=== seq_detect_param ===
Figure 1. Pin map (seq_detect_param).
Pins as bars across the die edge, other pins in grey.
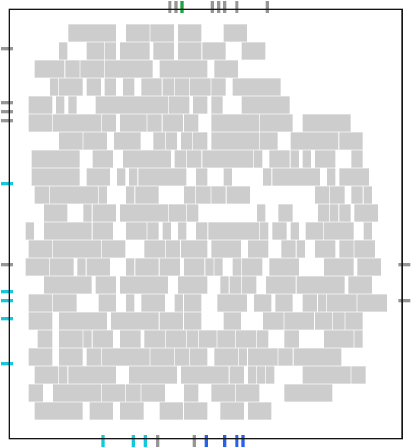

### config.mk
export PLATFORM = sky130hd
export DESIGN_NAME = seq_detect_param
export DESIGN_NICKNAME = d
export VERILOG_FILES = /design/src/rtl/seq_det_pkg.sv /design/src/rtl/seq_det_sat_cnt.sv /design/src/rtl/seq_detect_param.sv
export SDC_FILE = /design/constraint.sdc
export NUM_CORES = 1
export LEC_CHECK = 0
export CAP_MARGIN = 25
export CORE_ASPECT_RATIO = 1.1
export CORE_MARGIN = 2
export CORE_UTILIZATION = 58
export CTS_CLUSTER_SIZE = 20
export DETAILED_ROUTE_END_ITERATION = 8
export PLACE_DENSITY = 0.88
export SYNTH_ARGS = -nofsm -noshare
export SYNTH_HDL_FRONTEND = slang
export SYNTH_HIERARCHICAL = 1
export SYNTH_SLANG_ARGS = --single-unit
### constraint.sdc
create_clock -name clk -period 8.2 [get_ports clk]
set_input_delay 0.82 -clock clk [delete_from_list [all_inputs] [get_ports clk]]
set_output_delay 0.82 -clock clk [all_outputs]
set_load 0.1 [all_outputs]
### src/rtl/seq_det_pkg.sv
// Shared constants and helpers for the parametrised serial pattern detector.
package seq_det_pkg;

  localparam int         DEF_MAX_LEN   = 8;
  localparam int         DEF_CNT_W     = 8;
  localparam logic [7:0] DEF_PATTERN_C = 8'b0000_1011;
  localparam int         DEF_LEN_C     = 4;
  localparam logic       DEF_OVERLAP_C = 1'b0;

  // Width needed to hold a length in 0..max_len.
  function automatic int len_w(input int max_len);
    return $clog2(max_len + 1);
  endfunction

  function automatic int clamp_len(input int l, input int max_len);
    return (l > max_len) ? max_len : l;
  endfunction

endpackage

### src/rtl/seq_det_sat_cnt.sv
// Saturating up-counter with synchronous clear; clear wins over increment.
module seq_det_sat_cnt #(
  parameter int W = 8
) (
  input  logic         clk,
  input  logic         rst,
  input  logic         inc,
  input  logic         clr,
  output logic [W-1:0] cnt
);

  always_ff @(posedge clk) begin
    if (!rst) begin
      cnt <= '0;
    end else if (clr) begin
      cnt <= '0;
    end else if (inc && (cnt != '1)) begin
      cnt <= cnt + W'(1);
    end
  end

endmodule

### src/rtl/seq_detect_param.sv
// Serial pattern detector with runtime-loadable pattern/length, overlap mode and
// saturating match counter. y is Mealy (same cycle as completing bit).
module seq_detect_param
  import seq_det_pkg::*;
#(
  parameter int                 MAX_LEN     = DEF_MAX_LEN,
  parameter int                 CNT_W       = DEF_CNT_W,
  parameter logic [MAX_LEN-1:0] DEF_PATTERN = MAX_LEN'(DEF_PATTERN_C),
  parameter int                 DEF_LEN     = DEF_LEN_C,
  parameter logic               DEF_OVERLAP = DEF_OVERLAP_C
) (
  input  logic                        clk,
  input  logic                        rst,
  input  logic                        x,
  input  logic                        x_valid,
  input  logic                        cfg_load,
  input  logic [MAX_LEN-1:0]          cfg_pattern,
  input  logic [len_w(MAX_LEN)-1:0]   cfg_len,
  input  logic                        cfg_overlap,
  input  logic                        cnt_clr,
  output logic                        y,
  output logic [CNT_W-1:0]            match_cnt,
  output logic                        armed
);

  localparam int LW = len_w(MAX_LEN);

  logic [MAX_LEN-1:0] pat;
  logic [LW-1:0]      len;
  logic               ovl;
  logic [MAX_LEN-1:0] hist;
  logic [LW-1:0]      fill;

  logic [MAX_LEN-1:0] cand;
  logic [MAX_LEN-1:0] mask;
  logic               accept;
  logic               reach;
  logic               match;
  logic [LW-1:0]      len_nxt;
  logic [LW-1:0]      fill_nxt;
  logic               armed_nxt;

  always_comb begin
    cand   = {hist[MAX_LEN-2:0], x};
    mask   = '0;
    for (int i = 0; i < MAX_LEN; i++) begin
      mask[i] = (LW'(i) < len);
    end
    accept = x_valid && !cfg_load;
    // fill >= len-1, evaluated one bit wider so len=0 cannot underflow
    reach  = ({1'b0, fill} + (LW+1)'(1)) >= {1'b0, len};
    match  = accept && (len != '0) && reach && (((cand ^ pat) & mask) == '0);
    y      = match;

    len_nxt  = cfg_load ? LW'(clamp_len(int'(cfg_len), MAX_LEN)) : len;
    fill_nxt = fill;
    if (cfg_load) begin
      fill_nxt = '0;
    end else if (accept) begin
      if (match && !ovl) begin
        fill_nxt = '0;
      end else if (fill != LW'(MAX_LEN)) begin
        fill_nxt = fill + LW'(1);
      end
    end
    armed_nxt = (len_nxt != '0) &&
                (({1'b0, fill_nxt} + (LW+1)'(1)) >= {1'b0, len_nxt});
  end

  always_ff @(posedge clk) begin
    if (!rst) begin
      pat   <= DEF_PATTERN;
      len   <= LW'(clamp_len(DEF_LEN, MAX_LEN));
      ovl   <= DEF_OVERLAP;
      hist  <= '0;
      fill  <= '0;
      armed <= 1'b0;
    end else begin
      if (cfg_load) begin
        pat  <= cfg_pattern;
        ovl  <= cfg_overlap;
        hist <= '0;
      end else if (accept) begin
        hist <= cand;
      end
      len   <= len_nxt;
      fill  <= fill_nxt;
      armed <= armed_nxt;
    end
  end

  seq_det_sat_cnt #(.W(CNT_W)) u_cnt (
    .clk (clk),
    .rst (rst),
    .inc (match),
    .clr (cnt_clr),
    .cnt (match_cnt)
  );

endmodule

=== arbiter_in_download ===
`src/rtl/arbiter_in_download.sv`:
```
// Round-robin arbiter of the IN request/reply FIFOs onto the download flit bus.
// Define ARB_PKT_CNT_EN to add per-target completed-packet counters.
module arbiter_in_download #(
  parameter logic [4:0] INSTREP_CMD   = 5'b10100,
  parameter logic [4:0] NACKREP_CMD   = 5'b10101,
  parameter logic [4:0] SCFLUREP_CMD  = 5'b11100,
  parameter logic [4:0] C2CINVREP_CMD = 5'b11011
) (
  input  logic        clk,
  input  logic        rst,
  input  logic [15:0] req_flit,
  input  logic        v_req_flit,
  input  logic [1:0]  req_ctrl,
  output logic        req_fifo_pop,
  input  logic [15:0] rep_flit,
  input  logic        v_rep_flit,
  input  logic [1:0]  rep_ctrl,
  output logic        rep_fifo_pop,
  input  logic [1:0]  dc_download_state,
  input  logic [1:0]  ic_download_state,
  input  logic [1:0]  mem_download_state,
  output logic [15:0] flit_out,
  output logic [1:0]  ctrl_out,
  output logic        v_flit_dc,
  output logic        v_flit_ic,
  output logic        v_flit_mem,
  output logic [1:0]  arb_state
`ifdef ARB_PKT_CNT_EN
  ,
  output logic [15:0] dc_pkt_cnt,
  output logic [15:0] ic_pkt_cnt,
  output logic [15:0] mem_pkt_cnt
`endif
);

  typedef enum logic [1:0] {
    IDLE     = 2'b00,
    REQ_LOCK = 2'b01,
    REP_LOCK = 2'b10
  } state_t;

  localparam logic [1:0] TGT_DC  = 2'b01;
  localparam logic [1:0] TGT_IC  = 2'b10;
  localparam logic [1:0] TGT_MEM = 2'b11;
  localparam logic SRC_REQ = 1'b0;

  state_t     state;
  logic       last_grant;
  logic [1:0] target_reg;

  logic [4:0] rep_cmd;
  logic [1:0] rep_tgt;
  logic [1:0] rep_tgt_st;
  logic       req_elig;
  logic       rep_elig;
  logic       grant_req;
  logic       grant_rep;
  logic       sel_req;
  logic       sel_rep;
  logic       rep_single;
  logic       head_single;
  logic       fwd;
  logic       last_flit;
  logic [1:0] tgt;

  assign rep_cmd    = rep_flit[9:5];
  assign rep_tgt    = (rep_cmd == INSTREP_CMD) ? TGT_IC : TGT_DC;
  assign rep_tgt_st = (rep_tgt == TGT_IC) ? ic_download_state
                                          : dc_download_state;
  assign rep_single = rep_cmd inside {NACKREP_CMD, SCFLUREP_CMD,
                                      C2CINVREP_CMD};

  assign req_elig = v_req_flit && (mem_download_state == 2'b00);
  assign rep_elig = v_rep_flit && (rep_tgt_st == 2'b00);

  // On a tie the source that did not win last time takes the grant.
  assign grant_rep = (state == IDLE) && rep_elig &&
                     (!req_elig || last_grant == SRC_REQ);
  assign grant_req = (state == IDLE) && req_elig && !grant_rep;

  assign sel_req = grant_req || (state == REQ_LOCK && v_req_flit);
  assign sel_rep = grant_rep || (state == REP_LOCK && v_rep_flit);
  assign fwd     = sel_req || sel_rep;

  always_comb begin
    req_fifo_pop = 1'b0;
    rep_fifo_pop = 1'b0;
    flit_out     = 16'h0000;
    ctrl_out     = 2'b00;
    tgt          = 2'b00;
    unique case (1'b1)
      sel_req: begin
        req_fifo_pop = 1'b1;
        flit_out     = req_flit;
        ctrl_out     = req_ctrl;
        tgt          = grant_req ? TGT_MEM : target_reg;
      end
      sel_rep: begin
        rep_fifo_pop = 1'b1;
        flit_out     = rep_flit;
        ctrl_out     = rep_ctrl;
        tgt          = grant_rep ? rep_tgt : target_reg;
      end
      default: ;
    endcase
  end

  assign v_flit_dc  = (tgt == TGT_DC);
  assign v_flit_ic  = (tgt == TGT_IC);
  assign v_flit_mem = (tgt == TGT_MEM);
  assign arb_state  = state;

  assign head_single = grant_req ? (req_ctrl == 2'b11)
                                 : (rep_ctrl == 2'b11 || rep_single);
  assign last_flit   = fwd && ((state == IDLE) ? head_single
                                               : (ctrl_out == 2'b11));

  always_ff @(posedge clk) begin
    if (rst) begin
      state      <= IDLE;
      last_grant <= SRC_REQ;
      target_reg <= 2'b00;
    end else begin
      unique case (state)
        IDLE: begin
          if (fwd) begin
            last_grant <= grant_rep;
            target_reg <= tgt;
            if (!head_single)
              state <= grant_rep ? REP_LOCK : REQ_LOCK;
          end
        end
        default: begin
          if (fwd && ctrl_out == 2'b11)
            state <= IDLE;
        end
      endcase
    end
  end

`ifdef ARB_PKT_CNT_EN
  always_ff @(posedge clk) begin
    if (rst) begin
      dc_pkt_cnt  <= 16'h0000;
      ic_pkt_cnt  <= 16'h0000;
      mem_pkt_cnt <= 16'h0000;
    end else if (last_flit) begin
      unique case (tgt)
        TGT_DC:
          if (dc_pkt_cnt != 16'hFFFF)
            dc_pkt_cnt <= dc_pkt_cnt + 16'd1;
        TGT_IC:
          if (ic_pkt_cnt != 16'hFFFF)
            ic_pkt_cnt <= ic_pkt_cnt + 16'd1;
        TGT_MEM:
          if (mem_pkt_cnt != 16'hFFFF)
            mem_pkt_cnt <= mem_pkt_cnt + 16'd1;
        default: ;
      endcase
    end
  end
`endif

endmodule

```
`config.mk`:
```
export PLATFORM = sky130hd
export DESIGN_NAME = arbiter_in_download
export DESIGN_NICKNAME = d
export VERILOG_FILES = /design/src/rtl/arbiter_in_download.sv
export SDC_FILE = /design/constraint.sdc
export NUM_CORES = 1
export LEC_CHECK = 0
export CAP_MARGIN = 5
export CORE_ASPECT_RATIO = 1.75
export CORE_MARGIN = 2
export CORE_UTILIZATION = 28
export CTS_CLUSTER_DIAMETER = 40
export CTS_CLUSTER_SIZE = 24
export DETAILED_ROUTE_END_ITERATION = 8
export PLACE_DENSITY = 0.79
export SYNTH_ARGS = -nofsm -noshare
export SYNTH_HDL_FRONTEND = slang
export SYNTH_SLANG_ARGS = --single-unit
export TNS_END_PERCENT = 10
```
`constraint.sdc`:
```
create_clock -name clk -period 3.8 [get_ports clk]
set_clock_uncertainty 0.15 [all_clocks]
set_input_delay 1.14 -clock clk [delete_from_list [all_inputs] [get_ports clk]]
set_output_delay 1.14 -clock clk [all_outputs]
set_load 0.05 [all_outputs]
```
=== fifo_uart_tx ===
==> config.mk <==
export PLATFORM = sky130hd
export DESIGN_NAME = fifo_uart_tx
export DESIGN_NICKNAME = d
export VERILOG_FILES = /design/src/rtl/fifo_uart_tx.sv
export SDC_FILE = /design/constraint.sdc
export NUM_CORES = 1
export LEC_CHECK = 0
export ABC_CLOCK_PERIOD_IN_PS = 2300
export CORE_MARGIN = 2
export CORE_UTILIZATION = 53
export DETAILED_ROUTE_END_ITERATION = 7
export PLACE_DENSITY = 0.81
export SLEW_MARGIN = 20
export SYNTH_ARGS = -nofsm -noshare
export SYNTH_HDL_FRONTEND = slang
export SYNTH_SLANG_ARGS = --single-unit
==> constraint.sdc <==
create_clock -name clk -period 2.3 [get_ports clk]
set_input_delay 0.46 -clock clk [delete_from_list [all_inputs] [get_ports clk]]
set_output_delay 0.46 -clock clk [all_outputs]
set_load 0.05 [all_outputs]
==> src/rtl/fifo_uart_tx.sv <==
// Drains an 8-bit FIFO one byte at a time and sends each byte as a UART frame:
// start bit, 8 data bits LSB first, optional even/odd parity, one stop bit.
`timescale 1ns/1ps

module fifo_uart_tx #(
    parameter int unsigned CLKS_PER_BIT = 16,
    parameter int unsigned PARITY       = 0
) (
    input  logic       clk,
    input  logic       rst,
    input  logic       enable,
    input  logic       fifo_empty,
    input  logic [7:0] fifo_data,
    output logic       fifo_rd,
    output logic       tx,
    output logic       busy,
    output logic       tx_done
);

    localparam int unsigned CNT_W   = (CLKS_PER_BIT > 1) ? $clog2(CLKS_PER_BIT) : 1;
    localparam logic [CNT_W-1:0] CNT_MAX = CNT_W'(CLKS_PER_BIT - 1);

    typedef enum logic [2:0] {
        S_IDLE,
        S_READ,
        S_LOAD,
        S_START,
        S_DATA,
        S_PARITY,
        S_STOP
    } state_t;

    state_t           state;
    state_t           state_nxt;
    logic [CNT_W-1:0] cnt;
    logic [CNT_W-1:0] cnt_nxt;
    logic [2:0]       bit_idx;
    logic [2:0]       bit_nxt;
    logic [7:0]       sreg;
    logic [7:0]       sreg_nxt;
    logic             par_bit;
    logic             par_nxt;
    logic             baud_end;
    logic             tx_nxt;
    logic             rd_nxt;
    logic             busy_nxt;
    logic             done_nxt;

    // State, datapath and registered outputs; reset forces the line idle at once.
    always_ff @(posedge clk or posedge rst) begin
        if (rst) begin
            state   <= S_IDLE;
            cnt     <= '0;
            bit_idx <= '0;
            sreg    <= '0;
            par_bit <= 1'b0;
            tx      <= 1'b1;
            fifo_rd <= 1'b0;
            busy    <= 1'b0;
            tx_done <= 1'b0;
        end else begin
            state   <= state_nxt;
            cnt     <= cnt_nxt;
            bit_idx <= bit_nxt;
            sreg    <= sreg_nxt;
            par_bit <= par_nxt;
            tx      <= tx_nxt;
            fifo_rd <= rd_nxt;
            busy    <= busy_nxt;
            tx_done <= done_nxt;
        end
    end

    // Next-state and next-output decode; outputs are derived from the next state
    // so that each registered output lines up with the state it belongs to.
    always_comb begin
        state_nxt = state;
        cnt_nxt   = cnt + CNT_W'(1);
        bit_nxt   = bit_idx;
        sreg_nxt  = sreg;
        par_nxt   = par_bit;
        baud_end  = (cnt == CNT_MAX);
        tx_nxt    = 1'b1;
        rd_nxt    = 1'b0;
        busy_nxt  = 1'b0;
        done_nxt  = 1'b0;

        case (state)
            S_IDLE: begin
                cnt_nxt = '0;
                if (enable && !fifo_empty) begin
                    state_nxt = S_READ;
                end
            end
            S_READ: begin
                cnt_nxt   = '0;
                state_nxt = S_LOAD;
            end
            S_LOAD: begin
                cnt_nxt   = '0;
                sreg_nxt  = fifo_data;
                par_nxt   = (PARITY == 32'd2) ? ~(^fifo_data) : ^fifo_data;
                state_nxt = S_START;
            end
            S_START: begin
                if (baud_end) begin
                    cnt_nxt   = '0;
                    bit_nxt   = '0;
                    state_nxt = S_DATA;
                end
            end
            S_DATA: begin
                if (baud_end) begin
                    cnt_nxt = '0;
                    if (bit_idx == 3'd7) begin
                        state_nxt = (PARITY != 32'd0) ? S_PARITY : S_STOP;
                    end else begin
                        bit_nxt  = bit_idx + 3'd1;
                        sreg_nxt = {1'b0, sreg[7:1]};
                    end
                end
            end
            S_PARITY: begin
                if (baud_end) begin
                    cnt_nxt   = '0;
                    state_nxt = S_STOP;
                end
            end
            S_STOP: begin
                if (baud_end) begin
                    cnt_nxt   = '0;
                    done_nxt  = 1'b1;
                    state_nxt = (enable && !fifo_empty) ? S_READ : S_IDLE;
                end
            end
            default: begin
                cnt_nxt   = '0;
                state_nxt = S_IDLE;
            end
        endcase

        case (state_nxt)
            S_START:  tx_nxt = 1'b0;
            S_DATA:   tx_nxt = sreg_nxt[0];
            S_PARITY: tx_nxt = par_nxt;
            default:  tx_nxt = 1'b1;
        endcase

        rd_nxt   = (state_nxt == S_READ);
        busy_nxt = (state_nxt != S_IDLE);
    end

endmodule

=== alarm_ctrl ===
--- src/rtl/alarm_pkg.sv ---
// Shared state encoding, field widths and default timing for the alarm controller.
package alarm_pkg;

    typedef enum logic [1:0] {
        ST_IDLE    = 2'b00,
        ST_RINGING = 2'b01,
        ST_SNOOZE  = 2'b10
    } state_e;

    localparam int HOUR_W = 5;
    localparam int MIN_W  = 6;
    localparam int SEC_W  = 6;

    localparam int RING_TIMEOUT_DEF = 60;
    localparam int SNOOZE_SEC_DEF   = 300;
    localparam int MAX_SNOOZE_DEF   = 3;
    localparam int TIMER_W_DEF      = 9;

endpackage

--- src/rtl/alarm_ctrl_btn_edge.sv ---
// Raw button to one-clock pulse: two-flop synchroniser, then a registered rising-edge detect.
module btn_edge (
    input  logic clk,
    input  logic rst_n,
    input  logic btn_i,
    output logic pulse_o
);

    logic s1_q;
    logic s2_q;
    logic s3_q;
    logic pulse_q;

    always_ff @(posedge clk or negedge rst_n) begin
        if (!rst_n) begin
            s1_q    <= 1'b0;
            s2_q    <= 1'b0;
            s3_q    <= 1'b0;
            pulse_q <= 1'b0;
        end else begin
            s1_q    <= btn_i;
            s2_q    <= s1_q;
            s3_q    <= s2_q;
            pulse_q <= s2_q & ~s3_q;
        end
    end

    assign pulse_o = pulse_q;

endmodule

--- src/rtl/alarm_ctrl.sv ---
// Alarm ring/stop/snooze controller driving the piezo sound enable.
// Snooze support is built only when ALARM_SNOOZE_EN is defined.
module alarm_ctrl
    import alarm_pkg::*;
#(
    parameter int RING_TIMEOUT = RING_TIMEOUT_DEF,
    parameter int SNOOZE_SEC   = SNOOZE_SEC_DEF,
    parameter int MAX_SNOOZE   = MAX_SNOOZE_DEF,
    parameter int TIMER_W      = TIMER_W_DEF
) (
    input  logic              clk,
    input  logic              reset,
    input  logic              tick_1hz,
    input  logic              alarm_en,
    input  logic [HOUR_W-1:0] cur_hour,
    input  logic [MIN_W-1:0]  cur_min,
    input  logic [SEC_W-1:0]  cur_sec,
    input  logic [HOUR_W-1:0] alarm_hour,
    input  logic [MIN_W-1:0]  alarm_min,
    input  logic              stop_btn,
    input  logic              snooze_btn,
    output logic              alram_sound,
    output logic [1:0]        state_out,
    output logic [1:0]        snooze_left
);

`ifdef ALARM_SNOOZE_EN
    localparam bit SNZ_EN = 1'b1;
`else
    localparam bit SNZ_EN = 1'b0;
`endif

    localparam logic [1:0] LEFT_INIT =
        SNZ_EN ? 2'(MAX_SNOOZE) : 2'd0;
    localparam logic [TIMER_W-1:0] RING_LAST =
        TIMER_W'(RING_TIMEOUT - 1);
    localparam logic [TIMER_W-1:0] SNZ_LOAD =
        TIMER_W'(SNOOZE_SEC);

    state_e             state_q, state_d;
    logic [TIMER_W-1:0] ring_q, ring_d;
    logic [TIMER_W-1:0] snz_q, snz_d;
    logic [1:0]         left_q, left_d;
    logic               sound_q;
    logic               match_prev_q;
    logic               match;
    logic               trig;
    logic               stop_p;
    logic               snooze_p;

    btn_edge u_stop (
        .clk     (clk),
        .rst_n   (reset),
        .btn_i   (stop_btn),
        .pulse_o (stop_p)
    );

`ifdef ALARM_SNOOZE_EN
    btn_edge u_snooze (
        .clk     (clk),
        .rst_n   (reset),
        .btn_i   (snooze_btn),
        .pulse_o (snooze_p)
    );
`else
    logic unused_snooze_btn;
    assign unused_snooze_btn = snooze_btn;
    assign snooze_p          = 1'b0;
`endif

    // Edge on match gives one trigger per alarm minute.
    assign match = alarm_en
                 && (cur_hour == alarm_hour)
                 && (cur_min == alarm_min)
                 && (cur_sec == '0);
    assign trig  = match & ~match_prev_q;

    always_comb begin
        state_d = state_q;
        ring_d  = ring_q;
        snz_d   = snz_q;
        left_d  = left_q;
        if (!alarm_en) begin
            state_d = ST_IDLE;
        end else begin
            unique case (state_q)
                ST_IDLE: begin
                    if (trig) begin
                        state_d = ST_RINGING;
                        ring_d  = '0;
                        left_d  = LEFT_INIT;
                    end
                end
                ST_RINGING: begin
                    if (tick_1hz && ring_q != '1)
                        ring_d = ring_q + TIMER_W'(1);
                    if (stop_p) begin
                        state_d = ST_IDLE;
                    end else if (snooze_p && left_q != 2'd0) begin
                        state_d = ST_SNOOZE;
                        snz_d   = SNZ_LOAD;
                        left_d  = left_q - 2'd1;
                    end else if (tick_1hz && ring_q == RING_LAST) begin
                        state_d = ST_IDLE;
                    end
                end
                ST_SNOOZE: begin
                    if (tick_1hz && snz_q != '0)
                        snz_d = snz_q - TIMER_W'(1);
                    if (stop_p) begin
                        state_d = ST_IDLE;
                    end else if (tick_1hz && snz_q == TIMER_W'(1)) begin
                        state_d = ST_RINGING;
                        ring_d  = '0;
                    end
                end
                default: state_d = ST_IDLE;
            endcase
        end
    end

    always_ff @(posedge clk or negedge reset) begin
        if (!reset) begin
            state_q      <= ST_IDLE;
            ring_q       <= '0;
            snz_q        <= '0;
            left_q       <= LEFT_INIT;
            sound_q      <= 1'b0;
            match_prev_q <= 1'b0;
        end else begin
            state_q      <= state_d;
            ring_q       <= ring_d;
            snz_q        <= snz_d;
            left_q       <= left_d;
            sound_q      <= (state_q == ST_RINGING);
            match_prev_q <= match;
        end
    end

    assign alram_sound = sound_q;
    assign state_out   = state_q;
    assign snooze_left = left_q;

endmodule

--- config.mk ---
export PLATFORM = sky130hd
export DESIGN_NAME = alarm_ctrl
export DESIGN_NICKNAME = d
export VERILOG_FILES = /design/src/rtl/alarm_pkg.sv /design/src/rtl/alarm_ctrl_btn_edge.sv /design/src/rtl/alarm_ctrl.sv
export SDC_FILE = /design/constraint.sdc
export NUM_CORES = 1
export LEC_CHECK = 0
export CAP_MARGIN = 25
export CELL_PAD_IN_SITES_DETAIL_PLACEMENT = 0
export CELL_PAD_IN_SITES_GLOBAL_PLACEMENT = 1
export CORE_ASPECT_RATIO = 0.6
export CORE_UTILIZATION = 30
export DETAILED_ROUTE_END_ITERATION = 8
export HOLD_SLACK_MARGIN = 0.1
export PLACE_DENSITY_LB_ADDON = 0.1
export SYNTH_ARGS = -nofsm -noshare
export SYNTH_HDL_FRONTEND = slang
export SYNTH_SLANG_ARGS = --single-unit
--- constraint.sdc ---
create_clock -name clk -period 2.7 [get_ports clk]
set_input_delay 0.54 -clock clk [delete_from_list [all_inputs] [get_ports clk]]
set_output_delay 0.54 -clock clk [all_outputs]
set_load 0.005 [all_outputs]
Figure 2. Routed clock nets over the placement (fifo_uart_tx).
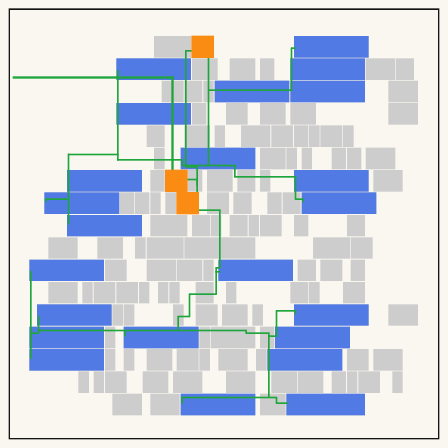
legend:
  orange:
    item: cells driving clock nets
    count: 3
  green:
    item: clock wires
    length: 238 um
  blue:
    item: flip-flops
    count: 23
flops lie: widely spread
routed clock nets: 4

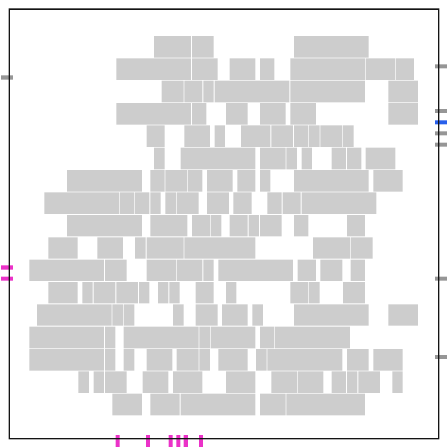
Figure 3: fifo_uart_tx, pin map.
Pins as bars across the die edge, other pins in grey.
legend:
  magenta:
    port: `fifo_data`
    pins: 8
    direction: input
    edge: 6 south, 2 west
  blue:
    port: `fifo_empty`
    pins: 1
    direction: input
    edge: east

==> report_table.html, fifo_uart_tx <==
<h2>Synthesis and place &amp; route</h2>
<table>
<tr><th>Metric</th><th>Value</th></tr>
<tr><th colspan="2">STA</th></tr>
<tr><td>Worst clock skew</td><td>0.009933 ns</td></tr>
<tr><td>Worst slew slack as a fraction of its limit</td><td>67.11%</td></tr>
<tr><td>Period Utilization, post-route</td><td>91.08%</td></tr>
<tr><th colspan="2">Power</th></tr>
<tr><td>Lkg Pwr</td><td>0.6108 nW</td></tr>
<tr><td>Worst VDD drop</td><td>0.6356 mV</td></tr>
<tr><td>Clock distribution power</td><td>0.181 mW</td></tr>
<tr><th colspan="2">Synthesis</th></tr>
<tr><td>Fraction of the yosys area taken by sequential cells</td><td>47.09%</td></tr>
<tr><td>Average size of a mapped cell</td><td>9.799 um^2</td></tr>
<tr><td>Post-synth net total</td><td>140</td></tr>
<tr><td>Synth mux share</td><td>0.8172%</td></tr>
<tr><th colspan="2">Die</th></tr>
<tr><td>Area enclosed by the die boundary</td><td>2712 um^2</td></tr>
<tr><th colspan="2">Worst setup path</th></tr>
<tr><td>Depth of the most critical reg-to-reg path</td><td>6</td></tr>
<tr><td>CP arrival</td><td>1.63 ns</td></tr>
<tr><th colspan="2">Run status</th></tr>
<tr><td>Status</td><td>finished, final reports clean</td></tr>
<tr><th colspan="2">Placed design</th></tr>
<tr><td>Routability cong.</td><td>0.7360</td></tr>
<tr><td>Port Buf Inserts</td><td>15</td></tr>
<tr><th colspan="2">Min path</th></tr>
<tr><td>Type of the tightest min-delay check</td><td>in2async</td></tr>
<tr><th colspan="2">Global routing</th></tr>
<tr><td>Wire length of the first global-routing pass</td><td>3.788 mm</td></tr>
<tr><th colspan="2">Cells and area</th></tr>
<tr><td>Layout cells sized above 1</td><td>8.571%</td></tr>
</table>
fifo_uart_tx: state kept, by name, summed over array words and instances (netlist names):
signal / count
sreg: 8
cnt: 4
bit_idx: 3
state: 3
busy: 1
fifo_rd: 1
par_bit: 1
tx: 1
tx_done: 1
fifo_uart_tx: area by class of cell:
type | count | area [um^2]
Multi-Input combinational cell | 91 | 593.1
Tap cell | 28 | 35.03
Fill cell | 175 | 775.7
Clock buffer | 4 | 26.28
Timing Repair Buffer | 17 | 165.2
Sequential cell | 23 | 576.8
Inverter | 5 | 18.77
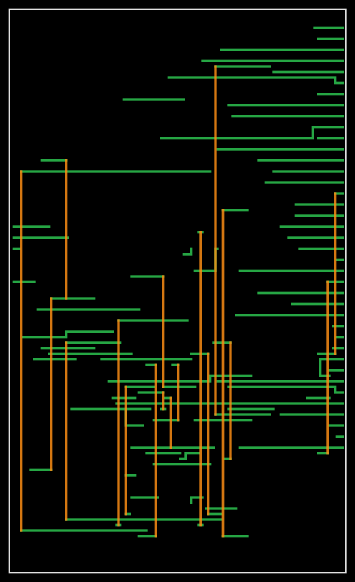
Figure 4: arbiter_in_download, signal wires by layer.
Only two layers are drawn.
legend:
  green:
    layer: met3
    wire_length: 643 um
  orange:
    layer: met4
    wire_length: 388 um

==> report_table.html, arbiter_in_download <==
<h2>Synthesis and place &amp; route</h2>
<table>
<tr><th>Metric</th><th>Value</th></tr>
<tr><th colspan="2">Run status</th></tr>
<tr><td>Status</td><td>complete, but fails checks</td></tr>
<tr><td>Failing checks</td><td>negative setup slack</td></tr>
<tr><th colspan="2">STA</th></tr>
<tr><td>Number of endpoints failing setup at the final stage</td><td>23</td></tr>
<tr><td>Post-route setup slack</td><td>-0.2813 ns</td></tr>
<tr><td>Summed negative setup slack over all endpoints</td><td>-5.300 ns</td></tr>
<tr><td>Number of pins with negative max-slew slack in the final report</td><td>0</td></tr>
<tr><th colspan="2">Synthesis</th></tr>
<tr><td>Synthesis warning total</td><td>0</td></tr>
<tr><td>Count of library flops with an enable pin</td><td>0</td></tr>
<tr><td>Fraction of the yosys area taken by sequential cells</td><td>14.73%</td></tr>
<tr><td>Post-Synthesis Cells</td><td>83</td></tr>
<tr><th colspan="2">Worst setup path</th></tr>
<tr><td>Number of cells on the critical path</td><td>9</td></tr>
<tr><th colspan="2">Cells and area</th></tr>
<tr><td>Non-clock buffer area fraction after layout</td><td>59.23%</td></tr>
<tr><td>Logic share of the area</td><td>31.68%</td></tr>
<tr><th colspan="2">CTS</th></tr>
<tr><td>CTS HTree Levels</td><td>1</td></tr>
<tr><th colspan="2">Power</th></tr>
<tr><td>Final Total Pwr</td><td>0.4583 mW</td></tr>
<tr><td>Internal power</td><td>0.2822 mW</td></tr>
<tr><th colspan="2">Placed design</th></tr>
<tr><td>DP HPWL</td><td>3.058 mm</td></tr>
<tr><th colspan="2">Global routing</th></tr>
<tr><td>Global Route Usage Sum</td><td>30.89%</td></tr>
</table>
-- arbiter_in_download: repair_timing --
item / in CTS / in global routing
endpoints found under the setup margin: 23 / 23
hold endpoints to repair: 0 / 0
pin swaps: 23 / 11
gates resized: 30 / 23
cloned: 0 / 3
buffers inserted: 4 / 3
-- arbiter_in_download: cell usage after synthesis (all sizes together) (2+ instances only) --
cell type	instances
a22o	18
a21oi	7
nand2	7
nor2	7
dfxtp	5
o21ai	5
buf	4
inv	3
a21o	2
and2	2
nand4bb	2
nor2b	2
o21a	2
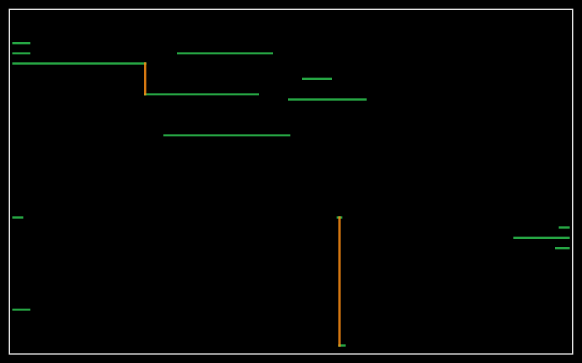
Figure 5: alarm_ctrl, signal wires by layer.
Only two layers are drawn.
legend:
  green:
    layer: met3
    wire_length: 93.4 um
  orange:
    layer: met4
    wire_length: 21.1 um

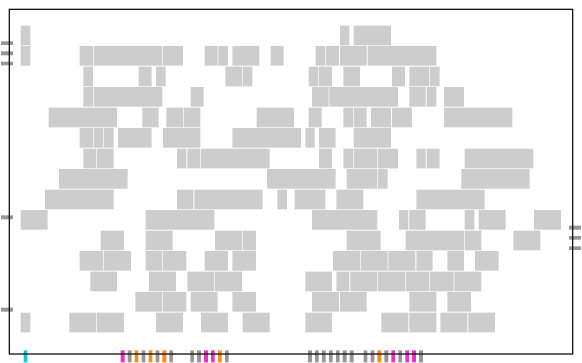
Figure 6: alarm_ctrl, pin map.
Pins as bars across the die edge, other pins in grey.
legend:
  orange:
    port: `cur_hour`
    pins: 5
    direction: input
    edge: south
  cyan:
    port: `snooze_btn`
    pins: 1
    direction: input
    edge: south
  magenta:
    port: `cur_min`
    pins: 6
    direction: input
    edge: south
all pins by edge: 31 south, 5 west, 3 east

==> report_table.html, alarm_ctrl <==
<h2>Synthesis and place &amp; route</h2>
<table>
<tr><th>Metric</th><th>Value</th></tr>
<tr><th colspan="2">Run status</th></tr>
<tr><td>Status</td><td>finished, final reports clean</td></tr>
<tr><th colspan="2">Global routing</th></tr>
<tr><td>GR Overflow Total</td><td>0</td></tr>
<tr><td>Vias in the first global route</td><td>824</td></tr>
<tr><th colspan="2">Die</th></tr>
<tr><td>Placeable Area</td><td>2928 um^2</td></tr>
<tr><td>Initial core utilization</td><td>32.35%</td></tr>
<tr><td>Chip height</td><td>45.53 um</td></tr>
<tr><td>Tap cells</td><td>42</td></tr>
<tr><th colspan="2">CTS</th></tr>
<tr><td>CTS Root Buffer Type</td><td>sky130_fd_sc_hd__clkbuf_8</td></tr>
<tr><td>Setup Fix Bufs, Post-CTS</td><td>0</td></tr>
<tr><td>Clock tree from TritonCTS</td><td>done</td></tr>
<tr><th colspan="2">Cells and area</th></tr>
<tr><td>Fill cell instance count of the final layout</td><td>288</td></tr>
<tr><td>Post-layout instance area</td><td>1380 um^2</td></tr>
<tr><th colspan="2">Detailed routing</th></tr>
<tr><td>Tally of nets with antenna violations remaining after routing</td><td>0</td></tr>
<tr><th colspan="2">Synthesis</th></tr>
<tr><td>Fraction of the mapped netlist area in simple logic gates</td><td>30.52%</td></tr>
<tr><th colspan="2">Worst setup path</th></tr>
<tr><td>Critical Path Sink</td><td>ring_q[5]$_DFFE_PN0P_</td></tr>
<tr><th colspan="2">Flow run</th></tr>
<tr><td>Count of maximum capacitance violations</td><td>0</td></tr>
</table>
[alarm_ctrl: metal layers]
layer  routed length, um  up-vias
met1                1062      384
met3                  93        4
met5                   0        -
li1                    -      420
met4                  21        0
met2                 960       18
[alarm_ctrl: critical path, delay by kind of cell]
kind / cells / cell delay (ns)
compound gates: 1 / 0.20
simple gates: 3 / 0.96
buf+inv: 1 / 0.56
[alarm_ctrl: sequential cells by signal, summed over array words and instances (netlist names)]
register        flops
alram_sound         1
u_stop.s3_q         1
u_stop.s1_q         1
state_out           1
ring_q              9
u_stop.s2_q         1
u_stop.pulse_o      1
match_prev_q        1
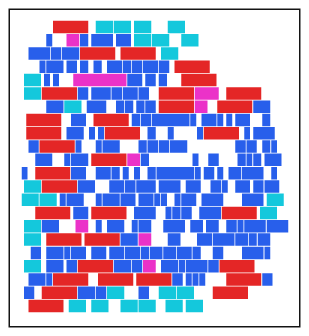
Figure 7: seq_detect_param, cell classes on the final placement.
legend:
  red:
    class: flip-flops
    cells: 33
    share_of_their_area: 29%
  blue:
    class: all other logic
    cells: 170
    share_of_their_area: 54%
  magenta:
    class: clock drivers and dummy loads
    cells: 8
    share_of_their_area: 3.9%
  cyan:
    class: other buffers and delay cells
    cells: 28
    share_of_their_area: 12%

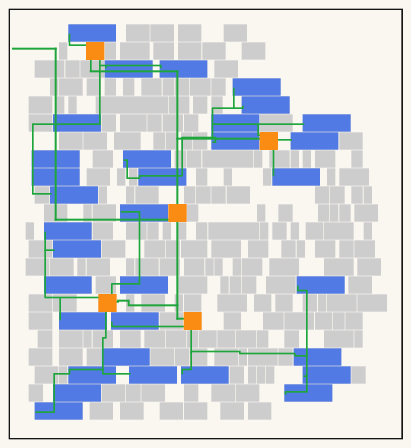
Figure 8: seq_detect_param, routed clock nets over the placement.
legend:
  blue:
    item: flip-flops
    count: 33
  orange:
    item: cells driving clock nets
    count: 5
  green:
    item: clock wires
    length: 381 um
flops lie: widely spread
routed clock nets: 6

Notes on Figure 1 above:
legend:
  cyan:
    port: `cfg_pattern`
    pins: 8
    direction: input
    edge: 5 west, 3 south
  blue:
    port: `cfg_len`
    pins: 4
    direction: input
    edge: south
  green:
    port: `cnt_clr`
    pins: 1
    direction: input
    edge: north
all pins by edge: 10 west, 9 south, 8 north, 2 east

==> report_table.html, seq_detect_param <==
<h2>Synthesis and place &amp; route</h2>
<table>
<tr><th>Metric</th><th>Value</th></tr>
<tr><th colspan="2">STA</th></tr>
<tr><td>Slew of the pin with the lowest slew margin</td><td>0.9746 ns</td></tr>
<tr><td>Worst slew slack as a fraction of its limit</td><td>34.82%</td></tr>
<tr><th colspan="2">Cells and area</th></tr>
<tr><td>Non-clock buffer count in the final layout</td><td>28</td></tr>
<tr><td>Fill cell instance count of the final layout</td><td>254</td></tr>
<tr><td>Layout cells sized above 1</td><td>7.950%</td></tr>
<tr><td>Area of the multi-input gates</td><td>1200 um^2</td></tr>
<tr><th colspan="2">Worst setup path</th></tr>
<tr><td>Endpoint of the worst-slack reg-to-reg timing path</td><td>armed$_SDFF_PN0_</td></tr>
<tr><td>Combined buffer and inverter count along the critical path</td><td>3</td></tr>
<tr><td>Chain of cells forming the critical path</td><td>clkdlybuf4s50_1 -&gt; inv_2 -&gt; o2111ai_1 -&gt; or3_4 -&gt; nor3_1 -&gt; clkdlybuf4s50_1</td></tr>
<tr><th colspan="2">Synthesis</th></tr>
<tr><td>Synth mux share</td><td>11.35%</td></tr>
<tr><td>Max-area cell share</td><td>34.04%</td></tr>
<tr><th colspan="2">Die</th></tr>
<tr><td>Row count</td><td>22</td></tr>
<tr><td>Tap cells</td><td>36</td></tr>
<tr><th colspan="2">Flow run</th></tr>
<tr><td>Number of OpenROAD warnings</td><td>27</td></tr>
<tr><th colspan="2">CTS</th></tr>
<tr><td>Clock-pin slew reported for the worst setup and hold paths after clock tree synthesis</td><td>0.11 ns</td></tr>
<tr><td>Later-pin clock latency in the skew report</td><td>0.34 ns</td></tr>
<tr><th colspan="2">Global routing</th></tr>
<tr><td>Vias in the first global route</td><td>1,506</td></tr>
<tr><td>Number of antenna violations at the first check in global routing</td><td>0</td></tr>
<tr><th colspan="2">Power</th></tr>
<tr><td>Clock distribution power</td><td>0.128 mW</td></tr>
<tr><th colspan="2">Min path</th></tr>
<tr><td>Depth of the worst hold-timing path</td><td>2</td></tr>
<tr><th colspan="2">Run status</th></tr>
<tr><td>Status</td><td>finished, final reports clean</td></tr>
<tr><th colspan="2">Detailed routing</th></tr>
<tr><td>Highest routed layer</td><td>met4</td></tr>
</table>
seq_detect_param: per-stage QoR:
step,setup slack [ns],util (%),hold WS [ns],instances
after floorplan,3.328,-,0.4630,212
after global placement,3.012,67.53,0.4852,267
after detailed placement,2.997,67.53,0.4922,267
after CTS,2.983,70.24,0.5211,275
after global routing,2.738,70.24,0.5631,275
final,2.958,70.24,0.5166,275
seq_detect_param: registers in the layout, summed over array words and instances (netlist names):
signal and cells:
len 4, u_cnt/cnt 8, armed 1, ovl 1
fill 4, hist 7, pat 8

==> screenshots <==
Routing congestion map.
shot_01.png
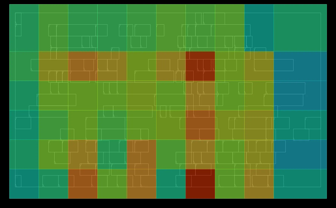
shot_02.png
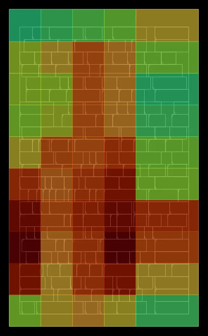
shot_03.png
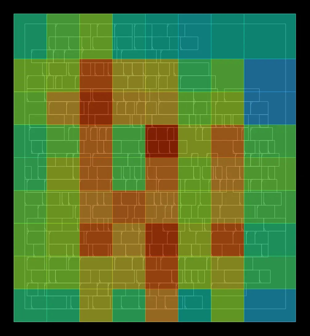
shot_03.png -> seq_detect_param
shot_01.png -> alarm_ctrl
shot_02.png -> arbiter_in_download
The one with the highest utilization is shot_02.png.


=== mux2x1_rr ===
Figure 9. Pin map (mux2x1_rr).
Pins as bars across the die edge, other pins in grey.
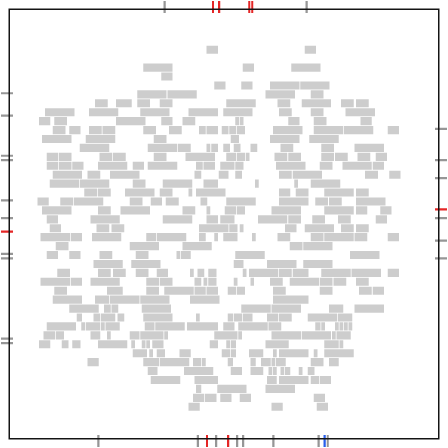

===== src/rtl/mux2x1_rr.sv =====
// Two-lane to one-lane round-robin merger: each lane is buffered in its own FIFO and
// the buffered words are interleaved onto one registered, lane-tagged output stream.
module mux2x1_rr #(
   parameter int WIDTH = 8,
   parameter int DEPTH = 4
) (
   input  logic             clk,
   input  logic             reset,
   input  logic [WIDTH-1:0] Entrada0,
   input  logic             validEntrada0,
   input  logic [WIDTH-1:0] Entrada1,
   input  logic             validEntrada1,
   input  logic             pauseSalida,
   output logic [WIDTH-1:0] Salida,
   output logic             validSalida,
   output logic             selectorSalida,
   output logic             fullEntrada0,
   output logic             fullEntrada1,
   output logic             errorEntrada0,
   output logic             errorEntrada1
);

   localparam int AW = $clog2(DEPTH);
   localparam int CW = AW + 1;
   localparam logic [CW-1:0] FULL_CNT = CW'(DEPTH);

   logic [1:0][DEPTH-1:0][WIDTH-1:0] mem_r;
   logic [1:0][AW-1:0]               wptr_r;
   logic [1:0][AW-1:0]               rptr_r;
   logic [1:0][CW-1:0]               count_r;
   logic [1:0]                       err_r;
   logic                             last_r;

   logic [1:0][WIDTH-1:0] din_s;
   logic [1:0]            vin_s;
   logic [1:0]            full_s;
   logic [1:0]            elig_s;
   logic [1:0]            wr_s;
   logic [1:0]            rd_s;
   logic                  grant_s;
   logic                  glane_s;

   assign din_s  = {Entrada1, Entrada0};
   assign vin_s  = {validEntrada1, validEntrada0};
   assign full_s = {(count_r[1] == FULL_CNT), (count_r[0] == FULL_CNT)};
   assign elig_s = {(count_r[1] != {CW{1'b0}}), (count_r[0] != {CW{1'b0}})};
   assign wr_s   = vin_s & ~full_s;
   assign rd_s   = {grant_s & glane_s, grant_s & ~glane_s};

   assign fullEntrada0  = full_s[0];
   assign fullEntrada1  = full_s[1];
   assign errorEntrada0 = err_r[0];
   assign errorEntrada1 = err_r[1];

   // Round-robin grant on pre-edge occupancy; ties go to the lane not granted last.
   always_comb begin
      grant_s = 1'b0;
      glane_s = last_r;
      if (pauseSalida) begin
         grant_s = 1'b0;
         glane_s = last_r;
      end else begin
         case (elig_s)
            2'b11: begin
               grant_s = 1'b1;
               glane_s = ~last_r;
            end
            2'b01: begin
               grant_s = 1'b1;
               glane_s = 1'b0;
            end
            2'b10: begin
               grant_s = 1'b1;
               glane_s = 1'b1;
            end
            default: begin
               grant_s = 1'b0;
               glane_s = last_r;
            end
         endcase
      end
   end

   // Per-lane FIFO storage, pointers, occupancy and sticky overflow flags.
   always_ff @(posedge clk or posedge reset) begin
      if (reset) begin
         mem_r   <= '0;
         wptr_r  <= '0;
         rptr_r  <= '0;
         count_r <= '0;
         err_r   <= 2'b00;
      end else begin
         for (int i = 0; i < 2; i++) begin
            if (wr_s[i]) begin
               mem_r[i][wptr_r[i]] <= din_s[i];
               wptr_r[i]           <= wptr_r[i] + AW'(1);
            end
            if (rd_s[i]) begin
               rptr_r[i] <= rptr_r[i] + AW'(1);
            end
            // Overflow is judged on the pre-edge count, so a same-edge pop does not rescue the word.
            if (vin_s[i] && full_s[i]) begin
               err_r[i] <= 1'b1;
            end
            case ({wr_s[i], rd_s[i]})
               2'b10:   count_r[i] <= count_r[i] + CW'(1);
               2'b01:   count_r[i] <= count_r[i] - CW'(1);
               default: count_r[i] <= count_r[i];
            endcase
         end
      end
   end

   // Registered output stage and last-granted lane tracking.
   always_ff @(posedge clk or posedge reset) begin
      if (reset) begin
         Salida         <= {WIDTH{1'b0}};
         validSalida    <= 1'b0;
         selectorSalida <= 1'b0;
         last_r         <= 1'b1;
      end else if (grant_s) begin
         Salida         <= mem_r[glane_s][rptr_r[glane_s]];
         validSalida    <= 1'b1;
         selectorSalida <= glane_s;
         last_r         <= glane_s;
      end else begin
         validSalida    <= 1'b0;
      end
   end

endmodule


===== config.mk =====
export PLATFORM = sky130hd
export DESIGN_NAME = mux2x1_rr
export DESIGN_NICKNAME = d
export VERILOG_FILES = /design/src/rtl/mux2x1_rr.sv
export SDC_FILE = /design/constraint.sdc
export NUM_CORES = 1
export LEC_CHECK = 0
export CORE_MARGIN = 8
export CORE_UTILIZATION = 33
export CTS_CLUSTER_DIAMETER = 200
export DETAILED_ROUTE_END_ITERATION = 12
export GPL_ROUTABILITY_DRIVEN = 1
export MAX_ROUTING_LAYER = met4
export PLACE_DENSITY = 0.52
export SLEW_MARGIN = 20
export SYNTH_ARGS = -nofsm -noshare
export SYNTH_HDL_FRONTEND = slang
export SYNTH_SLANG_ARGS = --single-unit

===== constraint.sdc =====
create_clock -name clk -period 4.5 [get_ports clk]
set_clock_uncertainty 0.15 [all_clocks]
set_input_delay 1.35 -clock clk [delete_from_list [all_inputs] [get_ports clk]]
set_output_delay 1.35 -clock clk [all_outputs]
set_load 0.05 [all_outputs]

=== timer_ctrl_flat ===
File: config.mk
export PLATFORM = sky130hd
export DESIGN_NAME = timer_ctrl_flat
export DESIGN_NICKNAME = d
export VERILOG_FILES = /design/src/rtl/timer_pkg.sv /design/src/rtl/timer_ctrl_if.sv /design/src/rtl/tick_gen.sv /design/src/rtl/timer_ctrl.sv /design/src/flat_wrapper.sv
export SDC_FILE = /design/constraint.sdc
export NUM_CORES = 1
export LEC_CHECK = 0
export CAP_MARGIN = 10
export CORE_MARGIN = 3
export CORE_UTILIZATION = 40
export CTS_BUF_LIST = sky130_fd_sc_hd__clkbuf_8
export CTS_CLUSTER_SIZE = 24
export DETAILED_ROUTE_END_ITERATION = 6
export PLACE_DENSITY = 0.63
export SLEW_MARGIN = 5
export SYNTH_ARGS = -nofsm -noshare
export SYNTH_HDL_FRONTEND = slang
export SYNTH_SLANG_ARGS = --single-unit
File: constraint.sdc
create_clock -name clk -period 2.9 [get_ports clk]
set_clock_uncertainty 0.05 [all_clocks]
set_input_delay 0.58 -clock clk [delete_from_list [all_inputs] [get_ports clk]]
set_output_delay 0.58 -clock clk [all_outputs]
set_load 0.1 [all_outputs]
File: src/rtl/timer_pkg.sv
// Shared constants for the countdown timer: FSM state codes and BCD digit geometry.
package timer_pkg;

    localparam logic [2:0] StIdle  = 3'd0;
    localparam logic [2:0] StEntry = 3'd1;
    localparam logic [2:0] StLoad  = 3'd2;
    localparam logic [2:0] StRun   = 3'd3;
    localparam logic [2:0] StPause = 3'd4;
    localparam logic [2:0] StDone  = 3'd5;

    localparam int unsigned DigitW = 4;
    localparam logic [DigitW-1:0] MaxDigit = 4'd9;

    function automatic logic is_digit(input logic [DigitW-1:0] code);
        return code <= MaxDigit;
    endfunction

endpackage

File: src/rtl/timer_ctrl_if.sv
// Keypad/button and counter-cascade signals of the timer controller.
// master = front-end plus counter chain, slave = timer_ctrl.
interface timer_ctrl_if #(
    parameter int unsigned NUM_DIGITS = 3
) ();

    logic                                     key_valid;
    logic [timer_pkg::DigitW-1:0]             key_code;
    logic                                     start;
    logic                                     stop;
    logic                                     zero;
    logic [timer_pkg::DigitW*NUM_DIGITS-1:0]  data;
    logic                                     load;
    logic                                     enable;
    logic                                     clear_out;
    logic                                     running;
    logic                                     done;

    modport master (
        output key_valid, key_code, start, stop, zero,
        input  data, load, enable, clear_out, running, done
    );

    modport slave (
        input  key_valid, key_code, start, stop, zero,
        output data, load, enable, clear_out, running, done
    );

endinterface

File: src/rtl/tick_gen.sv
// Tick divider: counts 0..TICK_DIV-1 while inc_i is high, wrap_o flags the wrapping cycle.
module tick_gen #(
    parameter int unsigned TICK_DIV = 50000000
) (
    input  logic clk,
    input  logic clear,
    input  logic inc_i,
    input  logic clr_i,
    output logic wrap_o
);

    localparam int unsigned CntW = (TICK_DIV > 1) ? $clog2(TICK_DIV) : 1;
    localparam logic [CntW-1:0] CntMax = CntW'(TICK_DIV - 1);

    logic [CntW-1:0] cnt_q, cnt_d;

    assign wrap_o = inc_i && !clr_i && (cnt_q == CntMax);

    always_comb begin
        cnt_d = cnt_q;
        if (clr_i) begin
            cnt_d = '0;
        end else if (inc_i) begin
            cnt_d = wrap_o ? '0 : cnt_q + 1'b1;
        end
    end

    always_ff @(posedge clk) begin
        if (!clear) begin
            cnt_q <= '0;
        end else begin
            cnt_q <= cnt_d;
        end
    end

endmodule

File: src/rtl/timer_ctrl.sv
// Countdown timer controller: keypad entry, load/enable/clear of a BCD counter cascade.
// Build option TIMER_CTRL_BLINK_EN makes done blink at the tick rate while in DONE.
module timer_ctrl import timer_pkg::*; #(
    parameter int unsigned NUM_DIGITS = 3,
    parameter int unsigned TICK_DIV   = 50000000
) (
    input logic         clk,
    input logic         clear,
    timer_ctrl_if.slave bus_io
);

    localparam int unsigned EntryW = DigitW * NUM_DIGITS;

    logic [2:0]        state_q, state_d;
    logic [EntryW-1:0] entry_q, entry_d;
    logic              load_q, load_d;
    logic              enable_q, enable_d;
    logic              clear_out_q, clear_out_d;
    logic              running_q, running_d;
    logic              done_q, done_d;

    logic              tick_inc, tick_clr, tick_wrap;
    logic              key_ok, start_req, stop_req;
    logic [EntryW-1:0] entry_shift;

    assign stop_req    = bus_io.stop;
    assign start_req   = bus_io.start && !bus_io.stop;
    assign key_ok      = bus_io.key_valid && is_digit(bus_io.key_code) &&
                         ((state_q == StIdle) || (state_q == StEntry));
    assign entry_shift = (entry_q << DigitW) | EntryW'(bus_io.key_code);

    // Counter is already 0 in LOAD, so LOAD counts as the first tick cycle;
    // this makes the first enable land TICK_DIV cycles after load goes low.
    always_comb begin
        tick_inc = 1'b0;
        tick_clr = 1'b0;
        case (state_q)
            StLoad:  tick_inc = 1'b1;
            StRun:   tick_inc = !bus_io.zero && !bus_io.stop;
            StPause: tick_clr = bus_io.stop;
`ifdef TIMER_CTRL_BLINK_EN
            StDone: begin
                tick_clr = bus_io.start || bus_io.stop;
                tick_inc = !(bus_io.start || bus_io.stop);
            end
`else
            StDone:  tick_clr = 1'b1;
`endif
            default: tick_clr = 1'b1;
        endcase
    end

    tick_gen #(
        .TICK_DIV (TICK_DIV)
    ) u_tick_gen (
        .clk    (clk),
        .clear  (clear),
        .inc_i  (tick_inc),
        .clr_i  (tick_clr),
        .wrap_o (tick_wrap)
    );

    always_comb begin
        state_d     = state_q;
        entry_d     = entry_q;
        load_d      = 1'b1;
        enable_d    = 1'b0;
        clear_out_d = 1'b1;
        done_d      = done_q;

        case (state_q)
            StIdle: begin
                if (key_ok) begin
                    entry_d = entry_shift;
                    state_d = StEntry;
                end
            end
            StEntry: begin
                if (stop_req) begin
                    state_d     = StIdle;
                    entry_d     = '0;
                    clear_out_d = 1'b0;
                end else if (start_req && (entry_q != '0)) begin
                    state_d = StLoad;
                    load_d  = 1'b0;
                end else if (key_ok) begin
                    entry_d = entry_shift;
                end
            end
            StLoad: begin
                state_d = StRun;
            end
            StRun: begin
                // zero wins over a tick so the cascade never wraps past 0
                if (bus_io.zero) begin
                    state_d = StDone;
                    done_d  = 1'b1;
                end else if (stop_req) begin
                    state_d = StPause;
                end else begin
                    enable_d = tick_wrap;
                end
            end
            StPause: begin
                if (stop_req) begin
                    state_d     = StIdle;
                    entry_d     = '0;
                    clear_out_d = 1'b0;
                end else if (start_req) begin
                    state_d = StRun;
                end
            end
            StDone: begin
                if (bus_io.start || bus_io.stop) begin
                    state_d     = StIdle;
                    entry_d     = '0;
                    clear_out_d = 1'b0;
                    done_d      = 1'b0;
                end else if (tick_wrap) begin
                    done_d = !done_q;
                end
            end
            default: begin
                state_d = StIdle;
                entry_d = '0;
                done_d  = 1'b0;
            end
        endcase

        running_d = (state_d == StRun);
    end

    always_ff @(posedge clk) begin
        if (!clear) begin
            state_q     <= StIdle;
            entry_q     <= '0;
            load_q      <= 1'b1;
            enable_q    <= 1'b0;
            clear_out_q <= 1'b1;
            running_q   <= 1'b0;
            done_q      <= 1'b0;
        end else begin
            state_q     <= state_d;
            entry_q     <= entry_d;
            load_q      <= load_d;
            enable_q    <= enable_d;
            clear_out_q <= clear_out_d;
            running_q   <= running_d;
            done_q      <= done_d;
        end
    end

    assign bus_io.data      = entry_q;
    assign bus_io.load      = load_q;
    assign bus_io.enable    = enable_q;
    assign bus_io.clear_out = clear_out_q;
    assign bus_io.running   = running_q;
    assign bus_io.done      = done_q;

    // Cascade strobes are mutually exclusive.
    a_load_enable_excl: assert property (@(posedge clk) disable iff (!clear)
        !(enable_q && !load_q));
    a_clear_enable_excl: assert property (@(posedge clk) disable iff (!clear)
        !(enable_q && !clear_out_q));

endmodule

File: src/flat_wrapper.sv
// flat-port wrapper written by rule: the top's interface ports become plain ports
module timer_ctrl_flat import timer_pkg::*;
#(
    parameter int unsigned NUM_DIGITS = 3,
    parameter int unsigned TICK_DIV   = 50000000
)
  (clk, clear, bus_io_key_valid, bus_io_key_code, bus_io_start, bus_io_stop, bus_io_zero, bus_io_data, bus_io_load, bus_io_enable, bus_io_clear_out, bus_io_running, bus_io_done);
  timer_ctrl_if #(.NUM_DIGITS(NUM_DIGITS)) bus_io_i ();
  input logic clk;
  input logic clear;
  input wire logic [$bits(bus_io_i.key_valid)-1:0] bus_io_key_valid;
  input wire logic [$bits(bus_io_i.key_code)-1:0] bus_io_key_code;
  input wire logic [$bits(bus_io_i.start)-1:0] bus_io_start;
  input wire logic [$bits(bus_io_i.stop)-1:0] bus_io_stop;
  input wire logic [$bits(bus_io_i.zero)-1:0] bus_io_zero;
  output wire logic [$bits(bus_io_i.data)-1:0] bus_io_data;
  output wire logic [$bits(bus_io_i.load)-1:0] bus_io_load;
  output wire logic [$bits(bus_io_i.enable)-1:0] bus_io_enable;
  output wire logic [$bits(bus_io_i.clear_out)-1:0] bus_io_clear_out;
  output wire logic [$bits(bus_io_i.running)-1:0] bus_io_running;
  output wire logic [$bits(bus_io_i.done)-1:0] bus_io_done;
  assign bus_io_i.key_valid = bus_io_key_valid;
  assign bus_io_i.key_code = bus_io_key_code;
  assign bus_io_i.start = bus_io_start;
  assign bus_io_i.stop = bus_io_stop;
  assign bus_io_i.zero = bus_io_zero;
  assign bus_io_data = bus_io_i.data;
  assign bus_io_load = bus_io_i.load;
  assign bus_io_enable = bus_io_i.enable;
  assign bus_io_clear_out = bus_io_i.clear_out;
  assign bus_io_running = bus_io_i.running;
  assign bus_io_done = bus_io_i.done;
  timer_ctrl #(.NUM_DIGITS(NUM_DIGITS), .TICK_DIV(TICK_DIV)) u_core (.clk(clk), .clear(clear), .bus_io(bus_io_i));
endmodule
=== reg_scoreboard ===
<file path="config.mk">
export PLATFORM = sky130hd
export DESIGN_NAME = reg_scoreboard
export DESIGN_NICKNAME = d
export VERILOG_FILES = /design/src/rtl/reg_scoreboard.sv
export SDC_FILE = /design/constraint.sdc
export NUM_CORES = 1
export LEC_CHECK = 0
export ABC_AREA = 1
export CAP_MARGIN = 20
export CELL_PAD_IN_SITES_DETAIL_PLACEMENT = 1
export CELL_PAD_IN_SITES_GLOBAL_PLACEMENT = 1
export CORE_MARGIN = 2
export CORE_UTILIZATION = 40
export CTS_BUF_LIST = sky130_fd_sc_hd__clkbuf_8
export DETAILED_ROUTE_END_ITERATION = 10
export PLACE_DENSITY_LB_ADDON = 0.2
export SYNTH_ARGS = -nofsm -noshare
export SYNTH_HDL_FRONTEND = slang
export SYNTH_SLANG_ARGS = --single-unit
</file>
<file path="constraint.sdc">
create_clock -name clk -period 2.3 [get_ports clk]
set_input_delay 0.345 -clock clk [delete_from_list [all_inputs] [get_ports clk]]
set_output_delay 0.345 -clock clk [all_outputs]
set_load 0.01 [all_outputs]
</file>
<file path="src/rtl/reg_scoreboard.sv">
// Register scoreboard: per-register read counts, write-pending and dirty flags.
// Define REG_SCOREBOARD_ERROR_EN to add the err_sticky overflow/misuse flag.
module reg_scoreboard #(
  parameter int REG_COUNT  = 16,
  parameter int ADDR_W     = 4,
  parameter int READ_PORTS = 2,
  parameter int CNT_W      = 3,
  parameter int EXT_REG    = 14
) (
  input  logic                         clk,
  input  logic                         async_rst_n,
  input  logic                         clk_en,
  input  logic                         sync_rst,
  input  logic [READ_PORTS-1:0]        rd_claim_valid,
  input  logic [READ_PORTS*ADDR_W-1:0] rd_claim_addr,
  input  logic                         wr_claim_valid,
  input  logic [ADDR_W-1:0]            wr_claim_addr,
  input  logic                         wr_claim_dirty,
  input  logic [READ_PORTS-1:0]        rd_release_valid,
  input  logic [READ_PORTS*ADDR_W-1:0] rd_release_addr,
  input  logic                         load_valid,
  input  logic [ADDR_W-1:0]            load_addr,
  input  logic                         wb_valid,
  input  logic [ADDR_W-1:0]            wb_addr,
  input  logic                         ext_dirty,
  input  logic                         ext_to_be_written,
  input  logic                         ext_to_be_read,
  output logic [REG_COUNT-1:0]         dirty_vec,
  output logic [REG_COUNT-1:0]         to_be_written_vec,
  output logic [REG_COUNT-1:0]         to_be_read_vec,
  output logic [REG_COUNT*CNT_W-1:0]   read_count_flat
`ifdef REG_SCOREBOARD_ERROR_EN
  ,
  output logic                         err_sticky
`endif
);

  localparam int CNT_MAX = (1 << CNT_W) - 1;

  logic [REG_COUNT-1:0][CNT_W-1:0] cnt_q, cnt_d;
  logic [REG_COUNT-1:0]            tbw_q, tbw_d;
  logic [REG_COUNT-1:0]            dirty_q, dirty_d;
  logic                            err_q, err_d;
  logic                            err_ev;

  int  inc, dec, sum;
  logic wr_set, clr;

  always_comb begin
    cnt_d   = cnt_q;
    tbw_d   = tbw_q;
    dirty_d = dirty_q;
    err_ev  = 1'b0;
    inc     = 0;
    dec     = 0;
    sum     = 0;
    wr_set  = 1'b0;
    clr     = 1'b0;
    for (int i = 0; i < REG_COUNT; i++) begin
      inc = 0;
      dec = 0;
      for (int p = 0; p < READ_PORTS; p++) begin
        if (rd_claim_valid[p] &&
            rd_claim_addr[p*ADDR_W +: ADDR_W] == ADDR_W'(i))
          inc = inc + 1;
        if (rd_release_valid[p] &&
            rd_release_addr[p*ADDR_W +: ADDR_W] == ADDR_W'(i))
          dec = dec + 1;
      end
      sum    = int'(cnt_q[i]) + inc - dec;
      wr_set = wr_claim_valid && (wr_claim_addr == ADDR_W'(i));
      clr    = (wb_valid && (wb_addr == ADDR_W'(i))) ||
               (load_valid && (load_addr == ADDR_W'(i)));
      if (i == EXT_REG) begin
        cnt_d[i]   = '0;
        tbw_d[i]   = 1'b0;
        dirty_d[i] = 1'b0;
      end else begin
        if (sum > CNT_MAX) begin
          cnt_d[i] = CNT_W'(CNT_MAX);
          err_ev   = 1'b1;
        end else if (sum < 0) begin
          cnt_d[i] = '0;
          err_ev   = 1'b1;
        end else begin
          cnt_d[i] = CNT_W'(sum);
        end
        // A claim wins over a same-cycle completion on the same register
        if (wr_set && tbw_q[i] && !clr)
          err_ev = 1'b1;
        tbw_d[i]   = wr_set ? 1'b1 : (clr ? 1'b0 : tbw_q[i]);
        dirty_d[i] = (wr_set && wr_claim_dirty) ? 1'b1 :
                     (clr ? 1'b0 : dirty_q[i]);
      end
    end
    err_d = err_q | err_ev;
    if (sync_rst) begin
      cnt_d   = '0;
      tbw_d   = '0;
      dirty_d = '0;
      err_d   = 1'b0;
    end
  end

  always_ff @(posedge clk or negedge async_rst_n) begin
    if (!async_rst_n) begin
      cnt_q   <= '0;
      tbw_q   <= '0;
      dirty_q <= '0;
      err_q   <= 1'b0;
    end else if (clk_en) begin
      cnt_q   <= cnt_d;
      tbw_q   <= tbw_d;
      dirty_q <= dirty_d;
      err_q   <= err_d;
    end
  end

  for (genvar i = 0; i < REG_COUNT; i++) begin : g_out
    if (i == EXT_REG) begin : g_ext
      assign dirty_vec[i]         = ext_dirty;
      assign to_be_written_vec[i] = ext_to_be_written;
      assign to_be_read_vec[i]    = ext_to_be_read;
      assign read_count_flat[i*CNT_W +: CNT_W] = '0;
    end else begin : g_int
      assign dirty_vec[i]         = dirty_q[i];
      assign to_be_written_vec[i] = tbw_q[i];
      assign to_be_read_vec[i]    = (cnt_q[i] != '0);
      assign read_count_flat[i*CNT_W +: CNT_W] = cnt_q[i];
    end
  end

  if (EXT_REG >= REG_COUNT) begin : g_no_ext
    logic unused_ext;
    assign unused_ext = ext_dirty ^ ext_to_be_written ^ ext_to_be_read;
  end

`ifdef REG_SCOREBOARD_ERROR_EN
  assign err_sticky = err_q;
`else
  logic unused_err;
  assign unused_err = err_q;
`endif

endmodule

</file>
=== seq_step_ctrl ===
`config.mk`:
```
export PLATFORM = sky130hd
export DESIGN_NAME = seq_step_ctrl
export DESIGN_NICKNAME = d
export VERILOG_FILES = /design/src/rtl/seq_step_ctrl.sv
export SDC_FILE = /design/constraint.sdc
export NUM_CORES = 1
export LEC_CHECK = 0
export CAP_MARGIN = 25
export CORE_UTILIZATION = 35
export DETAILED_ROUTE_END_ITERATION = 8
export PLACE_DENSITY = 0.5
export SETUP_SLACK_MARGIN = 0.3
export SLEW_MARGIN = 20
export SYNTH_ARGS = -nofsm -noshare
export SYNTH_HDL_FRONTEND = slang
export SYNTH_SLANG_ARGS = --single-unit
```
`constraint.sdc`:
```
create_clock -name i_clock_50 -period 1.9 [get_ports i_clock_50]
set_input_delay 0.19 -clock i_clock_50 [delete_from_list [all_inputs] [get_ports i_clock_50]]
set_output_delay 0.19 -clock i_clock_50 [all_outputs]
set_load 0.05 [all_outputs]
```
`src/rtl/seq_step_ctrl.sv`:
```
// seq_step_ctrl: auto/manual step sequencer, match counter and halt control for the sequence detector
module seq_step_ctrl #(
    parameter int DIV         = 12500000,
    parameter int CNT_W       = 4,
    parameter int MAX_MATCHES = 9,
    parameter int HOLD_STEPS  = 4
) (
    input  logic             i_clock_50,
    input  logic             i_reset,
    input  logic             i_start,
    input  logic             i_mode,
    input  logic             i_step_key,
    input  logic             i_bit_in,
    input  logic             i_clear,
    input  logic             i_match,
    output logic             o_det_step,
    output logic             o_det_bit,
    output logic             o_det_clr,
    output logic [CNT_W-1:0] o_match_cnt,
    output logic             o_match_led,
    output logic             o_halted,
    output logic [1:0]       o_state_out
);
    localparam int PW = $clog2(DIV);
    localparam int HW = $clog2(HOLD_STEPS + 1);

    typedef enum logic [1:0] {IDLE = 2'd0, AUTO = 2'd1, MANUAL = 2'd2, HALT = 2'd3} state_t;

    state_t           r_state, w_state_nxt;
    logic [PW-1:0]    r_presc, w_presc_nxt;
    logic [HW-1:0]    r_hold, w_hold_nxt;
    logic [CNT_W-1:0] r_cnt, w_cnt_nxt, w_cnt_inc;
    logic             r_bit_s1, r_bit_s, r_key_s1, r_key_s, r_key_q;
    logic             r_step, r_step_q, r_clr, r_bit, r_led, r_halted;
    logic             w_key_edge, w_tick, w_samp, w_hit, w_step_nxt, w_clr_nxt;

    // r_step_q marks the cycle the detector's match output reflects the last step
    always_comb begin
        w_key_edge  = r_key_s & ~r_key_q;
        w_tick      = (r_state == AUTO) && (r_presc == PW'(DIV - 1));
        w_samp      = r_step_q & i_match;
        w_cnt_inc   = r_cnt + 1'b1;
        w_hit       = w_samp && (w_cnt_inc == CNT_W'(MAX_MATCHES));
        w_state_nxt = r_state;
        w_step_nxt  = 1'b0;
        w_clr_nxt   = 1'b0;
        if (i_clear) begin
            w_state_nxt = IDLE;
            w_clr_nxt   = 1'b1;
        end else if (w_hit) begin
            w_state_nxt = HALT;
        end else begin
            case (r_state)
                IDLE: begin
                    w_state_nxt = i_start ? (i_mode ? AUTO : MANUAL) : IDLE;
                    w_clr_nxt   = i_start;
                end
                AUTO: begin
                    w_state_nxt = i_mode ? AUTO : MANUAL;
                    w_step_nxt  = i_mode & w_tick;
                end
                MANUAL: begin
                    w_state_nxt = i_mode ? AUTO : MANUAL;
                    w_step_nxt  = ~i_mode & w_key_edge;
                end
                default: w_state_nxt = HALT;
            endcase
        end
        w_presc_nxt = (r_state == AUTO && w_state_nxt == AUTO && !w_tick) ? r_presc + 1'b1 : '0;
        w_cnt_nxt   = i_clear ? '0 : (w_samp ? w_cnt_inc : r_cnt);
        w_hold_nxt  = i_clear ? '0 : w_samp ? HW'(HOLD_STEPS) :
                      (r_step && r_hold != '0) ? r_hold - 1'b1 : r_hold;
    end

    always_ff @(posedge i_clock_50) begin
        if (i_reset) begin
            r_state  <= IDLE;
            r_presc  <= '0;
            r_hold   <= '0;
            r_cnt    <= '0;
            r_bit_s1 <= 1'b0;
            r_bit_s  <= 1'b0;
            r_key_s1 <= 1'b0;
            r_key_s  <= 1'b0;
            r_key_q  <= 1'b0;
            r_step   <= 1'b0;
            r_step_q <= 1'b0;
            r_clr    <= 1'b0;
            r_bit    <= 1'b0;
            r_led    <= 1'b0;
            r_halted <= 1'b0;
        end else begin
            r_bit_s1 <= i_bit_in;
            r_bit_s  <= r_bit_s1;
            r_key_s1 <= i_step_key;
            r_key_s  <= r_key_s1;
            r_key_q  <= r_key_s;
            r_state  <= w_state_nxt;
            r_presc  <= w_presc_nxt;
            r_hold   <= w_hold_nxt;
            r_cnt    <= w_cnt_nxt;
            r_step   <= w_step_nxt;
            r_step_q <= r_step & ~i_clear;
            r_clr    <= w_clr_nxt;
            if (w_step_nxt) r_bit <= r_bit_s;
            r_led    <= w_hold_nxt != '0;
            r_halted <= w_state_nxt == HALT;
        end
    end

    assign o_det_step  = r_step;
    assign o_det_bit   = r_bit;
    assign o_det_clr   = r_clr;
    assign o_match_cnt = r_cnt;
    assign o_match_led = r_led;
    assign o_halted    = r_halted;
    assign o_state_out = r_state;
endmodule
```
Figure 10. Routing congestion map (reg_scoreboard).
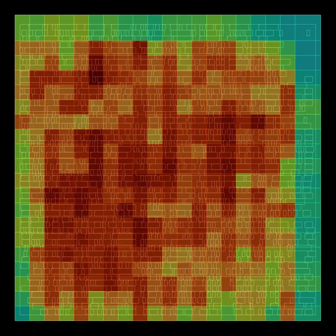
final core utilization: 64.66%
global route hottest layer: met2
Global Route Usage Sum: 32.22%

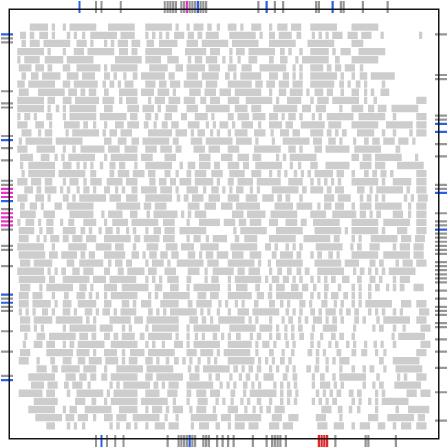
Figure 11: reg_scoreboard, pin map.
Pins as bars across the die edge, other pins in grey.
legend:
  blue:
    port: `to_be_read_vec`
    pins: 16
    direction: output
    edge: 6 west, 4 north, 4 east, 2 south
  red:
    port: `load_addr`
    pins: 4
    direction: input
    edge: south
  magenta:
    port: `rd_release_addr`
    pins: 8
    direction: input
    edge: 7 west, 1 north
all pins by edge: 40 east, 35 south, 34 west, 30 north

==> report_table.html, reg_scoreboard <==
<h2>Synthesis and place &amp; route</h2>
<table>
<tr><th>Metric</th><th>Value</th></tr>
<tr><th colspan="2">Run status</th></tr>
<tr><td>Status</td><td>complete, but fails checks</td></tr>
<tr><td>Failing checks</td><td>negative setup slack</td></tr>
<tr><th colspan="2">Detailed routing</th></tr>
<tr><td>Met2 wirelength from detailed routing</td><td>20.34 mm</td></tr>
<tr><td>Met1 Wirelength</td><td>14.54 mm</td></tr>
<tr><td>Per-cell via count in the routed design</td><td>5.732</td></tr>
<tr><td>Total Routed Length</td><td>40.05 mm</td></tr>
<tr><td>Via count of the routed design</td><td>8,850</td></tr>
<tr><td>First drt pass iteration count</td><td>5</td></tr>
<tr><th colspan="2">Synthesis</th></tr>
<tr><td>Xor/xnor share</td><td>1.697%</td></tr>
<tr><td>Async SR Flop Fraction</td><td>100.0%</td></tr>
<tr><td>Average size of a mapped cell</td><td>7.193 um^2</td></tr>
<tr><td>Fraction of the mapped netlist area in simple logic gates</td><td>31.12%</td></tr>
<tr><th colspan="2">Die</th></tr>
<tr><td>Row count</td><td>50</td></tr>
<tr><th colspan="2">STA</th></tr>
<tr><td>Final number of hold-violating endpoints</td><td>0</td></tr>
<tr><td>Slew of the pin with the lowest slew margin</td><td>0.6025 ns</td></tr>
<tr><td>Post-route setup slack</td><td>-0.4712 ns</td></tr>
<tr><td>Number of endpoints failing setup at the final stage</td><td>45</td></tr>
<tr><td>Max Freq</td><td>360.9 MHz</td></tr>
<tr><th colspan="2">Cells and area</th></tr>
<tr><td>Most common cell after layout, fill and taps aside</td><td>sky130_fd_sc_hd__nand2_1</td></tr>
<tr><td>Layout overhead on the synthesized area</td><td>57.32%</td></tr>
<tr><td>Comb gates</td><td>795</td></tr>
<tr><th colspan="2">Worst setup path</th></tr>
<tr><td>Critical-path cell with the highest stage delay</td><td>sky130_fd_sc_hd__fa_2</td></tr>
<tr><td>Startpoint of the worst register-to-register path</td><td>read_count_flat[25]$_DFFE_PN0P_</td></tr>
<tr><td>Crit Path Max Fanout</td><td>4</td></tr>
<tr><td>Combined buffer and inverter count along the critical path</td><td>4</td></tr>
<tr><th colspan="2">Global routing</th></tr>
<tr><td>GR met3 Demand/Resource</td><td>5.801%</td></tr>
<tr><td>Met1 global-route usage</td><td>36.89%</td></tr>
<tr><td>GR Overflow Total</td><td>0</td></tr>
<tr><th colspan="2">CTS</th></tr>
<tr><td>CTS HTree Levels</td><td>3</td></tr>
<tr><td>TritonCTS Sinks</td><td>75</td></tr>
</table>
reg_scoreboard: where the power goes:
group	switching [mW]	internal, mW	total (mW)	leakage [nW]
logic	6.54	5.83	12.4	4.33
registers	0.550	1.72	2.27	1.00
clock network	0.697	0.519	1.22	0.103
reg_scoreboard: what timing repair did:
item	4_1_cts	5_1_grt
endpoints found under the setup margin	45	45
endpoints found under the hold margin	35	0
setup buffers	17	12
hold buffers	1	0
resized	335	198
pin swaps	121	130
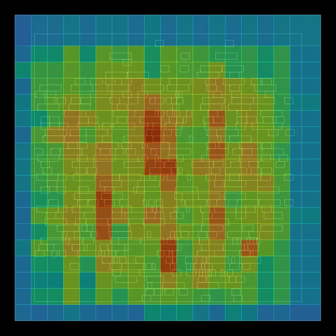
Figure 12: mux2x1_rr, routing congestion map.
GR met3 Demand/Resource: 2.557%
Global Route Usage Sum: 11.77%

## Picture notes: Figure 9
legend:
  blue:
    port: `fullEntrada0`
    pins: 1
    direction: output
    edge: south
  red:
    port: `Salida`
    pins: 8
    direction: output
    edge: 4 north, 2 south, 1 east, 1 west

==> report_table.html, mux2x1_rr <==
<h2>Synthesis and place &amp; route</h2>
<table>
<tr><th>Metric</th><th>Value</th></tr>
<tr><th colspan="2">Min path</th></tr>
<tr><td>Hold Startpoint</td><td>err_r[1]$_DFFE_PP0P_</td></tr>
<tr><td>Worst Hold Endpoint</td><td>err_r[1]$_DFFE_PP0P_</td></tr>
<tr><th colspan="2">Power</th></tr>
<tr><td>Lkg Pwr</td><td>2.196 nW</td></tr>
<tr><td>Sequential share of power</td><td>38.9%</td></tr>
<tr><td>Logic gate share of total power</td><td>41.8%</td></tr>
<tr><td>Leading power group</td><td>combinational cells</td></tr>
<tr><th colspan="2">Synthesis</th></tr>
<tr><td>Dominant register cell in the synthesized netlist</td><td>sky130_fd_sc_hd__dfrtp_1</td></tr>
<tr><td>Synth mux share</td><td>24.78%</td></tr>
<tr><td>Most numerous cell types in the synthesized netlist</td><td>90 x sky130_fd_sc_hd__dfrtp_1, 80 x sky130_fd_sc_hd__mux2_2, 21 x sky130_fd_sc_hd__nand2_1</td></tr>
<tr><th colspan="2">CTS</th></tr>
<tr><td>Clock-pin slew reported for the worst setup and hold paths after clock tree synthesis</td><td>0.06 ns</td></tr>
<tr><th colspan="2">Cells and area</th></tr>
<tr><td>Fill cell instance count of the final layout</td><td>1,300</td></tr>
<tr><td>Number of sequential cells</td><td>91</td></tr>
<tr><th colspan="2">Detailed routing</th></tr>
<tr><td>Via count of the routed design</td><td>2,569</td></tr>
<tr><th colspan="2">Global routing</th></tr>
<tr><td>Met1 global-route usage</td><td>15.47%</td></tr>
<tr><th colspan="2">Placed design</th></tr>
<tr><td>Minimum setup slack after placement</td><td>0.7430 ns</td></tr>
<tr><th colspan="2">Run status</th></tr>
<tr><td>Status</td><td>finished, final reports clean</td></tr>
<tr><th colspan="2">Worst setup path</th></tr>
<tr><td>Startpoint of the worst register-to-register path</td><td>count_r[3]$_DFFE_PP0P_</td></tr>
</table>
-- mux2x1_rr: worst max-delay path by stage --
stage,startpoint,endpoint,slack (ns),depth (start not counted)
detailed placement,pauseSalida,count_r[2]$_DFFE_PP0P_,0.74,9
floorplan,reset,Salida[0]$_DFFE_PP0P_,0.64,1
global route,count_r[3]$_DFFE_PP0P_,fullEntrada1,0.86,2
global placement,pauseSalida,count_r[2]$_DFFE_PP0P_,0.80,9
finish,count_r[3]$_DFFE_PP0P_,fullEntrada1,0.92,2
CTS,count_r[3]$_DFFE_PP0P_,fullEntrada1,0.88,2
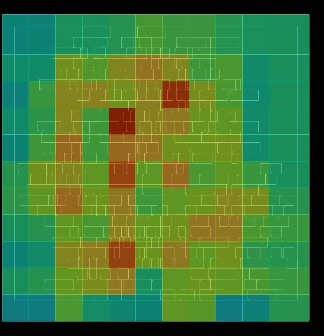
Figure 13: timer_ctrl_flat, routing congestion map.
met1 global-route usage: 21.27%
global route hottest layer: met2
Global Route Usage Sum: 15.61%
final core utilization: 48.96%

==> report_table.html, timer_ctrl_flat <==
<h2>Synthesis and place &amp; route</h2>
<table>
<tr><th>Metric</th><th>Value</th></tr>
<tr><th colspan="2">Die</th></tr>
<tr><td>Row count</td><td>26</td></tr>
<tr><td>Die X-Extent</td><td>79.37 um</td></tr>
<tr><td>I/O Pins</td><td>27</td></tr>
<tr><th colspan="2">Run status</th></tr>
<tr><td>Status</td><td>finished, final reports clean</td></tr>
<tr><th colspan="2">Synthesis</th></tr>
<tr><td>Average size of a mapped cell</td><td>8.683 um^2</td></tr>
<tr><td>Number of cell instances after yosys synthesis</td><td>248</td></tr>
<tr><td>Fraction of the yosys area taken by sequential cells</td><td>42.77%</td></tr>
<tr><td>Async SR Flop Fraction</td><td>0%</td></tr>
<tr><th colspan="2">Power</th></tr>
<tr><td>Logic gate share of total power</td><td>9.2%</td></tr>
<tr><td>Seq group</td><td>0.651 mW</td></tr>
<tr><td>Internal power</td><td>0.9342 mW</td></tr>
<tr><th colspan="2">Worst setup path</th></tr>
<tr><td>Setup crit start</td><td>bus_io_zero</td></tr>
<tr><td>Category of the worst setup path launch point</td><td>input port</td></tr>
<tr><td>CP top delay family</td><td>buffers and inverters</td></tr>
<tr><td>Number of cells on the critical path</td><td>7</td></tr>
<tr><td>Crit Path Max Fanout</td><td>12</td></tr>
<tr><th colspan="2">CTS</th></tr>
<tr><td>CTS Root Buffer Type</td><td>sky130_fd_sc_hd__clkbuf_8</td></tr>
<tr><td>Setup Fix Bufs, Post-CTS</td><td>0</td></tr>
<tr><th colspan="2">Global routing</th></tr>
<tr><td>Wire length of the first global-routing pass</td><td>7.921 mm</td></tr>
<tr><td>GR met3 Demand/Resource</td><td>3.386%</td></tr>
<tr><th colspan="2">Flow run</th></tr>
<tr><td>Count of maximum capacitance violations</td><td>0</td></tr>
<tr><th colspan="2">STA</th></tr>
<tr><td>Number of pins with negative max-slew slack in the final report</td><td>0</td></tr>
<tr><th colspan="2">Cells and area</th></tr>
<tr><td>Logic share of the area</td><td>44.32%</td></tr>
<tr><td>Register fraction of the total cell area</td><td>36.36%</td></tr>
<tr><td>Area of the multi-input gates</td><td>1122 um^2</td></tr>
<tr><td>Number of sequential cells</td><td>46</td></tr>
<tr><td>Most common cell after layout, fill and taps aside</td><td>sky130_fd_sc_hd__dfxtp_1</td></tr>
<tr><td>Non-clock buffer count in the final layout</td><td>30</td></tr>
<tr><th colspan="2">Detailed routing</th></tr>
<tr><td>Met2 wirelength from detailed routing</td><td>1.968 mm</td></tr>
<tr><td>Tally of nets with antenna violations remaining after routing</td><td>0</td></tr>
</table>
[timer_ctrl_flat: cell families (layout without fill, tap and decap cells)]
kind of cell	count (synthesis)	after routing	synth area share, %
buffers and inverters	23	49	5.114
AOI/OAI and AO/OA	40	40	14.06
xor gates and xnor gates	22	22	8.948
DFF	46	46	42.77
muxes	1	1	0.4649
and+or+nand+nor	115	115	28.07
adders and majority gates	1	1	0.5810
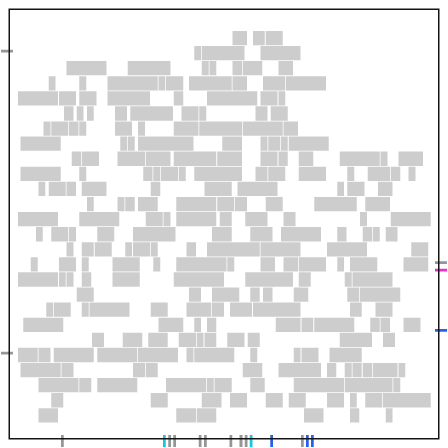
Figure 14: seq_step_ctrl, pin map.
Pins as bars across the die edge, other pins in grey.
legend:
  magenta:
    port: `o_match_led`
    pins: 1
    direction: output
    edge: east
  cyan:
    port: `o_state_out`
    pins: 2
    direction: output
    edge: south
  blue:
    port: `o_match_cnt`
    pins: 4
    direction: output
    edge: 3 south, 1 east

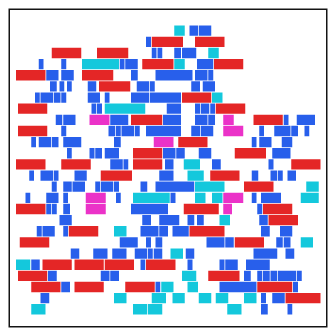
Figure 15: seq_step_ctrl, cell classes on the final placement.
legend:
  magenta:
    class: clock drivers and dummy loads
    cells: 8
    share_of_their_area: 3.8%
  red:
    class: flip-flops
    cells: 44
    share_of_their_area: 36%
  cyan:
    class: other buffers and delay cells
    cells: 32
    share_of_their_area: 14%
  blue:
    class: all other logic
    cells: 164
    share_of_their_area: 46%

==> report_table.html, seq_step_ctrl <==
<h2>Synthesis and place &amp; route</h2>
<table>
<tr><th>Metric</th><th>Value</th></tr>
<tr><th colspan="2">Global routing</th></tr>
<tr><td>Global route hottest layer</td><td>met2</td></tr>
<tr><td>Number of antenna violations at the first check in global routing</td><td>0</td></tr>
<tr><th colspan="2">Synthesis</th></tr>
<tr><td>Xor/xnor share</td><td>11.97%</td></tr>
<tr><td>Most area-consuming cells after synthesis</td><td>sky130_fd_sc_hd__dfxtp_1 45%, sky130_fd_sc_hd__xnor2_1 8.4%, sky130_fd_sc_hd__nor2_1 7.6%, sky130_fd_sc_hd__ha_1 5.7%, sky130_fd_sc_hd__xor2_1 3.5%</td></tr>
<tr><td>Most instantiated library cell after synthesis</td><td>sky130_fd_sc_hd__dfxtp_1</td></tr>
<tr><th colspan="2">STA</th></tr>
<tr><td>Post-route worst hold slack</td><td>0.4400 ns</td></tr>
<tr><td>Setup repair after global routing missed its margin</td><td>yes</td></tr>
<tr><th colspan="2">Placed design</th></tr>
<tr><td>Number of placed instances, taps included</td><td>298</td></tr>
<tr><th colspan="2">Flow run</th></tr>
<tr><td>Count of maximum capacitance violations</td><td>0</td></tr>
<tr><th colspan="2">Detailed routing</th></tr>
<tr><td>Met2 wirelength from detailed routing</td><td>1.758 mm</td></tr>
<tr><td>Mean routed wirelength per cell</td><td>12.29 um</td></tr>
<tr><th colspan="2">Worst setup path</th></tr>
<tr><td>CP arrival</td><td>1.80 ns</td></tr>
<tr><td>Worst EP required</td><td>2.10 ns</td></tr>
<tr><th colspan="2">Cells and area</th></tr>
<tr><td>Area of the multi-input gates</td><td>1126 um^2</td></tr>
<tr><td>Layout cells sized above 1</td><td>26.21%</td></tr>
<tr><td>Comb gates</td><td>152</td></tr>
<tr><th colspan="2">Power</th></tr>
<tr><td>Internal power</td><td>1.254 mW</td></tr>
<tr><th colspan="2">Run status</th></tr>
<tr><td>Status</td><td>finished, final reports clean</td></tr>
</table>
==> seq_step_ctrl: power by group through the flow <==
stage	logic [mW]	registers, mW	clock network [mW]
2_1_floorplan	0.0239	0.960	0
3_3_place_gp	0.0649	0.950	0
3_5_place_dp	0.0649	0.950	0
4_1_cts	0.0699	0.927	0.646
5_1_grt	0.0766	0.928	0.686
6_report	0.0706	0.927	0.614
==> seq_step_ctrl: registers in the layout (all words and copies together) (netlist names), 2 cells and up <==
signal / cells
r_hold: 3
o_state_out: 2
r_presc: 24
o_match_cnt: 4


==> screenshots <==
Routed clock nets over the placement.
panel A
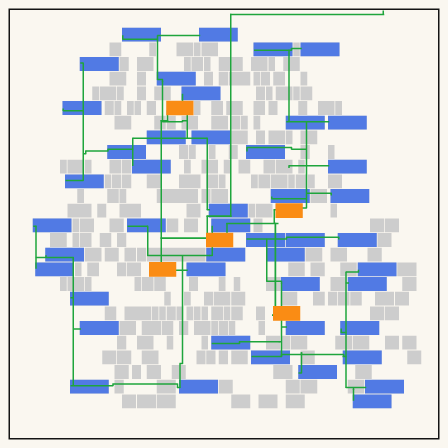
panel B
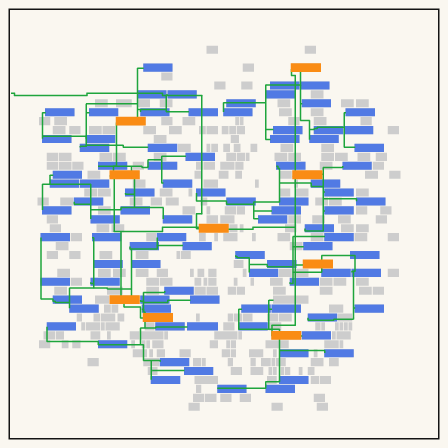
panel C
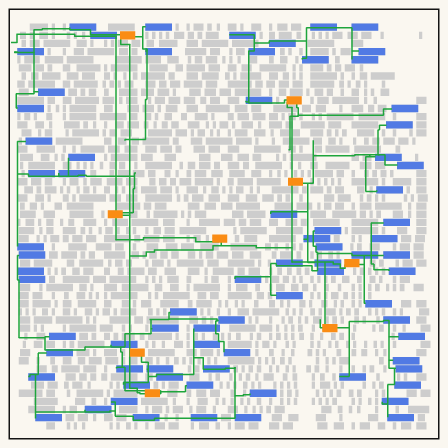
panel D
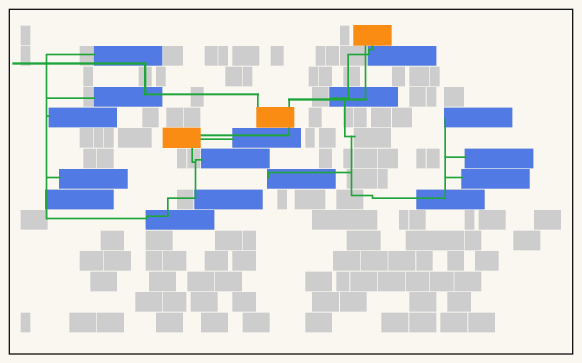
panel E
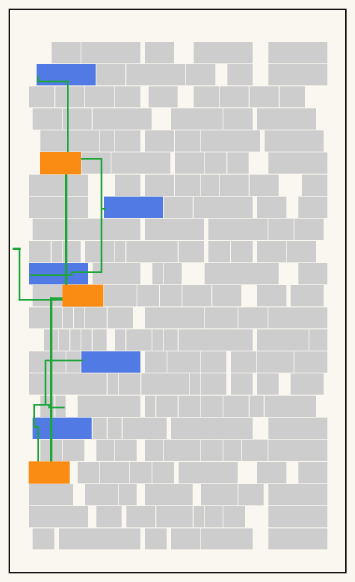
panel F
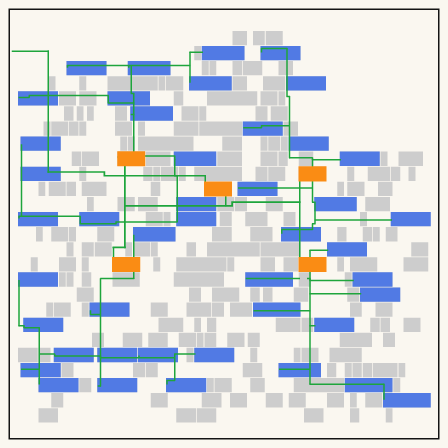
Of these, most sequential cells: panel B
Of these, fewest sequential cells: panel E
- alarm_ctrl = panel D
- arbiter_in_download = panel E
- reg_scoreboard = panel C
- mux2x1_rr = panel B
- timer_ctrl_flat = panel A
- seq_step_ctrl = panel F

Key to panel A:
legend:
  orange:
    item: cells driving clock nets
    count: 5
  blue:
    item: flip-flops
    count: 46
  green:
    item: clock wires
    length: 578 um
flops lie: widely spread


==> layout pictures side by side <==
Cell classes on the final placement.
(a)
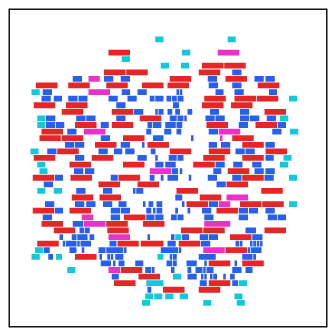
(b)
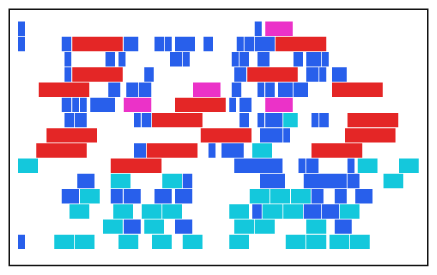
(c)
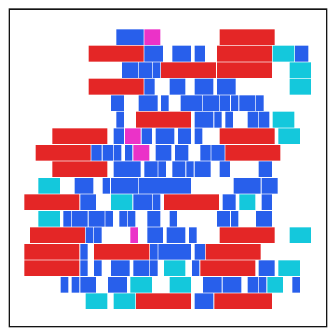
(d)
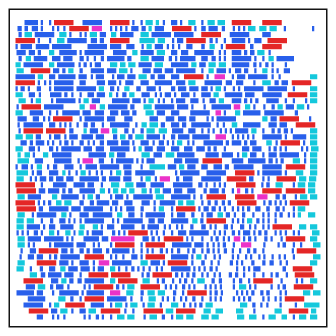
(e)
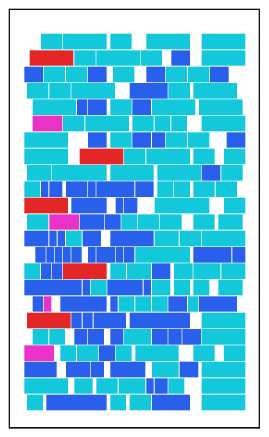
(f)
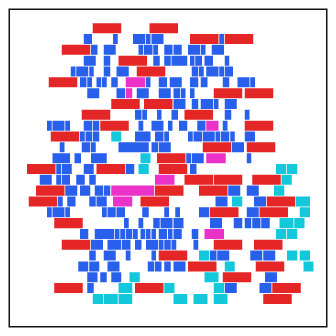
- reg_scoreboard = (d)
- timer_ctrl_flat = (f)
- arbiter_in_download = (e)
- mux2x1_rr = (a)
- alarm_ctrl = (b)
- fifo_uart_tx = (c)
- lowest utilization: (a)
- fewest sequential cells: (e)

Power is estimated from default activity; no workload was simulated.
